# multicycle_controller

<file path="config.mk">
export PLATFORM = sky130hd
export DESIGN_NAME = multicycle_controller
export DESIGN_NICKNAME = d
export VERILOG_FILES = /design/src/rtl/mips_ctrl_pkg.sv /design/src/rtl/alu_decoder.sv /design/src/rtl/multicycle_controller.sv
export SDC_FILE = /design/constraint.sdc
export NUM_CORES = 1
export LEC_CHECK = 0
export ABC_AREA = 1
export CORE_MARGIN = 8
export CORE_UTILIZATION = 30
export DETAILED_ROUTE_END_ITERATION = 16
export HOLD_SLACK_MARGIN = 0.02
export PLACE_DENSITY = 0.62
export SLEW_MARGIN = 20
export SYNTH_ARGS = -nofsm -noshare
export SYNTH_HDL_FRONTEND = slang
export SYNTH_SLANG_ARGS = --single-unit
</file>
<file path="constraint.sdc">
create_clock -name clk -period 3.1 [get_ports clk]
set_input_delay 0.62 -clock clk [delete_from_list [all_inputs] [get_ports clk]]
set_output_delay 0.62 -clock clk [all_outputs]
set_load 0.05 [all_outputs]
</file>
<file path="src/rtl/mips_ctrl_pkg.sv">
// Shared encodings for the multi-cycle MIPS control path: opcodes, FSM states,
// ALU operation classes and datapath mux select codes.
package mips_ctrl_pkg;

  localparam logic [5:0] OP_RTYPE = 6'b000000;
  localparam logic [5:0] OP_LW    = 6'b100011;
  localparam logic [5:0] OP_SW    = 6'b101011;
  localparam logic [5:0] OP_BEQ   = 6'b000100;
  localparam logic [5:0] OP_ADDI  = 6'b001000;
  localparam logic [5:0] OP_J     = 6'b000010;

  localparam logic [5:0] FN_ADD = 6'b100000;
  localparam logic [5:0] FN_SUB = 6'b100010;
  localparam logic [5:0] FN_AND = 6'b100100;
  localparam logic [5:0] FN_OR  = 6'b100101;
  localparam logic [5:0] FN_SLT = 6'b101010;

  typedef enum logic [3:0] {
    S_FETCH  = 4'd0,
    S_DECODE = 4'd1,
    S_MEMADR = 4'd2,
    S_MEMRD  = 4'd3,
    S_MEMWB  = 4'd4,
    S_MEMWR  = 4'd5,
    S_EXEC   = 4'd6,
    S_ALUWB  = 4'd7,
    S_BRANCH = 4'd8,
    S_ADDIEX = 4'd9,
    S_ADDIWB = 4'd10,
    S_JUMP   = 4'd11
  } state_e;

  localparam logic [1:0] ALUOP_ADD   = 2'b00;
  localparam logic [1:0] ALUOP_SUB   = 2'b01;
  localparam logic [1:0] ALUOP_FUNCT = 2'b10;

  localparam logic [2:0] ALU_AND = 3'b000;
  localparam logic [2:0] ALU_OR  = 3'b001;
  localparam logic [2:0] ALU_ADD = 3'b010;
  localparam logic [2:0] ALU_SUB = 3'b110;
  localparam logic [2:0] ALU_SLT = 3'b111;

  localparam logic [1:0] SRCB_REG    = 2'b00;
  localparam logic [1:0] SRCB_FOUR   = 2'b01;
  localparam logic [1:0] SRCB_IMM    = 2'b10;
  localparam logic [1:0] SRCB_IMM_SH = 2'b11;

  localparam logic [1:0] PCSRC_ALU    = 2'b00;
  localparam logic [1:0] PCSRC_ALUOUT = 2'b01;
  localparam logic [1:0] PCSRC_JUMP   = 2'b10;

endpackage

</file>
<file path="src/rtl/alu_decoder.sv">
// Maps the controller's ALU operation class and the R-type funct field to the
// 3-bit ALU control word.
module alu_decoder
  import mips_ctrl_pkg::*;
(
  input  logic [5:0] funct,
  input  logic [1:0] aluop,
  output logic [2:0] alucontrol
);

  always_comb begin
    alucontrol = ALU_ADD;
    case (aluop)
      ALUOP_ADD: alucontrol = ALU_ADD;
      ALUOP_SUB: alucontrol = ALU_SUB;
      ALUOP_FUNCT: begin
        case (funct)
          FN_ADD:  alucontrol = ALU_ADD;
          FN_SUB:  alucontrol = ALU_SUB;
          FN_AND:  alucontrol = ALU_AND;
          FN_OR:   alucontrol = ALU_OR;
          FN_SLT:  alucontrol = ALU_SLT;
          default: alucontrol = ALU_AND;
        endcase
      end
      default: alucontrol = ALU_ADD;
    endcase
  end

endmodule

</file>
<file path="src/rtl/multicycle_controller.sv">
// Control FSM for the multi-cycle MIPS datapath. Outputs decode directly from
// the state; only the write enables also look at zero, mem_ready and reset.
module multicycle_controller
  import mips_ctrl_pkg::*;
#(
  parameter int STATE_W = 4
) (
  input  logic               clk,
  input  logic               rst_n,
  input  logic [5:0]         opcode,
  input  logic [5:0]         funct,
  input  logic               zero,
  input  logic               mem_ready,
  output logic               pcen,
  output logic               iord,
  output logic               memwrite,
  output logic               irwrite,
  output logic               regdst,
  output logic               memtoreg,
  output logic               regwrite,
  output logic               alusrca,
  output logic [1:0]         alusrcb,
  output logic [1:0]         pcsrc,
  output logic [2:0]         alucontrol,
  output logic               illegal,
  output logic [STATE_W-1:0] state_o
);

  state_e     state_q, state_d;
  logic [1:0] aluop;
  logic       pcwrite, branch;
  logic       memwrite_s, irwrite_s, regwrite_s, illegal_s;

  always_ff @(posedge clk or negedge rst_n) begin
    if (!rst_n) state_q <= S_FETCH;
    else        state_q <= state_d;
  end

  always_comb begin
    state_d    = S_FETCH;
    iord       = 1'b0;
    memwrite_s = 1'b0;
    irwrite_s  = 1'b0;
    regdst     = 1'b0;
    memtoreg   = 1'b0;
    regwrite_s = 1'b0;
    alusrca    = 1'b0;
    alusrcb    = SRCB_REG;
    pcsrc      = PCSRC_ALU;
    aluop      = ALUOP_ADD;
    pcwrite    = 1'b0;
    branch     = 1'b0;
    illegal_s  = 1'b0;
    case (state_q)
      S_FETCH: begin
        alusrcb   = SRCB_FOUR;
        irwrite_s = mem_ready;
        pcwrite   = mem_ready;
        state_d   = mem_ready ? S_DECODE : S_FETCH;
      end
      S_DECODE: begin
        // Precompute the branch target into ALUOut while the opcode is decoded.
        alusrcb = SRCB_IMM_SH;
        case (opcode)
          OP_LW, OP_SW: state_d = S_MEMADR;
          OP_RTYPE:     state_d = S_EXEC;
          OP_BEQ:       state_d = S_BRANCH;
          OP_ADDI:      state_d = S_ADDIEX;
          OP_J:         state_d = S_JUMP;
          default: begin
            illegal_s = 1'b1;
            state_d   = S_FETCH;
          end
        endcase
      end
      S_MEMADR: begin
        alusrca = 1'b1;
        alusrcb = SRCB_IMM;
        state_d = (opcode == OP_SW) ? S_MEMWR : S_MEMRD;
      end
      S_MEMRD: begin
        iord    = 1'b1;
        state_d = mem_ready ? S_MEMWB : S_MEMRD;
      end
      S_MEMWB: begin
        memtoreg   = 1'b1;
        regwrite_s = 1'b1;
      end
      S_MEMWR: begin
        iord       = 1'b1;
        memwrite_s = 1'b1;
        state_d    = mem_ready ? S_FETCH : S_MEMWR;
      end
      S_EXEC: begin
        alusrca = 1'b1;
        aluop   = ALUOP_FUNCT;
        state_d = S_ALUWB;
      end
      S_ALUWB: begin
        regdst     = 1'b1;
        regwrite_s = 1'b1;
      end
      S_BRANCH: begin
        alusrca = 1'b1;
        aluop   = ALUOP_SUB;
        pcsrc   = PCSRC_ALUOUT;
        branch  = 1'b1;
      end
      S_ADDIEX: begin
        alusrca = 1'b1;
        alusrcb = SRCB_IMM;
        state_d = S_ADDIWB;
      end
      S_ADDIWB: regwrite_s = 1'b1;
      S_JUMP: begin
        pcsrc   = PCSRC_JUMP;
        pcwrite = 1'b1;
      end
      default: state_d = S_FETCH;
    endcase
  end

  alu_decoder u_alu_decoder (
    .funct      (funct),
    .aluop      (aluop),
    .alucontrol (alucontrol)
  );

  // Reset is asynchronous, so the strobes are masked combinationally as well.
  assign pcen     = rst_n & (pcwrite | (branch & zero));
  assign irwrite  = rst_n & irwrite_s;
  assign memwrite = rst_n & memwrite_s;
  assign regwrite = rst_n & regwrite_s;
  assign illegal  = rst_n & illegal_s;
  assign state_o  = STATE_W'(state_q);

endmodule

</file>
# onehot_receiver

**config.mk**
```make
export PLATFORM = sky130hd
export DESIGN_NAME = onehot_receiver
export DESIGN_NICKNAME = d
export VERILOG_FILES = /design/src/rtl/onehot_receiver.sv
export SDC_FILE = /design/constraint.sdc
export NUM_CORES = 1
export LEC_CHECK = 0
export ABC_AREA = 0
export CELL_PAD_IN_SITES_DETAIL_PLACEMENT = 0
export CELL_PAD_IN_SITES_GLOBAL_PLACEMENT = 1
export CORE_UTILIZATION = 45
export CTS_CLUSTER_DIAMETER = 80
export CTS_CLUSTER_SIZE = 40
export DETAILED_ROUTE_END_ITERATION = 10
export PLACE_DENSITY = 0.83
export SLEW_MARGIN = 20
export SYNTH_ARGS = -nofsm -noshare
export SYNTH_HDL_FRONTEND = slang
export SYNTH_SLANG_ARGS = --single-unit
```
**constraint.sdc**
```tcl
create_clock -name clk -period 5.5 [get_ports clk]
set_clock_uncertainty 0.15 [all_clocks]
set_input_delay 1.1 -clock clk [delete_from_list [all_inputs] [get_ports clk]]
set_output_delay 1.1 -clock clk [all_outputs]
set_load 0.02 [all_outputs]
```
**src/rtl/onehot_receiver.sv**
```systemverilog
// onehot_receiver: decodes a registered 4-wire one-hot symbol stream,
// reassembles WORD_BITS-wide words LSB symbol first, and presents them on
// a valid/ready output register. Illegal codes, mid-word stalls and
// overflow are flagged as one-cycle pulses and counted in err_cnt, which
// saturates at all-ones.
module onehot_receiver #(
  parameter int WORD_BITS = 32,
  parameter int GAP_MAX   = 15,
  parameter int CNT_BITS  = 8
) (
  input  logic                 clk,
  input  logic                 rst,
  input  logic [3:0]           in,
  output logic [WORD_BITS-1:0] out,
  output logic                 out_valid,
  input  logic                 out_ready,
  output logic                 err_code,
  output logic                 err_timeout,
  output logic                 err_ovf,
  output logic [CNT_BITS-1:0]  err_cnt
);

  localparam int SYMS  = WORD_BITS / 2;
  localparam int IDX_W = (SYMS > 1) ? $clog2(SYMS) : 1;
  localparam int GAP_W = (GAP_MAX > 1) ? $clog2(GAP_MAX + 1) : 1;

  localparam logic [IDX_W-1:0] LAST_IDX = IDX_W'(SYMS - 1);
  localparam logic [GAP_W-1:0] GAP_LAST = GAP_W'(GAP_MAX - 1);

  typedef enum logic {IDLE, RECV} state_t;

  state_t               state, state_n;
  logic [3:0]           in_q;
  logic [IDX_W-1:0]     idx, idx_n;
  logic [GAP_W-1:0]     gap, gap_n;
  logic [WORD_BITS-1:0] sh, sh_n;
  logic [WORD_BITS-1:0] word;
  logic [IDX_W:0]       bpos;
  logic                 load;
  logic                 e_code, e_to, e_ovf;
  logic                 legal, is_idle;
  logic [1:0]           sym;

  // Decode the registered line into idle / legal symbol / illegal.
  always_comb begin
    legal   = 1'b0;
    is_idle = 1'b0;
    sym     = 2'd0;
    case (in_q)
      4'b0000: is_idle = 1'b1;
      4'b0001: begin legal = 1'b1; sym = 2'd0; end
      4'b0010: begin legal = 1'b1; sym = 2'd1; end
      4'b0100: begin legal = 1'b1; sym = 2'd2; end
      4'b1000: begin legal = 1'b1; sym = 2'd3; end
      default: ;
    endcase
  end

  // Next-state: symbol placement, gap tracking, word completion and errors.
  always_comb begin
    state_n = state;
    idx_n   = idx;
    gap_n   = gap;
    sh_n    = sh;
    word    = sh;
    load    = 1'b0;
    e_code  = 1'b0;
    e_to    = 1'b0;
    e_ovf   = 1'b0;
    bpos    = {idx, 1'b0};
    if (!legal && !is_idle) begin
      // A multi-hot code is never a symbol; it aborts any partial word.
      e_code  = 1'b1;
      idx_n   = '0;
      gap_n   = '0;
      sh_n    = '0;
      state_n = IDLE;
    end else if (legal) begin
      case (state)
        IDLE: begin
          sh_n        = '0;
          sh_n[1:0]   = sym;
          idx_n       = IDX_W'(1);
          gap_n       = '0;
          state_n     = RECV;
        end
        default: begin
          word           = sh;
          word[bpos +: 2] = sym;
          if (idx == LAST_IDX) begin
            // A word leaving this cycle frees the register for the new one.
            if (!out_valid || out_ready) load  = 1'b1;
            else                         e_ovf = 1'b1;
            idx_n   = '0;
            gap_n   = '0;
            sh_n    = '0;
            state_n = IDLE;
          end else begin
            sh_n  = word;
            idx_n = idx + IDX_W'(1);
            gap_n = '0;
          end
        end
      endcase
    end else if (state == RECV) begin
      // Idle mid-word: abort once the stall reaches GAP_MAX cycles.
      if (gap == GAP_LAST) begin
        e_to    = 1'b1;
        idx_n   = '0;
        gap_n   = '0;
        sh_n    = '0;
        state_n = IDLE;
      end else begin
        gap_n = gap + GAP_W'(1);
      end
    end
  end

  // Input register and assembly state.
  always_ff @(posedge clk) begin
    if (rst) begin
      in_q  <= '0;
      state <= IDLE;
      idx   <= '0;
      gap   <= '0;
      sh    <= '0;
    end else begin
      in_q  <= in;
      state <= state_n;
      idx   <= idx_n;
      gap   <= gap_n;
      sh    <= sh_n;
    end
  end

  // Output register with valid/ready hand-off.
  always_ff @(posedge clk) begin
    if (rst) begin
      out       <= '0;
      out_valid <= 1'b0;
    end else if (load) begin
      out       <= word;
      out_valid <= 1'b1;
    end else if (out_valid && out_ready) begin
      out_valid <= 1'b0;
    end
  end

  // Error pulses and saturating error counter.
  always_ff @(posedge clk) begin
    if (rst) begin
      err_code    <= 1'b0;
      err_timeout <= 1'b0;
      err_ovf     <= 1'b0;
      err_cnt     <= '0;
    end else begin
      err_code    <= e_code;
      err_timeout <= e_to;
      err_ovf     <= e_ovf;
      if ((e_code || e_to || e_ovf) && (err_cnt != '1))
        err_cnt <= err_cnt + CNT_BITS'(1);
    end
  end

endmodule

```
# cache_refill_controller

<file path="config.mk">
export PLATFORM = sky130hd
export DESIGN_NAME = cache_refill_controller
export DESIGN_NICKNAME = d
export VERILOG_FILES = /design/src/rtl/cache_pkg.sv /design/src/rtl/sat_counter.sv /design/src/rtl/cache_refill_controller.sv
export SDC_FILE = /design/constraint.sdc
export NUM_CORES = 1
export LEC_CHECK = 0
export CAP_MARGIN = 20
export CORE_ASPECT_RATIO = 1.2
export CORE_MARGIN = 3
export CORE_UTILIZATION = 39
export DETAILED_ROUTE_END_ITERATION = 8
export GPL_TIMING_DRIVEN = 0
export PLACE_DENSITY = 0.77
export RECOVER_POWER = 100
export SYNTH_ARGS = -nofsm -noshare
export SYNTH_HDL_FRONTEND = slang
export SYNTH_SLANG_ARGS = --single-unit
export TNS_END_PERCENT = 1
</file>
<file path="constraint.sdc">
create_clock -name clk -period 1.9 [get_ports clk]
set_clock_uncertainty 0.15 [all_clocks]
set_input_delay 0.475 -clock clk [delete_from_list [all_inputs] [get_ports clk]]
set_output_delay 0.475 -clock clk [all_outputs]
set_load 0.01 [all_outputs]
</file>
<file path="src/rtl/cache_pkg.sv">
// Shared definitions for the direct-mapped cache, its refill controller and benches.
package cache_pkg;

   // Default geometry; index/tag split is half the address each way.
   localparam int DEF_ADDR_WIDTH = 8;
   localparam int INDEX_WIDTH    = DEF_ADDR_WIDTH / 2;
   localparam int TAG_WIDTH      = DEF_ADDR_WIDTH - DEF_ADDR_WIDTH / 2;

   // Refill controller states.
   typedef enum logic [2:0] {
      ST_IDLE   = 3'd0,
      ST_LOOKUP = 3'd1,
      ST_CHECK  = 3'd2,
      ST_MEM_RD = 3'd3,
      ST_FILL   = 3'd4,
      ST_WR     = 3'd5,
      ST_MEM_WR = 3'd6
   } state_t;

   // Geometry helpers for non-default address widths.
   function automatic int index_width(input int aw);
      return aw / 2;
   endfunction

   function automatic int tag_width(input int aw);
      return aw - aw / 2;
   endfunction

endpackage

</file>
<file path="src/rtl/sat_counter.sv">
// Saturating up-counter: sticks at all-ones instead of wrapping.
module sat_counter #(
   parameter int WIDTH = 16
) (
   input  logic             clk,
   input  logic             rst,
   input  logic             inc,
   output logic [WIDTH-1:0] count
);

   // Count increments, holding at the maximum value.
   always_ff @(posedge clk) begin
      if (rst) begin
         count <= '0;
      end else if (inc && (count != '1)) begin
         count <= count + WIDTH'(1);
      end
   end

endmodule

</file>
<file path="src/rtl/cache_refill_controller.sv">
// CPU-side controller for the direct-mapped cache: lookup, read-miss refill
// from main memory, write-through/write-allocate stores, hit/miss counters.
module cache_refill_controller
   import cache_pkg::*;
#(
   parameter int DATA_WIDTH = 32,
   parameter int ADDR_WIDTH = 8,
   parameter int CACHE_SIZE = 16,
   parameter int CNT_WIDTH  = 16
) (
   input  logic                  clk,
   input  logic                  rst,
   input  logic                  cpu_req,
   input  logic                  cpu_we,
   input  logic [ADDR_WIDTH-1:0] cpu_addr,
   input  logic [DATA_WIDTH-1:0] cpu_wdata,
   output logic                  cpu_ready,
   output logic [DATA_WIDTH-1:0] cpu_rdata,
   output logic                  cpu_busy,
   output logic [ADDR_WIDTH-1:0] cache_addr,
   output logic [DATA_WIDTH-1:0] cache_wr_data,
   output logic                  cache_mem_read,
   output logic                  cache_mem_write,
   input  logic [DATA_WIDTH-1:0] cache_read_data,
   input  logic                  cache_hit,
   output logic                  mem_req,
   output logic                  mem_we,
   output logic [ADDR_WIDTH-1:0] mem_addr,
   output logic [DATA_WIDTH-1:0] mem_wdata,
   input  logic                  mem_ack,
   input  logic [DATA_WIDTH-1:0] mem_rdata,
   output logic [CNT_WIDTH-1:0]  hit_count,
   output logic [CNT_WIDTH-1:0]  miss_count
);

   if (CACHE_SIZE != (1 << (ADDR_WIDTH / 2))) begin : g_size_check
      $error("CACHE_SIZE must equal 2**(ADDR_WIDTH/2)");
   end

   state_t                state;
   logic [ADDR_WIDTH-1:0] addr_q;
   logic [DATA_WIDTH-1:0] wdata_q;
   logic [DATA_WIDTH-1:0] rdata_q;
   logic                  hit_inc;
   logic                  miss_inc;

   // Store/load choice is folded into the first state, so cpu_we needs no latch.
   // Sequencer: accept, lookup, refill or write-through, registered completion.
   always_ff @(posedge clk) begin
      if (rst) begin
         state     <= ST_IDLE;
         addr_q    <= '0;
         wdata_q   <= '0;
         rdata_q   <= '0;
         cpu_ready <= 1'b0;
         cpu_rdata <= '0;
      end else begin
         cpu_ready <= 1'b0;
         unique case (state)
            ST_IDLE: begin
               if (cpu_req) begin
                  addr_q  <= cpu_addr;
                  wdata_q <= cpu_wdata;
                  state   <= cpu_we ? ST_WR : ST_LOOKUP;
               end
            end
            ST_LOOKUP: state <= ST_CHECK;
            ST_CHECK: begin
               if (cache_hit) begin
                  cpu_rdata <= cache_read_data;
                  cpu_ready <= 1'b1;
                  state     <= ST_IDLE;
               end else begin
                  state <= ST_MEM_RD;
               end
            end
            ST_MEM_RD: begin
               if (mem_ack) begin
                  rdata_q <= mem_rdata;
                  state   <= ST_FILL;
               end
            end
            ST_FILL: begin
               cpu_rdata <= rdata_q;
               cpu_ready <= 1'b1;
               state     <= ST_IDLE;
            end
            ST_WR: state <= ST_MEM_WR;
            ST_MEM_WR: begin
               if (mem_ack) begin
                  cpu_ready <= 1'b1;
                  state     <= ST_IDLE;
               end
            end
            default: state <= ST_IDLE;
         endcase
      end
   end

   // Cache and memory strobes decoded from state and latches only.
   always_comb begin
      cache_addr      = addr_q;
      cache_wr_data   = (state == ST_FILL) ? rdata_q : wdata_q;
      cache_mem_read  = (state == ST_LOOKUP);
      cache_mem_write = (state == ST_FILL) || (state == ST_WR);
      mem_req         = (state == ST_MEM_RD) || (state == ST_MEM_WR);
      mem_we          = (state == ST_MEM_WR);
      mem_addr        = addr_q;
      mem_wdata       = wdata_q;
      cpu_busy        = (state != ST_IDLE);
   end

   // Lookup outcome strobes for the statistics counters.
   always_comb begin
      hit_inc  = (state == ST_CHECK) && cache_hit;
      miss_inc = (state == ST_CHECK) && !cache_hit;
   end

   sat_counter #(.WIDTH(CNT_WIDTH)) u_hit_cnt (
      .clk   (clk),
      .rst   (rst),
      .inc   (hit_inc),
      .count (hit_count)
   );

   sat_counter #(.WIDTH(CNT_WIDTH)) u_miss_cnt (
      .clk   (clk),
      .rst   (rst),
      .inc   (miss_inc),
      .count (miss_count)
   );

endmodule

</file>
# signal_generator_mc

## config.mk

```make
export PLATFORM = sky130hd
export DESIGN_NAME = signal_generator_mc
export DESIGN_NICKNAME = d
export VERILOG_FILES = /design/src/rtl/signal_generator_mc.sv
export SDC_FILE = /design/constraint.sdc
export NUM_CORES = 1
export LEC_CHECK = 0
export ABC_AREA = 1
export CAP_MARGIN = 25
export CORE_MARGIN = 10
export CORE_UTILIZATION = 33
export DETAILED_ROUTE_END_ITERATION = 6
export GPL_TIMING_DRIVEN = 0
export MAX_ROUTING_LAYER = met4
export PLACE_DENSITY_LB_ADDON = 0.12
export SYNTH_ARGS = -nofsm -noshare
export SYNTH_HDL_FRONTEND = slang
export SYNTH_SLANG_ARGS = --single-unit
export TNS_END_PERCENT = 50
```

## constraint.sdc

```tcl
create_clock -name clk -period 9.6 [get_ports clk]
set_input_delay 2.88 -clock clk [delete_from_list [all_inputs] [get_ports clk]]
set_output_delay 2.88 -clock clk [all_outputs]
set_load 0.02 [all_outputs]
```

## src/rtl/signal_generator_mc.sv

```systemverilog
// Multi-channel tone generator: NUM_CH square/PWM/noise/one-shot channels programmed over a
// strobe/address/data bus, volume-weighted, summed and sigma-delta modulated onto one pin.
module signal_generator_mc #(
  parameter int NUM_CH = 3,
  parameter int DIV_W  = 12,
  parameter int LFSR_W = 15
) (
  input  logic       clk,
  input  logic       rst_n,
  input  logic       ena,
  input  logic       write_strobe,
  input  logic [2:0] address,
  input  logic [4:0] data,
  output logic       signal_out,
  output logic [6:0] debug
);

  typedef enum logic [1:0] {
    MODE_SQUARE  = 2'd0,
    MODE_PWM     = 2'd1,
    MODE_NOISE   = 2'd2,
    MODE_ONESHOT = 2'd3
  } mode_e;

  localparam int FULL  = 3 * NUM_CH;
  localparam int ACC_W = $clog2(2 * FULL);
  localparam logic [ACC_W-1:0] FULL_L = ACC_W'(FULL);
  localparam int DBG_N = (NUM_CH < 4) ? NUM_CH : 4;

  logic             strobe_p0, strobe_p1, strobe_p2;
  logic             wr_stb;
  logic [2:0]       ch_sel;
  logic [NUM_CH-1:0]   raw_bits;
  logic [2*NUM_CH-1:0] vol_bits;
  logic [ACC_W-1:0] acc, mix_sum, mix_s;
  logic             mix_carry;

  // Stage p0..p1 resynchronise the host strobe; p2 holds the previous sample for edge detect.
  always_ff @(posedge clk or negedge rst_n) begin
    if (!rst_n) begin
      strobe_p0 <= 1'b0;
      strobe_p1 <= 1'b0;
      strobe_p2 <= 1'b0;
    end else if (ena) begin
      strobe_p0 <= write_strobe;
      strobe_p1 <= strobe_p0;
      strobe_p2 <= strobe_p1;
    end
  end

  // One write per strobe rising edge; address/data are taken directly on this cycle.
  assign wr_stb = strobe_p1 & ~strobe_p2;

  // Channel select register, shared by all channel-addressed writes.
  always_ff @(posedge clk or negedge rst_n) begin
    if (!rst_n) begin
      ch_sel <= '0;
    end else if (ena && wr_stb && (address == 3'd7)) begin
      ch_sel <= data[2:0];
    end
  end

  for (genvar i = 0; i < NUM_CH; i++) begin : g_ch
    logic [4:0]        plo, pmid, duty, phase;
    logic [DIV_W-1:0]  period, cnt;
    logic              en, idle, sq, raw, tick, hit;
    logic              wr_plo, wr_pmid, wr_phi, wr_ctrl, wr_duty;
    mode_e             mode;
    logic [1:0]        vol;
    logic [LFSR_W-1:0] lfsr;

    // A select value outside 0..NUM_CH-1 matches no channel, so such writes fall away.
    assign hit     = wr_stb && (ch_sel == 3'(i));
    assign wr_plo  = hit && (address == 3'd0);
    assign wr_pmid = hit && (address == 3'd1);
    assign wr_phi  = hit && (address == 3'd2);
    assign wr_ctrl = hit && (address == 3'd3);
    assign wr_duty = hit && (address == 3'd4);

    // Greater-or-equal so a shortened period takes effect immediately.
    assign tick = en && !idle && (cnt >= period);

    // Raw output bit selected by mode; a disabled channel is silent.
    always_comb begin
      raw = 1'b0;
      if (en) begin
        case (mode)
          MODE_SQUARE:  raw = sq;
          MODE_PWM:     raw = (phase < duty);
          MODE_NOISE:   raw = lfsr[0];
          MODE_ONESHOT: raw = sq;
        endcase
      end
    end

    // Channel registers, period counter and mode state; bus writes land after the tick update.
    always_ff @(posedge clk or negedge rst_n) begin
      if (!rst_n) begin
        plo    <= '0;
        pmid   <= '0;
        period <= '0;
        duty   <= '0;
        en     <= 1'b0;
        mode   <= MODE_SQUARE;
        vol    <= '0;
        cnt    <= '0;
        phase  <= '0;
        sq     <= 1'b0;
        idle   <= 1'b0;
        lfsr   <= LFSR_W'(1);
      end else if (ena) begin
        if (wr_plo)  plo  <= data;
        if (wr_pmid) pmid <= data;
        if (wr_phi)  period <= {data[DIV_W-11:0], pmid, plo};
        if (wr_duty) duty <= data;

        if (!en) begin
          cnt   <= '0;
          phase <= '0;
          sq    <= 1'b0;
          idle  <= 1'b0;
        end else if (tick) begin
          cnt <= '0;
          case (mode)
            MODE_SQUARE:  sq <= ~sq;
            MODE_PWM:     phase <= phase + 5'd1;
            MODE_NOISE:   lfsr <= {lfsr[LFSR_W-2:0], lfsr[LFSR_W-1] ^ lfsr[LFSR_W-2]};
            MODE_ONESHOT: begin
              sq   <= 1'b0;
              idle <= 1'b1;
            end
          endcase
        end else if (!idle) begin
          cnt <= cnt + 1'b1;
        end

        if (wr_ctrl) begin
          en   <= data[4];
          mode <= mode_e'(data[3:2]);
          vol  <= data[1:0];
          if (data[3:2] != mode) begin
            cnt   <= '0;
            phase <= '0;
            sq    <= 1'b0;
            idle  <= 1'b0;
          end
          if (data[4] && (data[3:2] == 2'd3)) begin
            sq   <= 1'b1;
            cnt  <= '0;
            idle <= 1'b0;
          end
        end
      end
    end

    assign raw_bits[i]       = raw;
    assign vol_bits[2*i +: 2] = vol;
  end

  // Volume-weighted sum of all channels plus the running sigma-delta residue.
  always_comb begin
    mix_sum = '0;
    for (int c = 0; c < NUM_CH; c++) begin
      if (raw_bits[c]) mix_sum = mix_sum + ACC_W'(vol_bits[2*c +: 2]);
    end
    mix_s     = acc + mix_sum;
    mix_carry = (mix_s >= FULL_L);
  end

  // Output stage: first-order sigma-delta, output is the carry out of the accumulator.
  always_ff @(posedge clk or negedge rst_n) begin
    if (!rst_n) begin
      acc        <= '0;
      signal_out <= 1'b0;
    end else if (ena) begin
      signal_out <= mix_carry;
      acc        <= mix_carry ? (mix_s - FULL_L) : mix_s;
    end
  end

  assign debug = {ch_sel, 4'(raw_bits[DBG_N-1:0])};

endmodule

```


==> screenshots <==
Congestion heat map.
Plate I
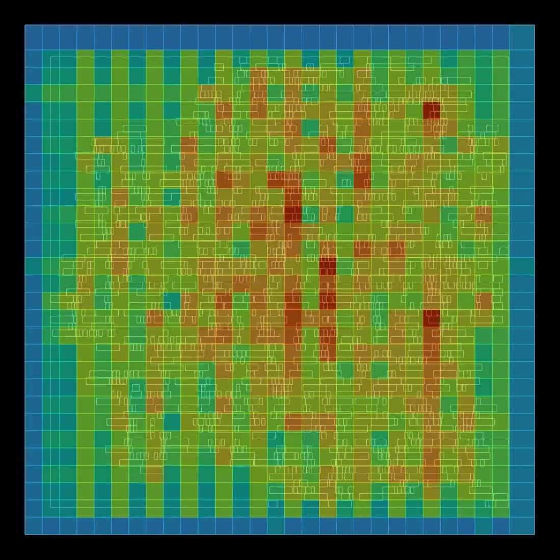
Plate II
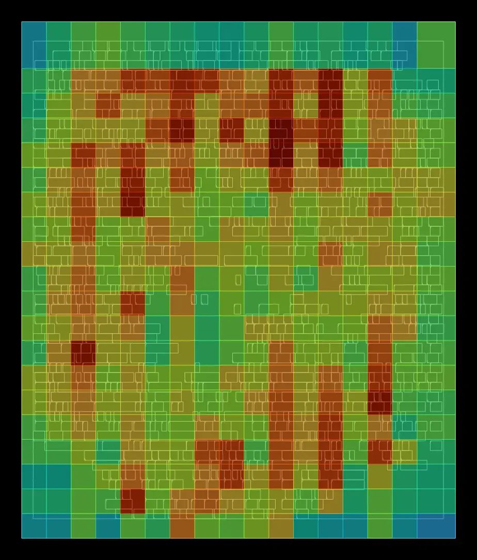
Plate III
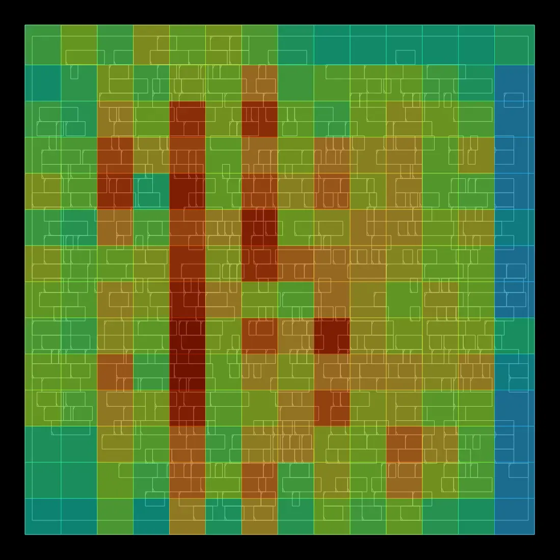
Plate IV
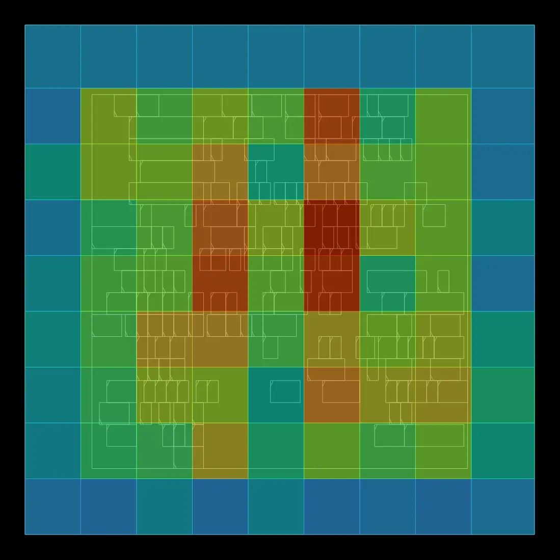
onehot_receiver is Plate III.
multicycle_controller is Plate IV.
signal_generator_mc is Plate I.
cache_refill_controller is Plate II.

onehot_receiver, I/O nets highlighted:
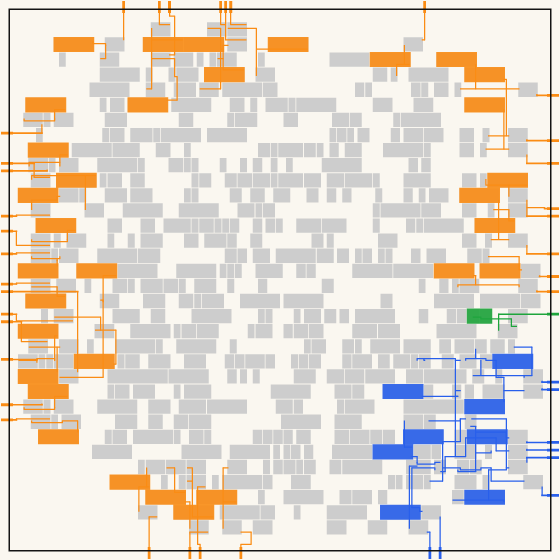
[orange] `out` | bits: 32 | direction: output | end cells: 32 | buffers: 32 | wire: 622 µm
[blue] `err_cnt` | bits: 8 | direction: output | end cells: 8 | buffers: 8 | wire: 262 µm
[green] `out_ready` | bits: 1 | direction: input | end cells: 2 | buffers: 1 | wire: 21.4 µm
Boundary Pins: 51
IO buf count: 50

==> deck_impl_summary.md, onehot_receiver <==
Flow Results at a Glance

Global route
  – All-Layer GR Usage: 19.70%
  – Routing usage on met1: between 20% and 30%
  – M2 GR Usage: 32.29%
  – Largest net degree at the start of global routing: 55
  – Initial antenna violation count: 0
  – Vias in the first global route: 3,162
  – Grt peak-use layer: met2

Clock tree
  – Register clock-pin slew on the reported worst setup and hold paths: 0.09 ns
  – Worst skew pair latency: 0.36 ns
  – Post-CTS setup buffer count: 0
  – Num CTS Buffers: 9

Finish
  – Area Overhead vs Synth: 18.29%
  – Most common logic cell in the routed design: dfxtp_1
  – Final core occ: 55.21%
  – Clock Buffer Count: 10
  – Final instance area: just under 5000 µm²
  – Top cells excl fill/tap: 89 x dfxtp_1, 86 x nor2_1, 49 x clkdlybuf4s50_1, 33 x mux2i_1, 28 x nand2_1
  – Non-clock buffer share: 10.71%
  – Combinational Area: 2165 µm²
  – Layout cell share with drive strength beyond 1: about an eighth
  – ClkCell Share: around 4.7%
  – Signal buffers: 53
  – Antenna cells: 0
  – Logic inverters: 3

Critical path
  – Crit path cell chain: xnor2_1 -> nor3_2 -> o211ai_2 -> nor2_4 -> buf_4 -> mux2i_1 -> nor2_1
  – Critical Path Stages: 7
  – Crit path DRT: 5.57 ns
  – Startpoint type of the worst setup path: flop
  – CP bufs+invs: 1
  – Kind of critical path: reg -> reg
  – Crit path from: in_q[2]$_SDFF_PP0_
  – R2R setup slack: 2.28 ns
  – Reg2reg start: in_q[2]$_SDFF_PP0_
  – Worst setup EP type: flop
  – R2r endpoint: out[16]$_SDFFE_PP0P_
  – CP top delay family: simple AND/OR/NAND/NOR gates
  – Worst setup endpoint: out[16]$_SDFFE_PP0P_

Pwr
  – Seq power: 0.664 mW
  – Clk network pwr share: 40.0%
  – Tot Pwr: 1.275 mW
  – Pleak: 1.719 nW
  – Sequential power share: 52.1%
  – Internal power: 0.9538 mW

Logic synthesis
  – Yosys xor share: about 1.5%
  – Adder-Cell Fraction of Synth Area: 1.774%
  – EDFF count, synth: 0
  – Syn. warnings: 0
  – Post-synthesis sequential area ratio: 43.56%
  – Ranking of synthesized cells by area: dfxtp_1 44%, mux2i_1 8.1%, nor2_1 8.0%
  – Synth Net Count: 467
  – Area fraction in compound gates: 13.31%

Detailed routing
  – Routed Wire Length: just under 9000 µm
  – Detailed router's first-iteration violation count: 219
  – Routed length on met2: 3896 µm
  – Wire per inst: about 14 µm
  – First-pass DRT Iterations: 4
  – DR vias/cell: 5.369

Job
  – OpenROAD warning count: 29

Timing
  – Sum of negative setup slack: 0 ns
  – Slew Viols, Final: 0

Place
  – DPL Wire Length: about 6000 µm
  – Routability congestion estimate: slightly below 0.8
  – Area after DPL: between 4000 and 5000 µm²
  – DP Worst Slack: 2.215 ns

Min path
  – Worst Hold Path EP: sh[6]$_SDFFE_PP0P_
  – Min-delay src: sh[6]$_SDFFE_PP0P_
  – HP Class: reg -> reg

Run status
  – Status: completed
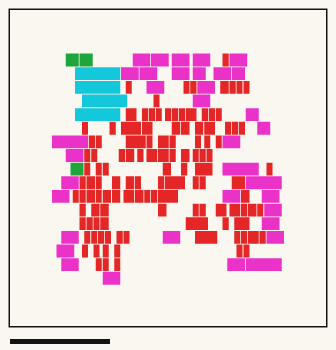
multicycle_controller: placed cells, one colour a class
Scale bar: 20 µm.
[magenta] other buffers and delay cells | cells: 35
[cyan] flops | cells: 4
[green] cells driving clock nets | cells: 3
[red] all other logic | cells: 120
final instance area: 1104 µm²
final core occ: 51.37%
site row count: 17
Seq area share: 9.070%
Core ar.: 2148 µm²

==> deck_impl_summary.md, multicycle_controller <==
Flow Results at a Glance

Pwr
  – Seq power: 0.0939 mW
  – Power density over cell area: 657.8 nW/µm²
  – Tot Pwr: slightly above 0.7 mW
  – Internal power: ~0.30 mW
  – Sw frac: 59.21%
  – Pleak: 0.6083 nW

Floorplan
  – Die Span Y: 63.02 µm

Logic synthesis
  – Post-synth regs: 4
  – Yosys xor share: 0%
  – Avg Cell Area, Syn: roughly 5.3 µm²
  – Post-synthesis sequential area ratio: about 15%

Finish
  – NumNets Final: 182
  – Area Overhead vs Synth: 66.42%
  – Non-clock buffer share: approximately a third
  – Most common logic cell in the routed design: inv_1
  – Fraction of area in multi-input gates: 40.36%
  – Layout cell share with drive strength beyond 1: 16.67%

Timing
  – Worst slew margin: 66.29%
  – Slew Viols, Final: 0
  – Fin worst setup slack: 0.4016 ns

Critical path
  – Kind of critical path: reg -> out
  – Crit path cell chain: nor2_1 -> inv_1 -> nor2_2 -> inv_1 -> nand3_1 -> clkdlybuf4s50_1
  – CP top delay family: buffers and inverters
  – R2r endpoint: state_o[2]$_DFF_PN0_
  – Reg2reg start: state_o[3]$_DFF_PN0_
  – Crit path max fanout: 6

Detailed routing
  – Antenna Nets Post-Route: 0

Run status
  – Status: completed

Clock tree
  – CTS tree: done
  – Register clock-pin slew on the reported worst setup and hold paths: 0.04 ns

Place
  – DPL Wire Length: 1749 µm
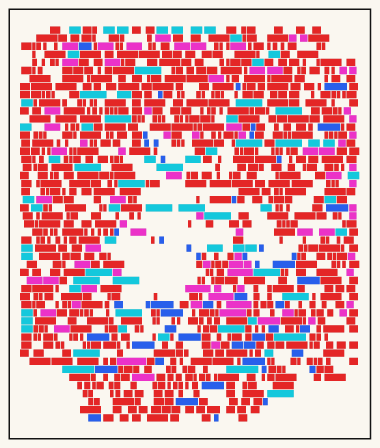
cache_refill_controller: cells by drive strength
[red] drive 1 or less | cells: 831 | share: 81%
[magenta] drive 3 to 4 | cells: 77 | share: 7.5%
[cyan] drive 6 and up | cells: 68 | share: 6.6%
[blue] drive 2 | cells: 51 | share: 5.0%
fin worst setup slack: -0.5071 ns
final instance area: 10,000 µm²
Area Overhead vs Synth: 61.28%
Signal buffers: 325

==> deck_impl_summary.md, cache_refill_controller <==
Flow Results at a Glance

Pwr
  – Sequential power share: 38.7%
  – Power density over cell area: 837.5 nW/µm²
  – Top pwr grp: the clock network
  – Worst ir drop on vdd: 0.0005477 V
  – Seq power: 3.24 mW
  – Pleak: 4.296 nW

Finish
  – Flop count: approximately 140
  – Logic inverters: 10
  – Non-filler cells, final: 1,232
  – Leading cell kind: logic gates
  – Final core occ: 65.51%
  – Filler Cell Count: 1,295
  – Most common logic cell in the routed design: nand2_1

Run status
  – Status: complete, but fails checks
  – Failing checks: setup timing

Logic synthesis
  – Yosys stat area: roughly 6200 µm²
  – Synth Net Count: 843
  – Post-Syn Area: a little over 6000 µm²
  – Ys flop type: dfxtp_1
  – Count of cell types in the netlist: 41
  – Ys cells: 731
  – Syn. warnings: 0
  – Syn Inst Count: around 730
  – Post-synthesis sequential area ratio: a little under half

Detailed routing
  – DR DRC count: 0
  – Metal3 WL: 1401 µm
  – Max layer used: met4

Critical path
  – CP bufs+invs: 3
  – Critical path's slowest cell: dfxtp_4
  – Crit path cell chain: nor2b_4 -> nand2b_1 -> buf_6 -> clkbuf_16 -> mux2_4 -> buf_6
  – Startpoint type of the worst setup path: flop
  – Worst setup endpoint: cache_wr_data[25]
  – Most common cell on crit path: buf_6
  – CP top delay family: buffers and inverters
  – Kind of critical path: reg -> out
  – R2r endpoint: u_miss_cnt.count[15]$_SDFFE_PP0P_

Place
  – Area after DPL: 9062 µm²
  – Placed cell count: 1,193

Clock tree
  – CTS Root Cell: clkbuf_16
  – Register clock-pin slew on the reported worst setup and hold paths: 0.06 ns
  – CTS max path bufs: 2
  – Worst skew pair latency: 0.42 ns

Min path
  – Min-delay src: cache_addr[6]$_SDFFE_PP0P_

Floorplan
  – Chip area: 17,460 µm²

Timing
  – Sum of negative setup slack: -19.05 ns
  – Fin. Hold Viols: 0
  – RSZ-0062 raised after global routing: true
  – Setup violation total in the final timing report: 80
  – Fin worst setup slack: -0.5071 ns

Global route
  – First-pass GRT wire length: ~34,000 µm
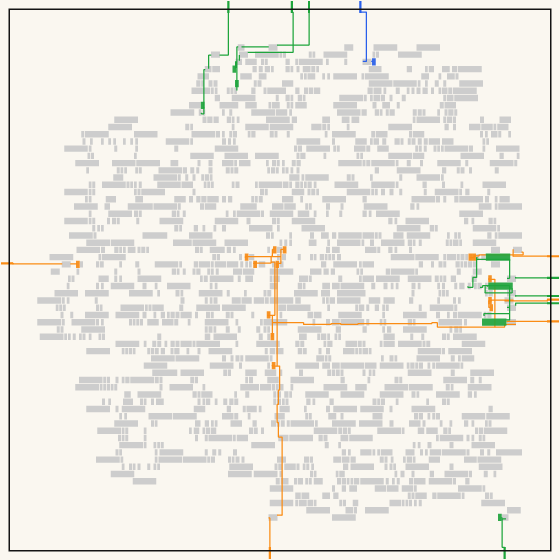
signal_generator_mc: I/O nets highlighted
[blue] `write_strobe` | bits: 1 | direction: input | end cells: 1 | buffers: 1 | wire: 23.2 µm
[green] `debug` | bits: 7 | direction: output | end cells: 7 | buffers: 10 | wire: 275 µm
[orange] `data` | bits: 5 | direction: input | end cells: 14 | buffers: 5 | wire: 405 µm
Boundary Pins: 20
IO buf count: 18

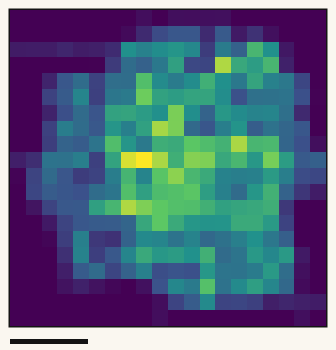
signal_generator_mc: signal metal coverage by tile
Scale bar: 50 µm. 20 x 20 tiles, from dark purple (low) to yellow (high), scaled to the fullest tile. Values are wire area over tile area, all layers added.
tiles over half the peak: 24%
densest ninth of the die: centre
fullest tile: 0.35
nearly empty tiles: 26%
mean over tiles: 0.10
Routed Wire Length: 26,580 µm
All-Layer GR Usage: 13.43%
Vias: 8,409
wire per inst: 14.52 µm

==> deck_impl_summary.md, signal_generator_mc <==
Flow Results at a Glance

Clock tree
  – CTS tree: done
  – Register clock-pin slew on the reported worst setup and hold paths: around 0.060 ns
  – Worst skew pair latency: 0.54 ns
  – CTS max path bufs: 3

Global route
  – Initial antenna violation count: 1
  – Largest net degree at the start of global routing: 110
  – Vias in the first global route: 8,333

Finish
  – Non-filler cells, final: 1,831
  – Top cells excl fill/tap: 374 x nand2_1, 207 x dfrtp_1, 163 x inv_1, 109 x o21ai_0, 78 x nor2_1
  – Seq area share: 41.54%
  – Clock Buffer Count: 42
  – Most common logic cell in the routed design: nand2_1
  – Leading cell kind: registers
  – Count of multi-input gates: 906
  – Area Overhead vs Synth: 14.39%
  – Fraction of area in multi-input gates: 39.24%
  – Logic inverters: 175
  – Final instance area: between 10,000 and 15,000 µm²
  – Register area: between 5000 and 6000 µm²
  – Max reg flops: between 40 and 50

Pwr
  – P_sw: 0.5557 mW
  – Top pwr grp: registers
  – Tot Pwr: 2.133 mW
  – Sw frac: 26.06%
  – Sequential power share: 44.8%
  – P_comb: approximately 0.23 mW
  – Worst ir drop on vdd: 0.0001084 V
  – Logic pwr share: 10.6%

Critical path
  – CP bufs+invs: 4
  – Worst setup EP type: primary output
  – CP top delay family: buffers and inverters
  – Startpoint type of the worst setup path: flop
  – Worst setup endpoint: debug[1]
  – Reg2reg path depth: 30
  – Critical path's slowest cell: clkdlybuf4s50_1
  – Crit path DRT: 6.72 ns
  – Critical path's largest stage delay: around 0.60 ns

Floorplan
  – Die X: between 200 and 250 µm
  – Initial core utilization: around 34%

Detailed routing
  – Detailed router's first-iteration violation count: between 400 and 500
  – Met1 WL: 13,540 µm

Min path
  – Min-delay src: g_ch[1].lfsr[7]$_DFFE_PN0P_
  – Worst Hold Path EP: g_ch[1].lfsr[7]$_DFFE_PN0P_

Timing
  – Setup violation total in the final timing report: 0
  – Worst-Margin Slew: between 0.8 and 0.9 ns
  – Fin. Hold Viols: 0
  – Sum of negative setup slack: 0 ns
  – Hold Slack: 0.4652 ns
  – Crit share post-route: about three fifths
  – RSZ-0062 raised after global routing: false

Logic synthesis
  – Post-synth regs: 210
  – Ranking of synthesized cells by area: dfrtp_1 47%, nand2_1 13%, ha_1 8.5%
  – EDFF count, synth: 0
  – Simple Share, Synth: approximately 22%
  – Syn Inst Count: 1,322
  – Yosys stat area: 11,070 µm²
  – Area fraction in compound gates: 10.54%
  – Ys cells: 1,322
  – Most frequent cells after synthesis: 374 x nand2_1, 207 x dfrtp_1, 163 x inv_1, 109 x o21ai_0, 78 x nor2_1
  – Adder-Cell Fraction of Synth Area: 9.023%
  – Avg Cell Area, Syn: about 8.4 µm²
  – Ys flop type: dfrtp_1

Place
  – Area after DPL: roughly 12,000 µm²
  – DP Worst Slack: between 4 and 5 ns
  – Placed cell count: 1,783

Run status
  – Status: completed

# sample_rx_buffer

sample_rx_buffer, placed cells, one colour a class:
Scale bar: 100 µm.
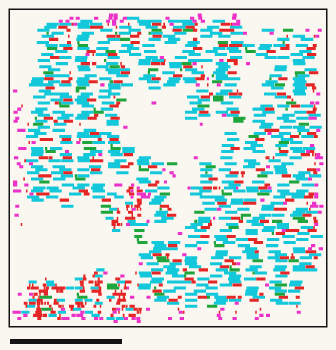

**src/rtl/sample_rx_buffer.sv**
```systemverilog
// Frame capture buffer for strobed reference/error sample pairs. It counts N
// accepted strobes per frame into a small FIFO and flags overflow and strobe-rate violations.
module sample_rx_buffer #(
    parameter int BW_P  = 32,
    parameter int K     = 32,
    parameter int N     = 1024,
    parameter int DEPTH = 8
) (
    input  logic                       clk,
    input  logic                       rst,
    input  logic                       valid_in,
    input  logic [BW_P-1:0]            up_in,
    input  logic [BW_P-1:0]            ep_in,
    output logic                       out_valid,
    input  logic                       out_ready,
    output logic [BW_P-1:0]            out_up,
    output logic [BW_P-1:0]            out_ep,
    output logic [$clog2(N+1)-1:0]     count,
    output logic [$clog2(DEPTH+1)-1:0] level,
    output logic                       done,
    output logic                       overflow,
    output logic                       rate_err
);

    localparam int CW = $clog2(N+1);
    localparam int LW = $clog2(DEPTH+1);
    localparam int PW = $clog2(DEPTH);
    localparam int GW = $clog2(K+1);

    typedef enum logic [1:0] {IDLE, RUN, DRAIN, DONE} state_t;

    state_t              state, state_nxt;
    logic [2*BW_P-1:0]   mem [DEPTH];
    logic [PW-1:0]       wr_ptr, rd_ptr;
    logic [GW-1:0]       gap;
    logic                accepting, full, pop, push, drop, fast;
    logic [CW-1:0]       count_nxt;
    logic [LW-1:0]       level_nxt;

    // A full FIFO still takes a strobe when the head leaves in the same cycle.
    always_comb begin
        accepting = (state == IDLE) || (state == RUN);
        full      = (level == LW'(DEPTH));
        pop       = out_valid && out_ready;
        push      = valid_in && accepting && (!full || pop);
        drop      = valid_in && accepting && full && !pop;
        fast      = valid_in && accepting && (gap < GW'(K-1));
        count_nxt = count + CW'(push);
        level_nxt = level + LW'(push) - LW'(pop);
    end

    always_comb begin
        state_nxt = state;
        case (state)
            IDLE, RUN: begin
                if (count_nxt == CW'(N))
                    state_nxt = (level_nxt == '0) ? DONE : DRAIN;
                else if (push)
                    state_nxt = RUN;
            end
            DRAIN:   if (level_nxt == '0) state_nxt = DONE;
            default: state_nxt = state;
        endcase
    end

    assign out_valid = (level != '0);
    assign out_up    = out_valid ? mem[rd_ptr][2*BW_P-1:BW_P] : '0;
    assign out_ep    = out_valid ? mem[rd_ptr][BW_P-1:0]      : '0;

    always_ff @(posedge clk) begin
        if (push) mem[wr_ptr] <= {up_in, ep_in};
    end

    always_ff @(posedge clk) begin
        if (rst) begin
            state    <= IDLE;
            wr_ptr   <= '0;
            rd_ptr   <= '0;
            count    <= '0;
            level    <= '0;
            done     <= 1'b0;
            overflow <= 1'b0;
            rate_err <= 1'b0;
            gap      <= GW'(K);
        end else begin
            state <= state_nxt;
            done  <= (state_nxt == DONE);
            count <= count_nxt;
            level <= level_nxt;
            if (push) wr_ptr <= wr_ptr + PW'(1);
            if (pop)  rd_ptr <= rd_ptr + PW'(1);
            if (drop) overflow <= 1'b1;
            if (fast) rate_err <= 1'b1;
            // Gap saturates at K so the first strobe after reset is always legal.
            if (valid_in)            gap <= '0;
            else if (gap != GW'(K))  gap <= gap + GW'(1);
        end
    end

endmodule
```
**config.mk**
```make
export PLATFORM = sky130hd
export DESIGN_NAME = sample_rx_buffer
export DESIGN_NICKNAME = d
export VERILOG_FILES = /design/src/rtl/sample_rx_buffer.sv
export SDC_FILE = /design/constraint.sdc
export NUM_CORES = 1
export LEC_CHECK = 0
export CAP_MARGIN = 20
export CORE_MARGIN = 2
export CORE_UTILIZATION = 27
export CTS_BUF_LIST = sky130_fd_sc_hd__clkbuf_16
export DETAILED_ROUTE_END_ITERATION = 12
export PLACE_DENSITY = 0.42
export SETUP_SLACK_MARGIN = 0.05
export SLEW_MARGIN = 30
export SYNTH_ARGS = -nofsm -noshare
export SYNTH_HDL_FRONTEND = slang
export SYNTH_SLANG_ARGS = --single-unit
```
**constraint.sdc**
```tcl
create_clock -name clk -period 27.7 [get_ports clk]
set_input_delay 5.54 -clock clk [delete_from_list [all_inputs] [get_ports clk]]
set_output_delay 5.54 -clock clk [all_outputs]
set_load 0.1 [all_outputs]
```
# cdb_writeback_arbiter

**src/rtl/cdb_writeback_arbiter.sv**
```systemverilog
// CDB round-robin arbiter + register-bank writeback with Qi (register status) tracking.
// Grant is combinational in the request cycle; broadcast/write registered one cycle later; units hold req until granted.
module cdb_writeback_arbiter #(
   parameter int N_REQ    = 3,
   parameter int TAG_W    = 3,
   parameter int DATA_W   = 16,
   parameter int REG_W    = 4,
   parameter int NUM_REGS = 6
) (
   input  logic                       clock,
   input  logic                       reset_n,
   input  logic [N_REQ-1:0]           req,
   input  logic [N_REQ*TAG_W-1:0]     req_tag,
   input  logic [N_REQ*DATA_W-1:0]    req_data,
   output logic [N_REQ-1:0]           grant,
   input  logic                       issue_valid,
   input  logic [REG_W-1:0]           issue_reg,
   input  logic [TAG_W-1:0]           issue_tag,
   output logic                       cdb_valid,
   output logic [TAG_W-1:0]           cdb_tag,
   output logic [DATA_W-1:0]          cdb_data,
   output logic [DATA_W-1:0]          data,
   output logic [REG_W-1:0]           regnumber,
   output logic                       write,
   output logic [NUM_REGS*TAG_W-1:0]  reg_status
);

   localparam int PTR_W = (N_REQ > 1) ? $clog2(N_REQ) : 1;

   logic [PTR_W-1:0]  rr_ptr;
   logic [TAG_W-1:0]  qi [NUM_REGS];

   logic              gnt_vld;
   logic [PTR_W-1:0]  gnt_idx;
   logic [TAG_W-1:0]  gnt_tag;
   logic [DATA_W-1:0] gnt_data;
   logic              hit;
   logic [REG_W-1:0]  hit_reg;
   logic [NUM_REGS-1:0] hit_vec;
   logic              issue_ok;

   // Lowest rotated distance from rr_ptr+1 wins; tag 0 means "no producer" and never arbitrates.
   always_comb begin
      int best_d;
      int d;
      best_d   = N_REQ;
      d        = 0;
      gnt_idx  = '0;
      gnt_tag  = '0;
      gnt_data = '0;
      for (int i = 0; i < N_REQ; i++) begin
         d = (i + 2*N_REQ - 1 - int'(rr_ptr)) % N_REQ;
         if (reset_n && req[i] && (req_tag[i*TAG_W +: TAG_W] != '0) && (d < best_d)) begin
            best_d   = d;
            gnt_idx  = PTR_W'(i);
            gnt_tag  = req_tag[i*TAG_W +: TAG_W];
            gnt_data = req_data[i*DATA_W +: DATA_W];
         end
      end
      gnt_vld = (best_d < N_REQ);
      grant   = gnt_vld ? (N_REQ'(1) << gnt_idx) : '0;
   end

   always_comb begin
      hit     = 1'b0;
      hit_reg = '0;
      hit_vec = '0;
      for (int r = 0; r < NUM_REGS; r++) begin
         if (gnt_vld && (qi[r] == gnt_tag)) begin
            hit        = 1'b1;
            hit_reg    = REG_W'(r + 1);
            hit_vec[r] = 1'b1;
         end
      end
   end

   assign issue_ok = issue_valid && (issue_tag != '0) && (issue_reg != '0) &&
                     (issue_reg <= REG_W'(NUM_REGS));

   always_ff @(posedge clock or negedge reset_n) begin
      if (!reset_n) begin
         rr_ptr    <= PTR_W'(N_REQ - 1);
         cdb_valid <= 1'b0;
         cdb_tag   <= '0;
         cdb_data  <= '0;
         write     <= 1'b0;
         data      <= '0;
         regnumber <= '0;
         for (int r = 0; r < NUM_REGS; r++) qi[r] <= '0;
      end else begin
         cdb_valid <= gnt_vld;
         write     <= hit;
         if (gnt_vld) begin
            rr_ptr   <= gnt_idx;
            cdb_tag  <= gnt_tag;
            cdb_data <= gnt_data;
         end
         if (hit) begin
            regnumber <= hit_reg;
            data      <= gnt_data;
         end
         // A same-edge rename beats the completion clear: the register now waits on the new tag.
         for (int r = 0; r < NUM_REGS; r++) begin
            if (issue_ok && (issue_reg == REG_W'(r + 1)))
               qi[r] <= issue_tag;
            else if (hit_vec[r])
               qi[r] <= '0;
         end
      end
   end

   always_comb begin
      reg_status = '0;
      for (int r = 0; r < NUM_REGS; r++) reg_status[r*TAG_W +: TAG_W] = qi[r];
   end

endmodule

```
**config.mk**
```make
export PLATFORM = sky130hd
export DESIGN_NAME = cdb_writeback_arbiter
export DESIGN_NICKNAME = d
export VERILOG_FILES = /design/src/rtl/cdb_writeback_arbiter.sv
export SDC_FILE = /design/constraint.sdc
export NUM_CORES = 1
export LEC_CHECK = 0
export ABC_AREA = 0
export CELL_PAD_IN_SITES_DETAIL_PLACEMENT = 0
export CELL_PAD_IN_SITES_GLOBAL_PLACEMENT = 1
export CORE_MARGIN = 4
export CORE_UTILIZATION = 31
export DETAILED_ROUTE_END_ITERATION = 8
export PLACE_DENSITY_LB_ADDON = 0.05
export SYNTH_ARGS = -nofsm -noshare
export SYNTH_HDL_FRONTEND = slang
export SYNTH_SLANG_ARGS = --single-unit
```
**constraint.sdc**
```tcl
create_clock -name clock -period 6.25 [get_ports clock]
set_input_delay 0.9375 -clock clock [delete_from_list [all_inputs] [get_ports clock]]
set_output_delay 0.9375 -clock clock [all_outputs]
set_load 0.1 [all_outputs]
```
# pipeline_sequencer

## src/rtl/pipeline_sequencer.sv

```systemverilog
// Stall/flush sequencer for the 5-stage core: merges load-use, branch, data-memory
// wait and multi-cycle EXE hazards into per-stage enables/flushes plus perf counters.
module pipeline_sequencer #(
    parameter int MULDIV_LAT  = 4,
    parameter int MEM_TIMEOUT = 255
) (
    input  logic        clk,
    input  logic        rst_n,
    input  logic        Load_hazard,
    input  logic        Branch_hazard,
    input  logic        muldiv_start_exe,
    input  logic        dmem_req_mem,
    input  logic        dmem_ack,
    output logic        pc_en,
    output logic        if_id_en,
    output logic        id_ex_en,
    output logic        ex_mem_en,
    output logic        mem_wb_en,
    output logic        if_id_flush,
    output logic        id_ex_flush,
    output logic        ex_mem_flush,
    output logic        muldiv_done,
    output logic        mem_timeout,
    output logic [31:0] stall_cnt,
    output logic [31:0] flush_cnt
);
    typedef enum logic {RUN, BUSY} state_t;

    localparam logic [3:0]  MD_LOAD = 4'(MULDIV_LAT - 2);
    localparam logic [15:0] TO_LIM  = 16'(MEM_TIMEOUT);

    state_t      state_q, state_d;
    logic [3:0]  md_cnt_q, md_cnt_d;
    logic [15:0] wait_cnt_q, wait_cnt_d;
    logic [31:0] stall_cnt_q, stall_cnt_d;
    logic [31:0] flush_cnt_q, flush_cnt_d;
    logic        mem_timeout_q, mem_timeout_d;

    logic mem_freeze, branch_take;
    logic pc_en_c, if_id_en_c, id_ex_en_c, ex_mem_en_c, mem_wb_en_c;
    logic if_id_flush_c, id_ex_flush_c, ex_mem_flush_c, done_c;

    assign mem_freeze = dmem_req_mem & ~dmem_ack;

    always_comb begin
        pc_en_c        = 1'b1;
        if_id_en_c     = 1'b1;
        id_ex_en_c     = 1'b1;
        ex_mem_en_c    = 1'b1;
        mem_wb_en_c    = 1'b1;
        if_id_flush_c  = 1'b0;
        id_ex_flush_c  = 1'b0;
        ex_mem_flush_c = 1'b0;
        done_c         = 1'b0;
        branch_take    = 1'b0;
        state_d        = state_q;
        md_cnt_d       = md_cnt_q;

        // The mul/div countdown keeps running through memory freezes.
        if (state_q == BUSY && md_cnt_q != 4'd0)
            md_cnt_d = md_cnt_q - 4'd1;

        if (mem_freeze) begin
            pc_en_c     = 1'b0;
            if_id_en_c  = 1'b0;
            id_ex_en_c  = 1'b0;
            ex_mem_en_c = 1'b0;
            mem_wb_en_c = 1'b0;
        end else if (state_q == BUSY) begin
            if (md_cnt_q != 4'd0) begin
                pc_en_c        = 1'b0;
                if_id_en_c     = 1'b0;
                id_ex_en_c     = 1'b0;
                ex_mem_flush_c = 1'b1;
            end else begin
                // Release cycle: start is still high for this same op, so it is ignored.
                done_c  = 1'b1;
                state_d = RUN;
                if (Load_hazard) begin
                    pc_en_c       = 1'b0;
                    if_id_en_c    = 1'b0;
                    id_ex_flush_c = 1'b1;
                end
            end
        end else if (Branch_hazard) begin
            if_id_flush_c = 1'b1;
            id_ex_flush_c = 1'b1;
            branch_take   = 1'b1;
        end else if (muldiv_start_exe) begin
            pc_en_c        = 1'b0;
            if_id_en_c     = 1'b0;
            id_ex_en_c     = 1'b0;
            ex_mem_flush_c = 1'b1;
            md_cnt_d       = MD_LOAD;
            state_d        = BUSY;
        end else if (Load_hazard) begin
            pc_en_c       = 1'b0;
            if_id_en_c    = 1'b0;
            id_ex_flush_c = 1'b1;
        end
    end

    always_comb begin
        stall_cnt_d   = stall_cnt_q + {31'd0, ~pc_en_c};
        flush_cnt_d   = flush_cnt_q + {31'd0, branch_take};
        wait_cnt_d    = 16'd0;
        if (mem_freeze)
            wait_cnt_d = (wait_cnt_q == 16'hFFFF) ? wait_cnt_q : wait_cnt_q + 16'd1;
        mem_timeout_d = mem_timeout_q | (wait_cnt_d >= TO_LIM);
    end

    always_ff @(posedge clk or negedge rst_n) begin
        if (!rst_n) begin
            state_q       <= RUN;
            md_cnt_q      <= 4'd0;
            wait_cnt_q    <= 16'd0;
            stall_cnt_q   <= 32'd0;
            flush_cnt_q   <= 32'd0;
            mem_timeout_q <= 1'b0;
        end else begin
            state_q       <= state_d;
            md_cnt_q      <= md_cnt_d;
            wait_cnt_q    <= wait_cnt_d;
            stall_cnt_q   <= stall_cnt_d;
            flush_cnt_q   <= flush_cnt_d;
            mem_timeout_q <= mem_timeout_d;
        end
    end

    // Everything is held quiet while reset is asserted; a flush never escapes without its enable.
    assign pc_en        = rst_n & pc_en_c;
    assign if_id_en     = rst_n & if_id_en_c;
    assign id_ex_en     = rst_n & id_ex_en_c;
    assign ex_mem_en    = rst_n & ex_mem_en_c;
    assign mem_wb_en    = rst_n & mem_wb_en_c;
    assign if_id_flush  = rst_n & if_id_en_c & if_id_flush_c;
    assign id_ex_flush  = rst_n & id_ex_en_c & id_ex_flush_c;
    assign ex_mem_flush = rst_n & ex_mem_en_c & ex_mem_flush_c;
    assign muldiv_done  = rst_n & done_c;
    assign mem_timeout  = mem_timeout_q;
    assign stall_cnt    = stall_cnt_q;
    assign flush_cnt    = flush_cnt_q;
endmodule

```

## config.mk

```make
export PLATFORM = sky130hd
export DESIGN_NAME = pipeline_sequencer
export DESIGN_NICKNAME = d
export VERILOG_FILES = /design/src/rtl/pipeline_sequencer.sv
export SDC_FILE = /design/constraint.sdc
export NUM_CORES = 1
export LEC_CHECK = 0
export CORE_ASPECT_RATIO = 2
export CORE_UTILIZATION = 46
export DETAILED_ROUTE_END_ITERATION = 16
export PLACE_DENSITY = 0.72
export SETUP_SLACK_MARGIN = 0.02
export SYNTH_ARGS = -nofsm -noshare
export SYNTH_HDL_FRONTEND = slang
export SYNTH_SLANG_ARGS = --single-unit
```

## constraint.sdc

```tcl
create_clock -name clk -period 2.41 [get_ports clk]
set_input_delay 0.723 -clock clk [delete_from_list [all_inputs] [get_ports clk]]
set_output_delay 0.723 -clock clk [all_outputs]
set_load 0.1 [all_outputs]
```

# rr_arbiter_n

### config.mk
export PLATFORM = sky130hd
export DESIGN_NAME = rr_arbiter_n
export DESIGN_NICKNAME = d
export VERILOG_FILES = /design/src/rtl/rr_arbiter_n.sv
export SDC_FILE = /design/constraint.sdc
export NUM_CORES = 1
export LEC_CHECK = 0
export CAP_MARGIN = 20
export CORE_MARGIN = 8
export CORE_UTILIZATION = 40
export DETAILED_ROUTE_END_ITERATION = 8
export PLACE_DENSITY_LB_ADDON = 0.15
export SLEW_MARGIN = 30
export SYNTH_ARGS = -nofsm -noshare
export SYNTH_HDL_FRONTEND = slang
export SYNTH_SLANG_ARGS = --single-unit
### constraint.sdc
create_clock -name CLK -period 3.45 [get_ports CLK]
set_input_delay 0.69 -clock CLK [delete_from_list [all_inputs] [get_ports CLK]]
set_output_delay 0.69 -clock CLK [all_outputs]
set_load 0.05 [all_outputs]
### src/rtl/rr_arbiter_n.sv
// Registered round-robin arbiter: one grant held until the owner releases it, then the search pointer rotates.
// Optional hold-time limit with TIMEOUT_ERR pulse is enabled by defining ARB_TIMEOUT_EN.
module rr_arbiter_n #(
   parameter int N       = 8,
   parameter int ID_W    = 3,
   parameter int TIMEOUT = 16
) (
   input  logic            CLK,
   input  logic            RST,
   input  logic [N-1:0]    REQ,
   input  logic            DONE,
   output logic [N-1:0]    GNT,
   output logic [ID_W-1:0] GNT_ID,
   output logic            GNT_VLD
`ifdef ARB_TIMEOUT_EN
   ,
   output logic            TIMEOUT_ERR
`endif
);

   typedef enum logic {IDLE, BUSY} state_t;

   state_t          state, state_nxt;
   logic [ID_W-1:0] ptr, ptr_nxt;
   logic [ID_W-1:0] gnt_id_nxt;
   logic [N-1:0]    gnt_nxt;
   logic [ID_W-1:0] rot_ptr;
   logic [ID_W-1:0] search_start;
   logic [ID_W-1:0] winner;
   logic            found;
   logic            owner_release;
   logic            forced;
   logic            release_now;

`ifdef ARB_TIMEOUT_EN
   logic [7:0]      hold_cnt, hold_cnt_nxt;
   logic            err_nxt;
`endif

   if (N < 2 || N > 32 || (1 << ID_W) < N || TIMEOUT < 2 || TIMEOUT > 255) begin : g_bad_params
      $error("rr_arbiter_n: illegal parameter combination");
   end

   assign rot_ptr       = (GNT_ID == ID_W'(N - 1)) ? '0 : GNT_ID + 1'b1;
   assign owner_release = DONE || !REQ[GNT_ID];
`ifdef ARB_TIMEOUT_EN
   // A natural release in the limit cycle wins, so the error only fires when nothing else released.
   assign forced        = (state == BUSY) && !owner_release && (hold_cnt == 8'(TIMEOUT - 1));
`else
   assign forced        = 1'b0;
`endif
   assign release_now   = owner_release || forced;
   assign search_start  = (state == BUSY) ? rot_ptr : ptr;
   assign GNT_VLD       = |GNT;

   // Circular scan from search_start; wraps explicitly so non-power-of-2 N never indexes past N-1.
   always_comb begin
      int idx;
      found  = 1'b0;
      winner = '0;
      idx    = 0;
      for (int k = 0; k < N; k++) begin
         idx = int'(search_start) + k;
         if (idx >= N) idx = idx - N;
         if (!found && REQ[ID_W'(idx)]) begin
            found  = 1'b1;
            winner = ID_W'(idx);
         end
      end
   end

   always_comb begin
      state_nxt    = state;
      gnt_nxt      = GNT;
      gnt_id_nxt   = GNT_ID;
      ptr_nxt      = ptr;
`ifdef ARB_TIMEOUT_EN
      hold_cnt_nxt = hold_cnt;
      err_nxt      = 1'b0;
`endif
      case (state)
         IDLE: begin
            if (found) begin
               gnt_nxt         = '0;
               gnt_nxt[winner] = 1'b1;
               gnt_id_nxt      = winner;
               state_nxt       = BUSY;
`ifdef ARB_TIMEOUT_EN
               hold_cnt_nxt    = 8'd0;
`endif
            end
         end
         BUSY: begin
            if (release_now) begin
               ptr_nxt = rot_ptr;
`ifdef ARB_TIMEOUT_EN
               err_nxt      = forced;
               hold_cnt_nxt = 8'd0;
`endif
               // Back-to-back handover in the same edge avoids an idle bubble between owners.
               if (found) begin
                  gnt_nxt         = '0;
                  gnt_nxt[winner] = 1'b1;
                  gnt_id_nxt      = winner;
               end else begin
                  gnt_nxt    = '0;
                  gnt_id_nxt = '0;
                  state_nxt  = IDLE;
               end
            end else begin
`ifdef ARB_TIMEOUT_EN
               hold_cnt_nxt = hold_cnt + 8'd1;
`endif
            end
         end
         default: begin
            state_nxt  = IDLE;
            gnt_nxt    = '0;
            gnt_id_nxt = '0;
         end
      endcase
   end

   always_ff @(posedge CLK) begin
      if (RST) begin
         state       <= IDLE;
         GNT         <= '0;
         GNT_ID      <= '0;
         ptr         <= '0;
`ifdef ARB_TIMEOUT_EN
         hold_cnt    <= 8'd0;
         TIMEOUT_ERR <= 1'b0;
`endif
      end else begin
         state       <= state_nxt;
         GNT         <= gnt_nxt;
         GNT_ID      <= gnt_id_nxt;
         ptr         <= ptr_nxt;
`ifdef ARB_TIMEOUT_EN
         hold_cnt    <= hold_cnt_nxt;
         TIMEOUT_ERR <= err_nxt;
`endif
      end
   end

endmodule

# scan_chain_ctrl

[src/rtl/scan_ctrl_pkg.sv]
// scan_ctrl_pkg: shared state encoding, pattern-entry type and default sizes
// for the scan chain controller.
package scan_ctrl_pkg;

    localparam int DEF_CHAIN_LEN = 4;
    localparam int DEF_FCNT_W    = 8;

    typedef enum logic [2:0] {
        ST_IDLE,
        ST_WAIT,
        ST_SHIFT,
        ST_CAPTURE,
        ST_DONE
    } state_t;

    typedef struct packed {
        logic [DEF_CHAIN_LEN-1:0] data;
        logic [DEF_CHAIN_LEN-1:0] exp;
        logic                     last;
    } pat_entry_t;

endpackage

[src/rtl/scan_misr.sv]
// scan_misr: multiple-input signature register; folds one response word into
// the signature per enabled cycle, with a synchronous clear.
module scan_misr #(
    parameter int               WIDTH = 4,
    parameter logic [WIDTH-1:0] POLY  = WIDTH'(4'h9)
) (
    input  logic             clk,
    input  logic             rst,
    input  logic             i_clear,
    input  logic             i_enable,
    input  logic [WIDTH-1:0] i_data,
    output logic [WIDTH-1:0] o_sig
);

    logic [WIDTH-1:0] r_sig;
    logic [WIDTH-1:0] w_feedback;

    assign w_feedback = r_sig[WIDTH-1] ? POLY : '0;

    always_ff @(posedge clk or negedge rst) begin
        if (!rst) begin
            r_sig <= '0;
        end else if (i_clear) begin
            r_sig <= '0;
        end else if (i_enable) begin
            r_sig <= {r_sig[WIDTH-2:0], 1'b0} ^ w_feedback ^ i_data;
        end
    end

    assign o_sig = r_sig;

endmodule

[src/rtl/scan_chain_ctrl.sv]
// scan_chain_ctrl: scan load / single-cycle capture / overlapped unload sequencer
// with response compare. Define SCAN_MISR_EN to add MISR signature compaction.
module scan_chain_ctrl
    import scan_ctrl_pkg::*;
#(
    parameter int                   CHAIN_LEN = DEF_CHAIN_LEN,
    parameter int                   FCNT_W    = DEF_FCNT_W,
    parameter logic [CHAIN_LEN-1:0] MISR_POLY = CHAIN_LEN'(4'h9)
) (
    input  logic                 clk,
    input  logic                 rst,
    input  logic                 start,
    input  logic                 pat_valid,
    output logic                 pat_ready,
    input  logic [CHAIN_LEN-1:0] pat_data,
    input  logic [CHAIN_LEN-1:0] pat_exp,
    input  logic                 pat_last,
    output logic                 scan_en,
    output logic                 scan_in,
    input  logic                 chain_so,
    output logic                 busy,
    output logic                 done,
    output logic                 fail,
    output logic [FCNT_W-1:0]    fail_cnt,
    output logic [CHAIN_LEN-1:0] signature
);

    localparam int               CNT_W    = $clog2(CHAIN_LEN);
    localparam logic [CNT_W-1:0] CNT_LAST = CNT_W'(CHAIN_LEN - 1);

    typedef struct packed {
        logic [CHAIN_LEN-1:0] data;
        logic [CHAIN_LEN-1:0] exp;
        logic                 last;
    } entry_t;

    state_t               r_state;
    logic                 r_load;
    logic                 r_unload;
    logic [CNT_W-1:0]     r_cnt;
    entry_t               r_nxt;
    logic                 r_nxtFull;
    logic                 r_lastSeen;
    entry_t               r_cur;
    logic [CHAIN_LEN-1:0] r_prevExp;
    logic                 r_prevLast;
    logic [CHAIN_LEN-2:0] r_resp;
    logic                 r_scanEn;
    logic                 r_scanIn;
    logic                 r_busy;
    logic                 r_done;
    logic                 r_fail;
    logic [FCNT_W-1:0]    r_failCnt;

    logic                 w_accept;
    entry_t               w_incoming;
    entry_t               w_waitEntry;
    logic [CHAIN_LEN-1:0] w_respFull;
    logic [CHAIN_LEN-1:0] w_ldShifted;
    logic                 w_lastCycle;
    logic                 w_compare;

    // Once the session's last pattern is buffered no further patterns are taken.
    assign pat_ready   = r_busy & ~r_nxtFull & ~r_lastSeen;
    assign w_accept    = pat_valid & pat_ready;
    assign w_incoming  = '{data: pat_data, exp: pat_exp, last: pat_last};
    assign w_waitEntry = r_nxtFull ? r_nxt : w_incoming;
    assign w_respFull  = {r_resp, chain_so};
    assign w_ldShifted = r_cur.data << r_cnt;
    assign w_lastCycle = (r_state == ST_SHIFT) && (r_cnt == CNT_LAST);
    assign w_compare   = w_lastCycle & r_unload;

    always_ff @(posedge clk or negedge rst) begin
        if (!rst) begin
            r_state    <= ST_IDLE;
            r_load     <= 1'b0;
            r_unload   <= 1'b0;
            r_cnt      <= '0;
            r_nxt      <= '0;
            r_nxtFull  <= 1'b0;
            r_lastSeen <= 1'b0;
            r_cur      <= '0;
            r_prevExp  <= '0;
            r_prevLast <= 1'b0;
            r_resp     <= '0;
            r_scanEn   <= 1'b0;
            r_scanIn   <= 1'b0;
            r_busy     <= 1'b0;
            r_done     <= 1'b0;
            r_fail     <= 1'b0;
            r_failCnt  <= '0;
        end else begin
            r_done <= 1'b0;

            if (w_accept) begin
                r_nxt     <= w_incoming;
                r_nxtFull <= 1'b1;
                if (pat_last) begin
                    r_lastSeen <= 1'b1;
                end
            end

            if (w_compare && (w_respFull != r_prevExp)) begin
                r_fail <= 1'b1;
                if (r_failCnt != '1) begin
                    r_failCnt <= r_failCnt + FCNT_W'(1);
                end
            end

            // Outputs are registered, so each branch sets them for the state being entered.
            case (r_state)
                ST_IDLE: begin
                    if (start) begin
                        r_state    <= ST_WAIT;
                        r_busy     <= 1'b1;
                        r_scanEn   <= 1'b1;
                        r_scanIn   <= 1'b0;
                        r_fail     <= 1'b0;
                        r_failCnt  <= '0;
                        r_nxtFull  <= 1'b0;
                        r_lastSeen <= 1'b0;
                    end
                end

                ST_WAIT: begin
                    if (r_nxtFull || w_accept) begin
                        r_state   <= ST_SHIFT;
                        r_cur     <= w_waitEntry;
                        r_nxtFull <= 1'b0;
                        r_load    <= 1'b1;
                        r_unload  <= 1'b0;
                        r_cnt     <= '0;
                        r_scanEn  <= 1'b1;
                        r_scanIn  <= w_waitEntry.data[CHAIN_LEN-1];
                    end
                end

                ST_SHIFT: begin
                    if (r_unload) begin
                        r_resp <= w_respFull[CHAIN_LEN-2:0];
                    end
                    if (!w_lastCycle) begin
                        r_cnt    <= r_cnt + CNT_W'(1);
                        r_scanIn <= r_load & w_ldShifted[CHAIN_LEN-2];
                    end else if (r_load) begin
                        r_state  <= ST_CAPTURE;
                        r_scanEn <= 1'b0;
                        r_scanIn <= 1'b0;
                    end else if (r_prevLast) begin
                        r_state  <= ST_DONE;
                        r_scanEn <= 1'b0;
                        r_scanIn <= 1'b0;
                        r_done   <= 1'b1;
                    end else begin
                        r_state  <= ST_WAIT;
                        r_scanEn <= 1'b1;
                        r_scanIn <= 1'b0;
                    end
                end

                ST_CAPTURE: begin
                    r_state    <= ST_SHIFT;
                    r_prevExp  <= r_cur.exp;
                    r_prevLast <= r_cur.last;
                    r_unload   <= 1'b1;
                    r_cnt      <= '0;
                    r_scanEn   <= 1'b1;
                    if (r_nxtFull && !r_cur.last) begin
                        r_load    <= 1'b1;
                        r_cur     <= r_nxt;
                        r_nxtFull <= 1'b0;
                        r_scanIn  <= r_nxt.data[CHAIN_LEN-1];
                    end else begin
                        r_load   <= 1'b0;
                        r_scanIn <= 1'b0;
                    end
                end

                ST_DONE: begin
                    r_state    <= ST_IDLE;
                    r_busy     <= 1'b0;
                    r_scanEn   <= 1'b0;
                    r_scanIn   <= 1'b0;
                    r_lastSeen <= 1'b0;
                end

                default: begin
                    r_state <= ST_IDLE;
                end
            endcase
        end
    end

    assign scan_en  = r_scanEn;
    assign scan_in  = r_scanIn;
    assign busy     = r_busy;
    assign done     = r_done;
    assign fail     = r_fail;
    assign fail_cnt = r_failCnt;

`ifdef SCAN_MISR_EN
    logic                 w_sessionStart;
    logic [CHAIN_LEN-1:0] w_sig;

    assign w_sessionStart = (r_state == ST_IDLE) && start;

    scan_misr #(
        .WIDTH (CHAIN_LEN),
        .POLY  (MISR_POLY)
    ) u_misr (
        .clk      (clk),
        .rst      (rst),
        .i_clear  (w_sessionStart),
        .i_enable (w_compare),
        .i_data   (w_respFull),
        .o_sig    (w_sig)
    );

    assign signature = w_sig;
`else
    // Without compaction the signature reads as zero; the polynomial has no effect.
    assign signature = MISR_POLY & {CHAIN_LEN{1'b0}};
`endif

endmodule

[config.mk]
export PLATFORM = sky130hd
export DESIGN_NAME = scan_chain_ctrl
export DESIGN_NICKNAME = d
export VERILOG_FILES = /design/src/rtl/scan_ctrl_pkg.sv /design/src/rtl/scan_misr.sv /design/src/rtl/scan_chain_ctrl.sv
export SDC_FILE = /design/constraint.sdc
export NUM_CORES = 1
export LEC_CHECK = 0
export CORE_MARGIN = 5
export CORE_UTILIZATION = 40
export CTS_CLUSTER_DIAMETER = 200
export CTS_CLUSTER_SIZE = 10
export DETAILED_ROUTE_END_ITERATION = 16
export PLACE_DENSITY = 0.72
export SYNTH_ARGS = -nofsm -noshare
export SYNTH_HDL_FRONTEND = slang
export SYNTH_SLANG_ARGS = --single-unit
[constraint.sdc]
create_clock -name clk -period 4.4 [get_ports clk]
set_clock_uncertainty 0.05 [all_clocks]
set_input_delay 0.88 -clock clk [delete_from_list [all_inputs] [get_ports clk]]
set_output_delay 0.88 -clock clk [all_outputs]
set_load 0.1 [all_outputs]
sample_rx_buffer, signal metal coverage by tile:
Scale bar: 100 µm. 28 x 28 tiles, from dark purple (low) to yellow (high), scaled to the fullest tile. Values are wire area over tile area, all layers added.
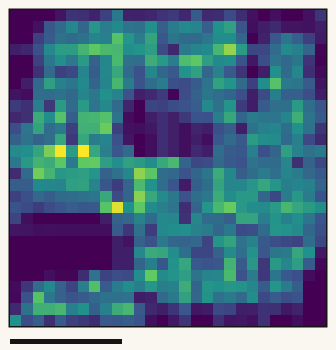
emptiest ninth of the die: lower left
mean over tiles: 0.098
nearly empty tiles: 9.8%
wire per inst: 21.90 µm
Routed Wire Length: 49,960 µm
Vias: 10,068
All-Layer GR Usage: 12.40%

## Picture notes: 'placed cells, one colour a class' of sample_rx_buffer
[green] clock drivers and dummy loads | cells: 110
[cyan] flops | cells: 547
[magenta] other buffers and delay cells | cells: 173
[red] all other logic | cells: 411
final core occ: 33.48%
site row count: 102
final instance area: 25,890 µm²
Core ar.: 77,340 µm²
Seq area share: 62.13%

==> deck_impl_summary.md, sample_rx_buffer <==
Flow Results at a Glance

Run status
  – Status: completed

Timing
  – FMAX: 0.1012 GHz
  – Clk_skew: 0.01491 ns
  – Fin. Hold Viols: 0
  – Worst-Margin Slew: 1.019 ns

Min path
  – Min-delay src: rate_err$_SDFFE_PP0P_
  – Worst Hold Path EP: rate_err$_SDFFE_PP0P_

Logic synthesis
  – Largest logic family: multiplexers
  – Yosys stat area: 21,080 µm²
  – Post-synth regs: 547
  – Yosys xor share: 0.8312%
  – Count leader, synth: edfxtp_1
  – Syn Inst Count: 1,010
  – Post-synth top area cell: edfxtp_1
  – Synth mux share: 16.91%
  – Ys flop type: edfxtp_1

Detailed routing
  – Routed length on met2: 24,770 µm
  – First-pass DRT Iterations: 7

Place
  – Routability congestion estimate: about 0.66
  – Area after DPL: 23,900 µm²
  – DPL Wire Length: ~26,000 µm

Critical path
  – Worst setup EP type: primary output
  – CP bufs+invs: 3
  – Startpoint type of the worst setup path: flop
  – Crit path max fanout: a little under 70
  – Reg2reg start: level[2]$_SDFF_PP0_
  – Reg2reg path depth: 10
  – Crit path DAT: 4.34 ns

Global route
  – Vias in the first global route: approximately 11,000

Clock tree
  – CTS Root Cell: clkbuf_16
  – Clock Sinks: 547
  – Register clock-pin slew on the reported worst setup and hold paths: about 0.060 ns

Finish
  – Clock Buffer Count: 61
  – Reg with most FFs: mem
  – ClkCell Share: 7.703%
  – Max reg flops: 512
  – Biggest regs: mem: 512 flops, count: 11 flops, gap: 6 flops
  – Non-clock buffer share: 6.495%
  – Logic inverters: 11
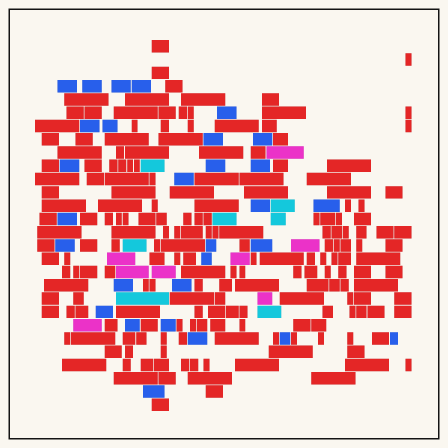
scan_chain_ctrl: cells by drive strength
[cyan] drive 6 and up | cells: 7 | share: 2.9%
[magenta] drive 3 to 4 | cells: 8 | share: 3.3%
[red] drive 1 or less | cells: 197 | share: 82%
[blue] drive 2 | cells: 29 | share: 12%
Signal buffers: 27
Area Overhead vs Synth: 15.60%

==> deck_impl_summary.md, scan_chain_ctrl <==
Flow Results at a Glance

Logic synthesis
  – Count leader, synth: dfrtp_1
  – Area leader share: approximately 49%
  – Post-synthesis sequential area ratio: 48.73%
  – Largest logic family: simple AND/OR/NAND/NOR gates
  – Synth async-reset ratio: 100.0%
  – Yosys xor share: 2.177%
  – Synth mux share: a little over an eighth
  – Syn Inst Count: around 210
  – Area fraction in compound gates: 10.73%

Finish
  – Non-filler cells, final: 316
  – Non-clock buffer share: under 10%
  – Clock Buffer Count: 5
  – Max reg flops: 9
  – Most common logic cell in the routed design: dfrtp_1
  – Count of multi-input gates: about 160
  – Top cells excl fill/tap: 47 x dfrtp_1, 28 x nor2_1, 26 x clkdlybuf4s50_1, 17 x mux2_2, 15 x a21oi_1

Timing
  – Sum of negative setup slack: 0 ns
  – Worst-Margin Slew: 1.026 ns

Critical path
  – Crit path from: r_nxtFull$_DFF_PN0_
  – Reg2reg start: r_state[1]$_DFFE_PN0P_
  – Reg2reg path depth: 5
  – CP top delay family: buffers and inverters

Floorplan
  – Chip area: 7688 µm²

Clock tree
  – Quantity of gates resized following cts: 0
  – Num CTS Buffers: 5
  – CTS Hold Bufs: 0

Min path
  – Worst Hold Path EP: r_nxt[7]$_DFFE_PN0P_

Job
  – OpenROAD warning count: 26

Place
  – Placed cell count: 308

Global route
  – Total congestion overflow: 0
  – All-Layer GR Usage: 11.62%

Run status
  – Status: completed

Detailed routing
  – Met1 WL: approximately 1900 µm
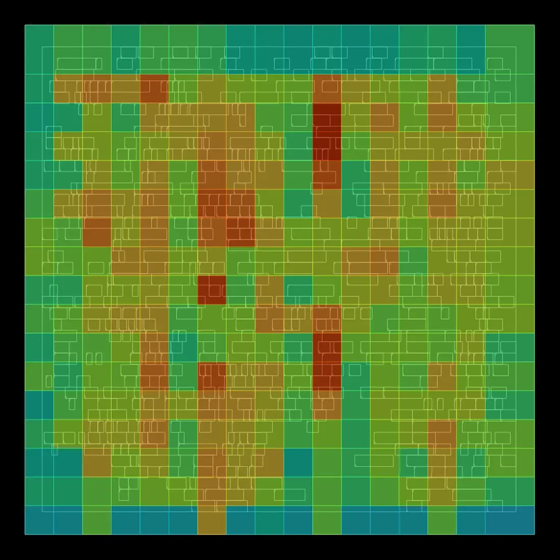
cdb_writeback_arbiter: congestion heat map
final core occ: 51.54%
met3 Resource Use GR: 4.364%
All-Layer GR Usage: 17.79%

==> deck_impl_summary.md, cdb_writeback_arbiter <==
Flow Results at a Glance

Run status
  – Status: completed

Clock tree
  – Post-CTS setup buffer count: 4
  – H-tree Lvls: 3

Timing
  – Slew Viols, Final: 0
  – Clk_skew: 0.01049 ns

Job
  – OpenROAD warning count: 38

Critical path
  – Most common cell on crit path: nor3_4
  – Crit path DAT: 5.10 ns
  – Crit path cell chain: buf_8 -> o311ai_4 -> nor2_4 -> nand2_2 -> ha_4 -> a2111oi_4 -> nand2_1 -> a32o_2 -> nor3_4 -> nor2_2 -> a21oi_2 -> ha_1 -> a211o_1 -> a221o_1 -> a211oi_2 -> nor3_1 -> nor2_1 -> a21o_2 -> a21oi_4 -> buf_6 -> nor3_4 -> buf_12
  – Critical path's slowest cell: o311ai_4
  – Reg2reg path depth: 29
  – Crit path max fanout: 5
  – Startpoint type of the worst setup path: input pin

Finish
  – Signal buffers: around 190
  – Register area: about 1500 µm²
  – Count of multi-input gates: 340
  – Most common logic cell in the routed design: clkdlybuf4s50_1
  – Non-filler cells, final: about 800

Floorplan
  – Site row count: 41
  – Chip area: 14,930 µm²
  – Boundary Pins: 132

Min path
  – Hold Path Depth: 2

Detailed routing
  – Antenna Nets Post-Route: 0

Logic synthesis
  – Largest logic family: simple AND/OR/NAND/NOR gates
  – Avg Cell Area, Syn: 9.468 µm²
  – Yosys xor share: under 10%

Place
  – Placed cell count: between 700 and 800

Global route
  – Grt peak-use layer: met2
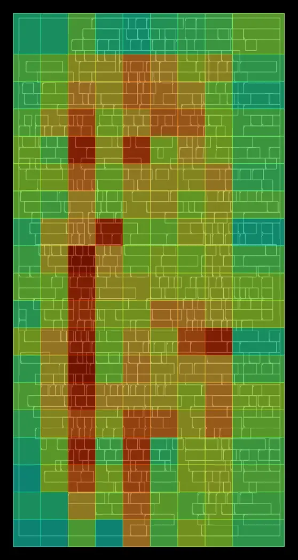
pipeline_sequencer: congestion heat map
routing usage on met1: 25.00%
final core occ: 66.67%
All-Layer GR Usage: 21.93%

==> deck_impl_summary.md, pipeline_sequencer <==
Flow Results at a Glance

Run status
  – Status: complete, but fails checks
  – Failing checks: setup timing

Finish
  – NumNets Final: around 530
  – Fraction of area in multi-input gates: 34.75%
  – Combinational Area: 1989 µm²
  – Layout cell share with drive strength beyond 1: 34.49%
  – Final instance area: roughly 5700 µm²
  – Non-filler cells, final: 619
  – Area Overhead vs Synth: 41.85%
  – Count of multi-input gates: 280

Detailed routing
  – Routed Wire Length: 9232 µm
  – DR vias/cell: 5.365
  – Antenna Nets Post-Route: 0
  – Met1 WL: roughly 3600 µm
  – Detailed router's first-iteration violation count: 177
  – DR DRC count: 0

Place
  – DPL Wire Length: about 6800 µm
  – Area after DPL: roughly 5300 µm²
  – IO buf count: 80
  – Placed cell count: approximately 600

Clock tree
  – Post-CTS setup buffer count: 7
  – Clock Sinks: approximately 86
  – H-tree Lvls: 3

Logic synthesis
  – Yosys stat area: 4036 µm²
  – Count of cell types in the netlist: 38
  – Post-Syn Area: between 4000 and 5000 µm²
  – Ranking of synthesized cells by area: dfrtp_1 53%, xnor2_1 10%, xor2_1 5.0%
  – Synth Net Count: 397
  – EDFF count, synth: 0
  – Simple Share, Synth: 22.35%
  – Synth async-reset ratio: 100.0%
  – Ys flop type: dfrtp_1
  – Post-synth top area cell: dfrtp_1

Critical path
  – Reg2reg path depth: 6
  – Critical path's largest stage delay: 0.24 ns
  – Startpoint type of the worst setup path: input pin
  – Critical Path Stages: 7
  – Crit path from: muldiv_start_exe
  – Critical path's slowest cell: a21boi_4
  – Crit path DRT: 1.69 ns
  – R2R setup slack: 0.16 ns
  – Crit path DAT: ~1.8 ns

Job
  – Max-cap violation count: 0

Timing
  – Setup violation total in the final timing report: 3
  – Fin worst setup slack: -0.08648 ns
  – Fin. Hold Viols: 0

Floorplan
  – Tap Count: 100
  – Site row count: 48
  – Die Span Y: 134.5 µm
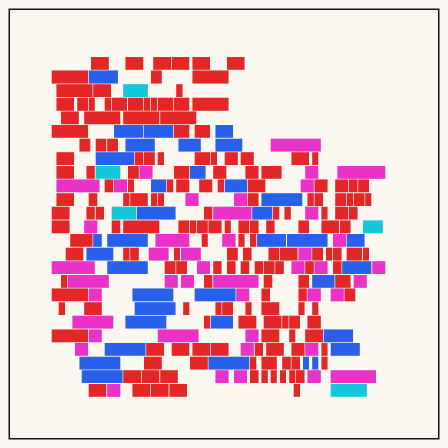
rr_arbiter_n: cells by drive strength
[magenta] drive 3 to 4 | cells: 44 | share: 17%
[blue] drive 2 | cells: 36 | share: 14%
[cyan] drive 6 and up | cells: 5 | share: 1.9%
[red] drive 1 or less | cells: 181 | share: 68%
Area Overhead vs Synth: 33.14%
final instance area: 2569 µm²

==> deck_impl_summary.md, rr_arbiter_n <==
Flow Results at a Glance

Finish
  – Fraction of area in multi-input gates: 62.88%
  – Seq area share: 12.08%
  – Leading cell kind: logic gates
  – Combinational Area: 1615 µm²

Detailed routing
  – Wire per inst: 18.38 µm
  – DR DRC count: 0

Critical path
  – Crit path DRT: 3.60 ns
  – R2r endpoint: GNT[2]$_SDFFE_PP0P_

Run status
  – Status: completed

Logic synthesis
  – EDFF count, synth: 0
  – Post-synth regs: 15
  – Synth Net Count: 234

Min path
  – HP Class: reg -> reg

Global route
  – Initial antenna violation count: 0

Timing
  – FMAX: 0.3038 GHz

## Gallery

Placed cells, one colour a class.
Scale bar: 20 µm.
shot_01.png
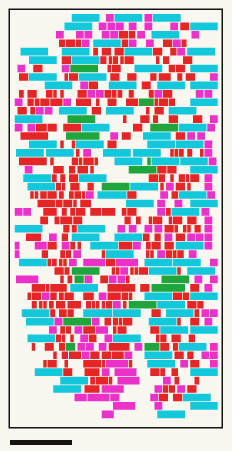
shot_02.png
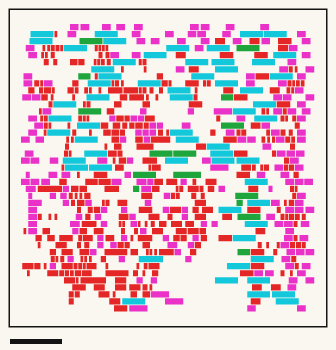
shot_03.png
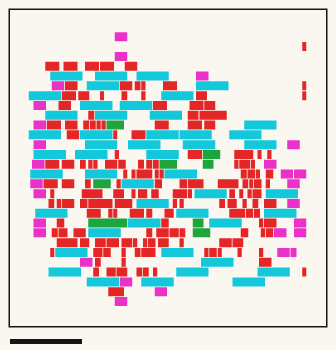
shot_04.png
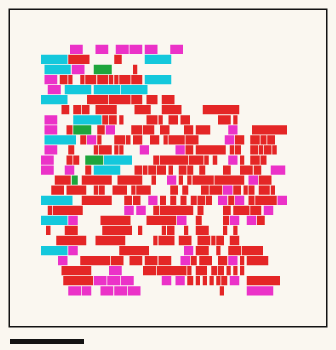
shot_02.png -> cdb_writeback_arbiter
shot_04.png -> rr_arbiter_n
shot_01.png -> pipeline_sequencer
shot_03.png -> scan_chain_ctrl
Of these, fewest sequential cells: shot_04.png
Of these, most cells: shot_02.png

Key to shot_02.png:
[green] clock drivers and dummy loads | cells: 15
[cyan] flops | cells: 60
[red] all other logic | cells: 353
[magenta] other buffers and delay cells | cells: 191



==> screenshots <==
Signal metal coverage by tile.
(a)
Scale bar: 20 µm. 17 x 17 tiles, from dark purple (low) to yellow (high), scaled to the fullest tile. Values are wire area over tile area, all layers added.
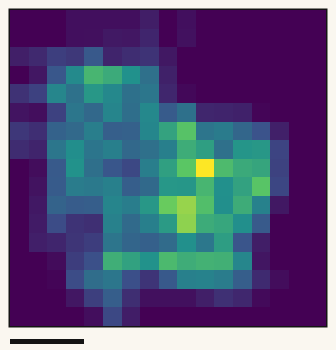
(b)
Scale bar: 20 µm. 24 x 24 tiles, from dark purple (low) to yellow (high), scaled to the fullest tile. Values are wire area over tile area, all layers added.
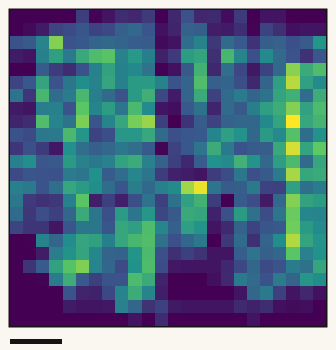
(c)
Scale bar: 20 µm. 14 x 27 tiles, from dark purple (low) to yellow (high), scaled to the fullest tile. Values are wire area over tile area, all layers added.
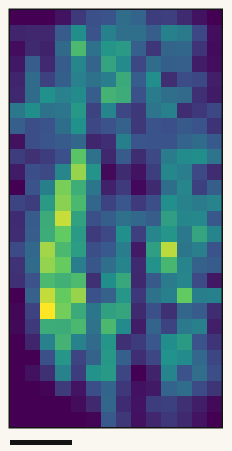
(d)
Scale bar: 20 µm. 13 x 13 tiles, from dark purple (low) to yellow (high), scaled to the fullest tile. Values are wire area over tile area, all layers added.
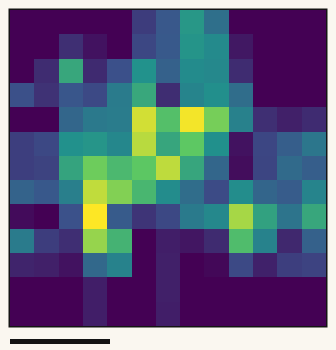
(e)
Scale bar: 20 µm. 24 x 29 tiles, from dark purple (low) to yellow (high), scaled to the fullest tile. Values are wire area over tile area, all layers added.
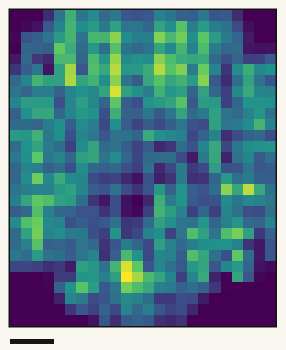
(f)
Scale bar: 20 µm. 18 x 18 tiles, from dark purple (low) to yellow (high), scaled to the fullest tile. Values are wire area over tile area, all layers added.
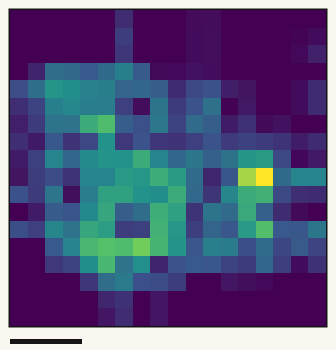
Of these, smallest die: (d)
| picture | from |
|---|---|
| (f) | scan_chain_ctrl |
| (d) | multicycle_controller |
| (e) | cache_refill_controller |
| (a) | rr_arbiter_n |
| (c) | pipeline_sequencer |
| (b) | cdb_writeback_arbiter |

Key to (c):
fullest tile: 0.52
mean over tiles: 0.16
nearly empty tiles: 6.9%
tiles over half the peak: 16%
densest ninth of the die: middle left


==> notes/layouts.md <==
Pictures saved along the way, in no particular order.

Placed cells, one colour a class.
image #1
Scale bar: 50 µm.
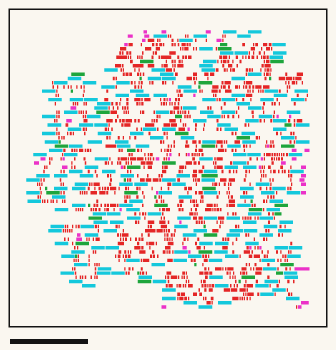
image #2
Scale bar: 20 µm.
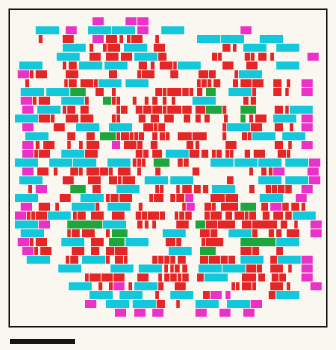
image #3
Scale bar: 20 µm.
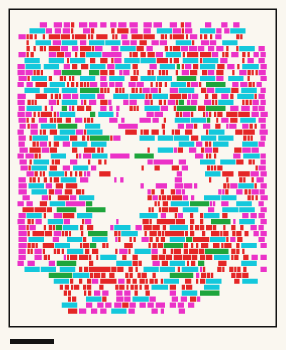
onehot_receiver -> image #2
signal_generator_mc -> image #1
cache_refill_controller -> image #3
Of these, most cells: image #1

Key to image #3:
[magenta] other buffers and delay cells | cells: 325
[red] all other logic | cells: 531
[cyan] flops | cells: 140
[green] clock drivers and dummy loads | cells: 31

No activity file was given, so power comes from the tool's default toggle rates.
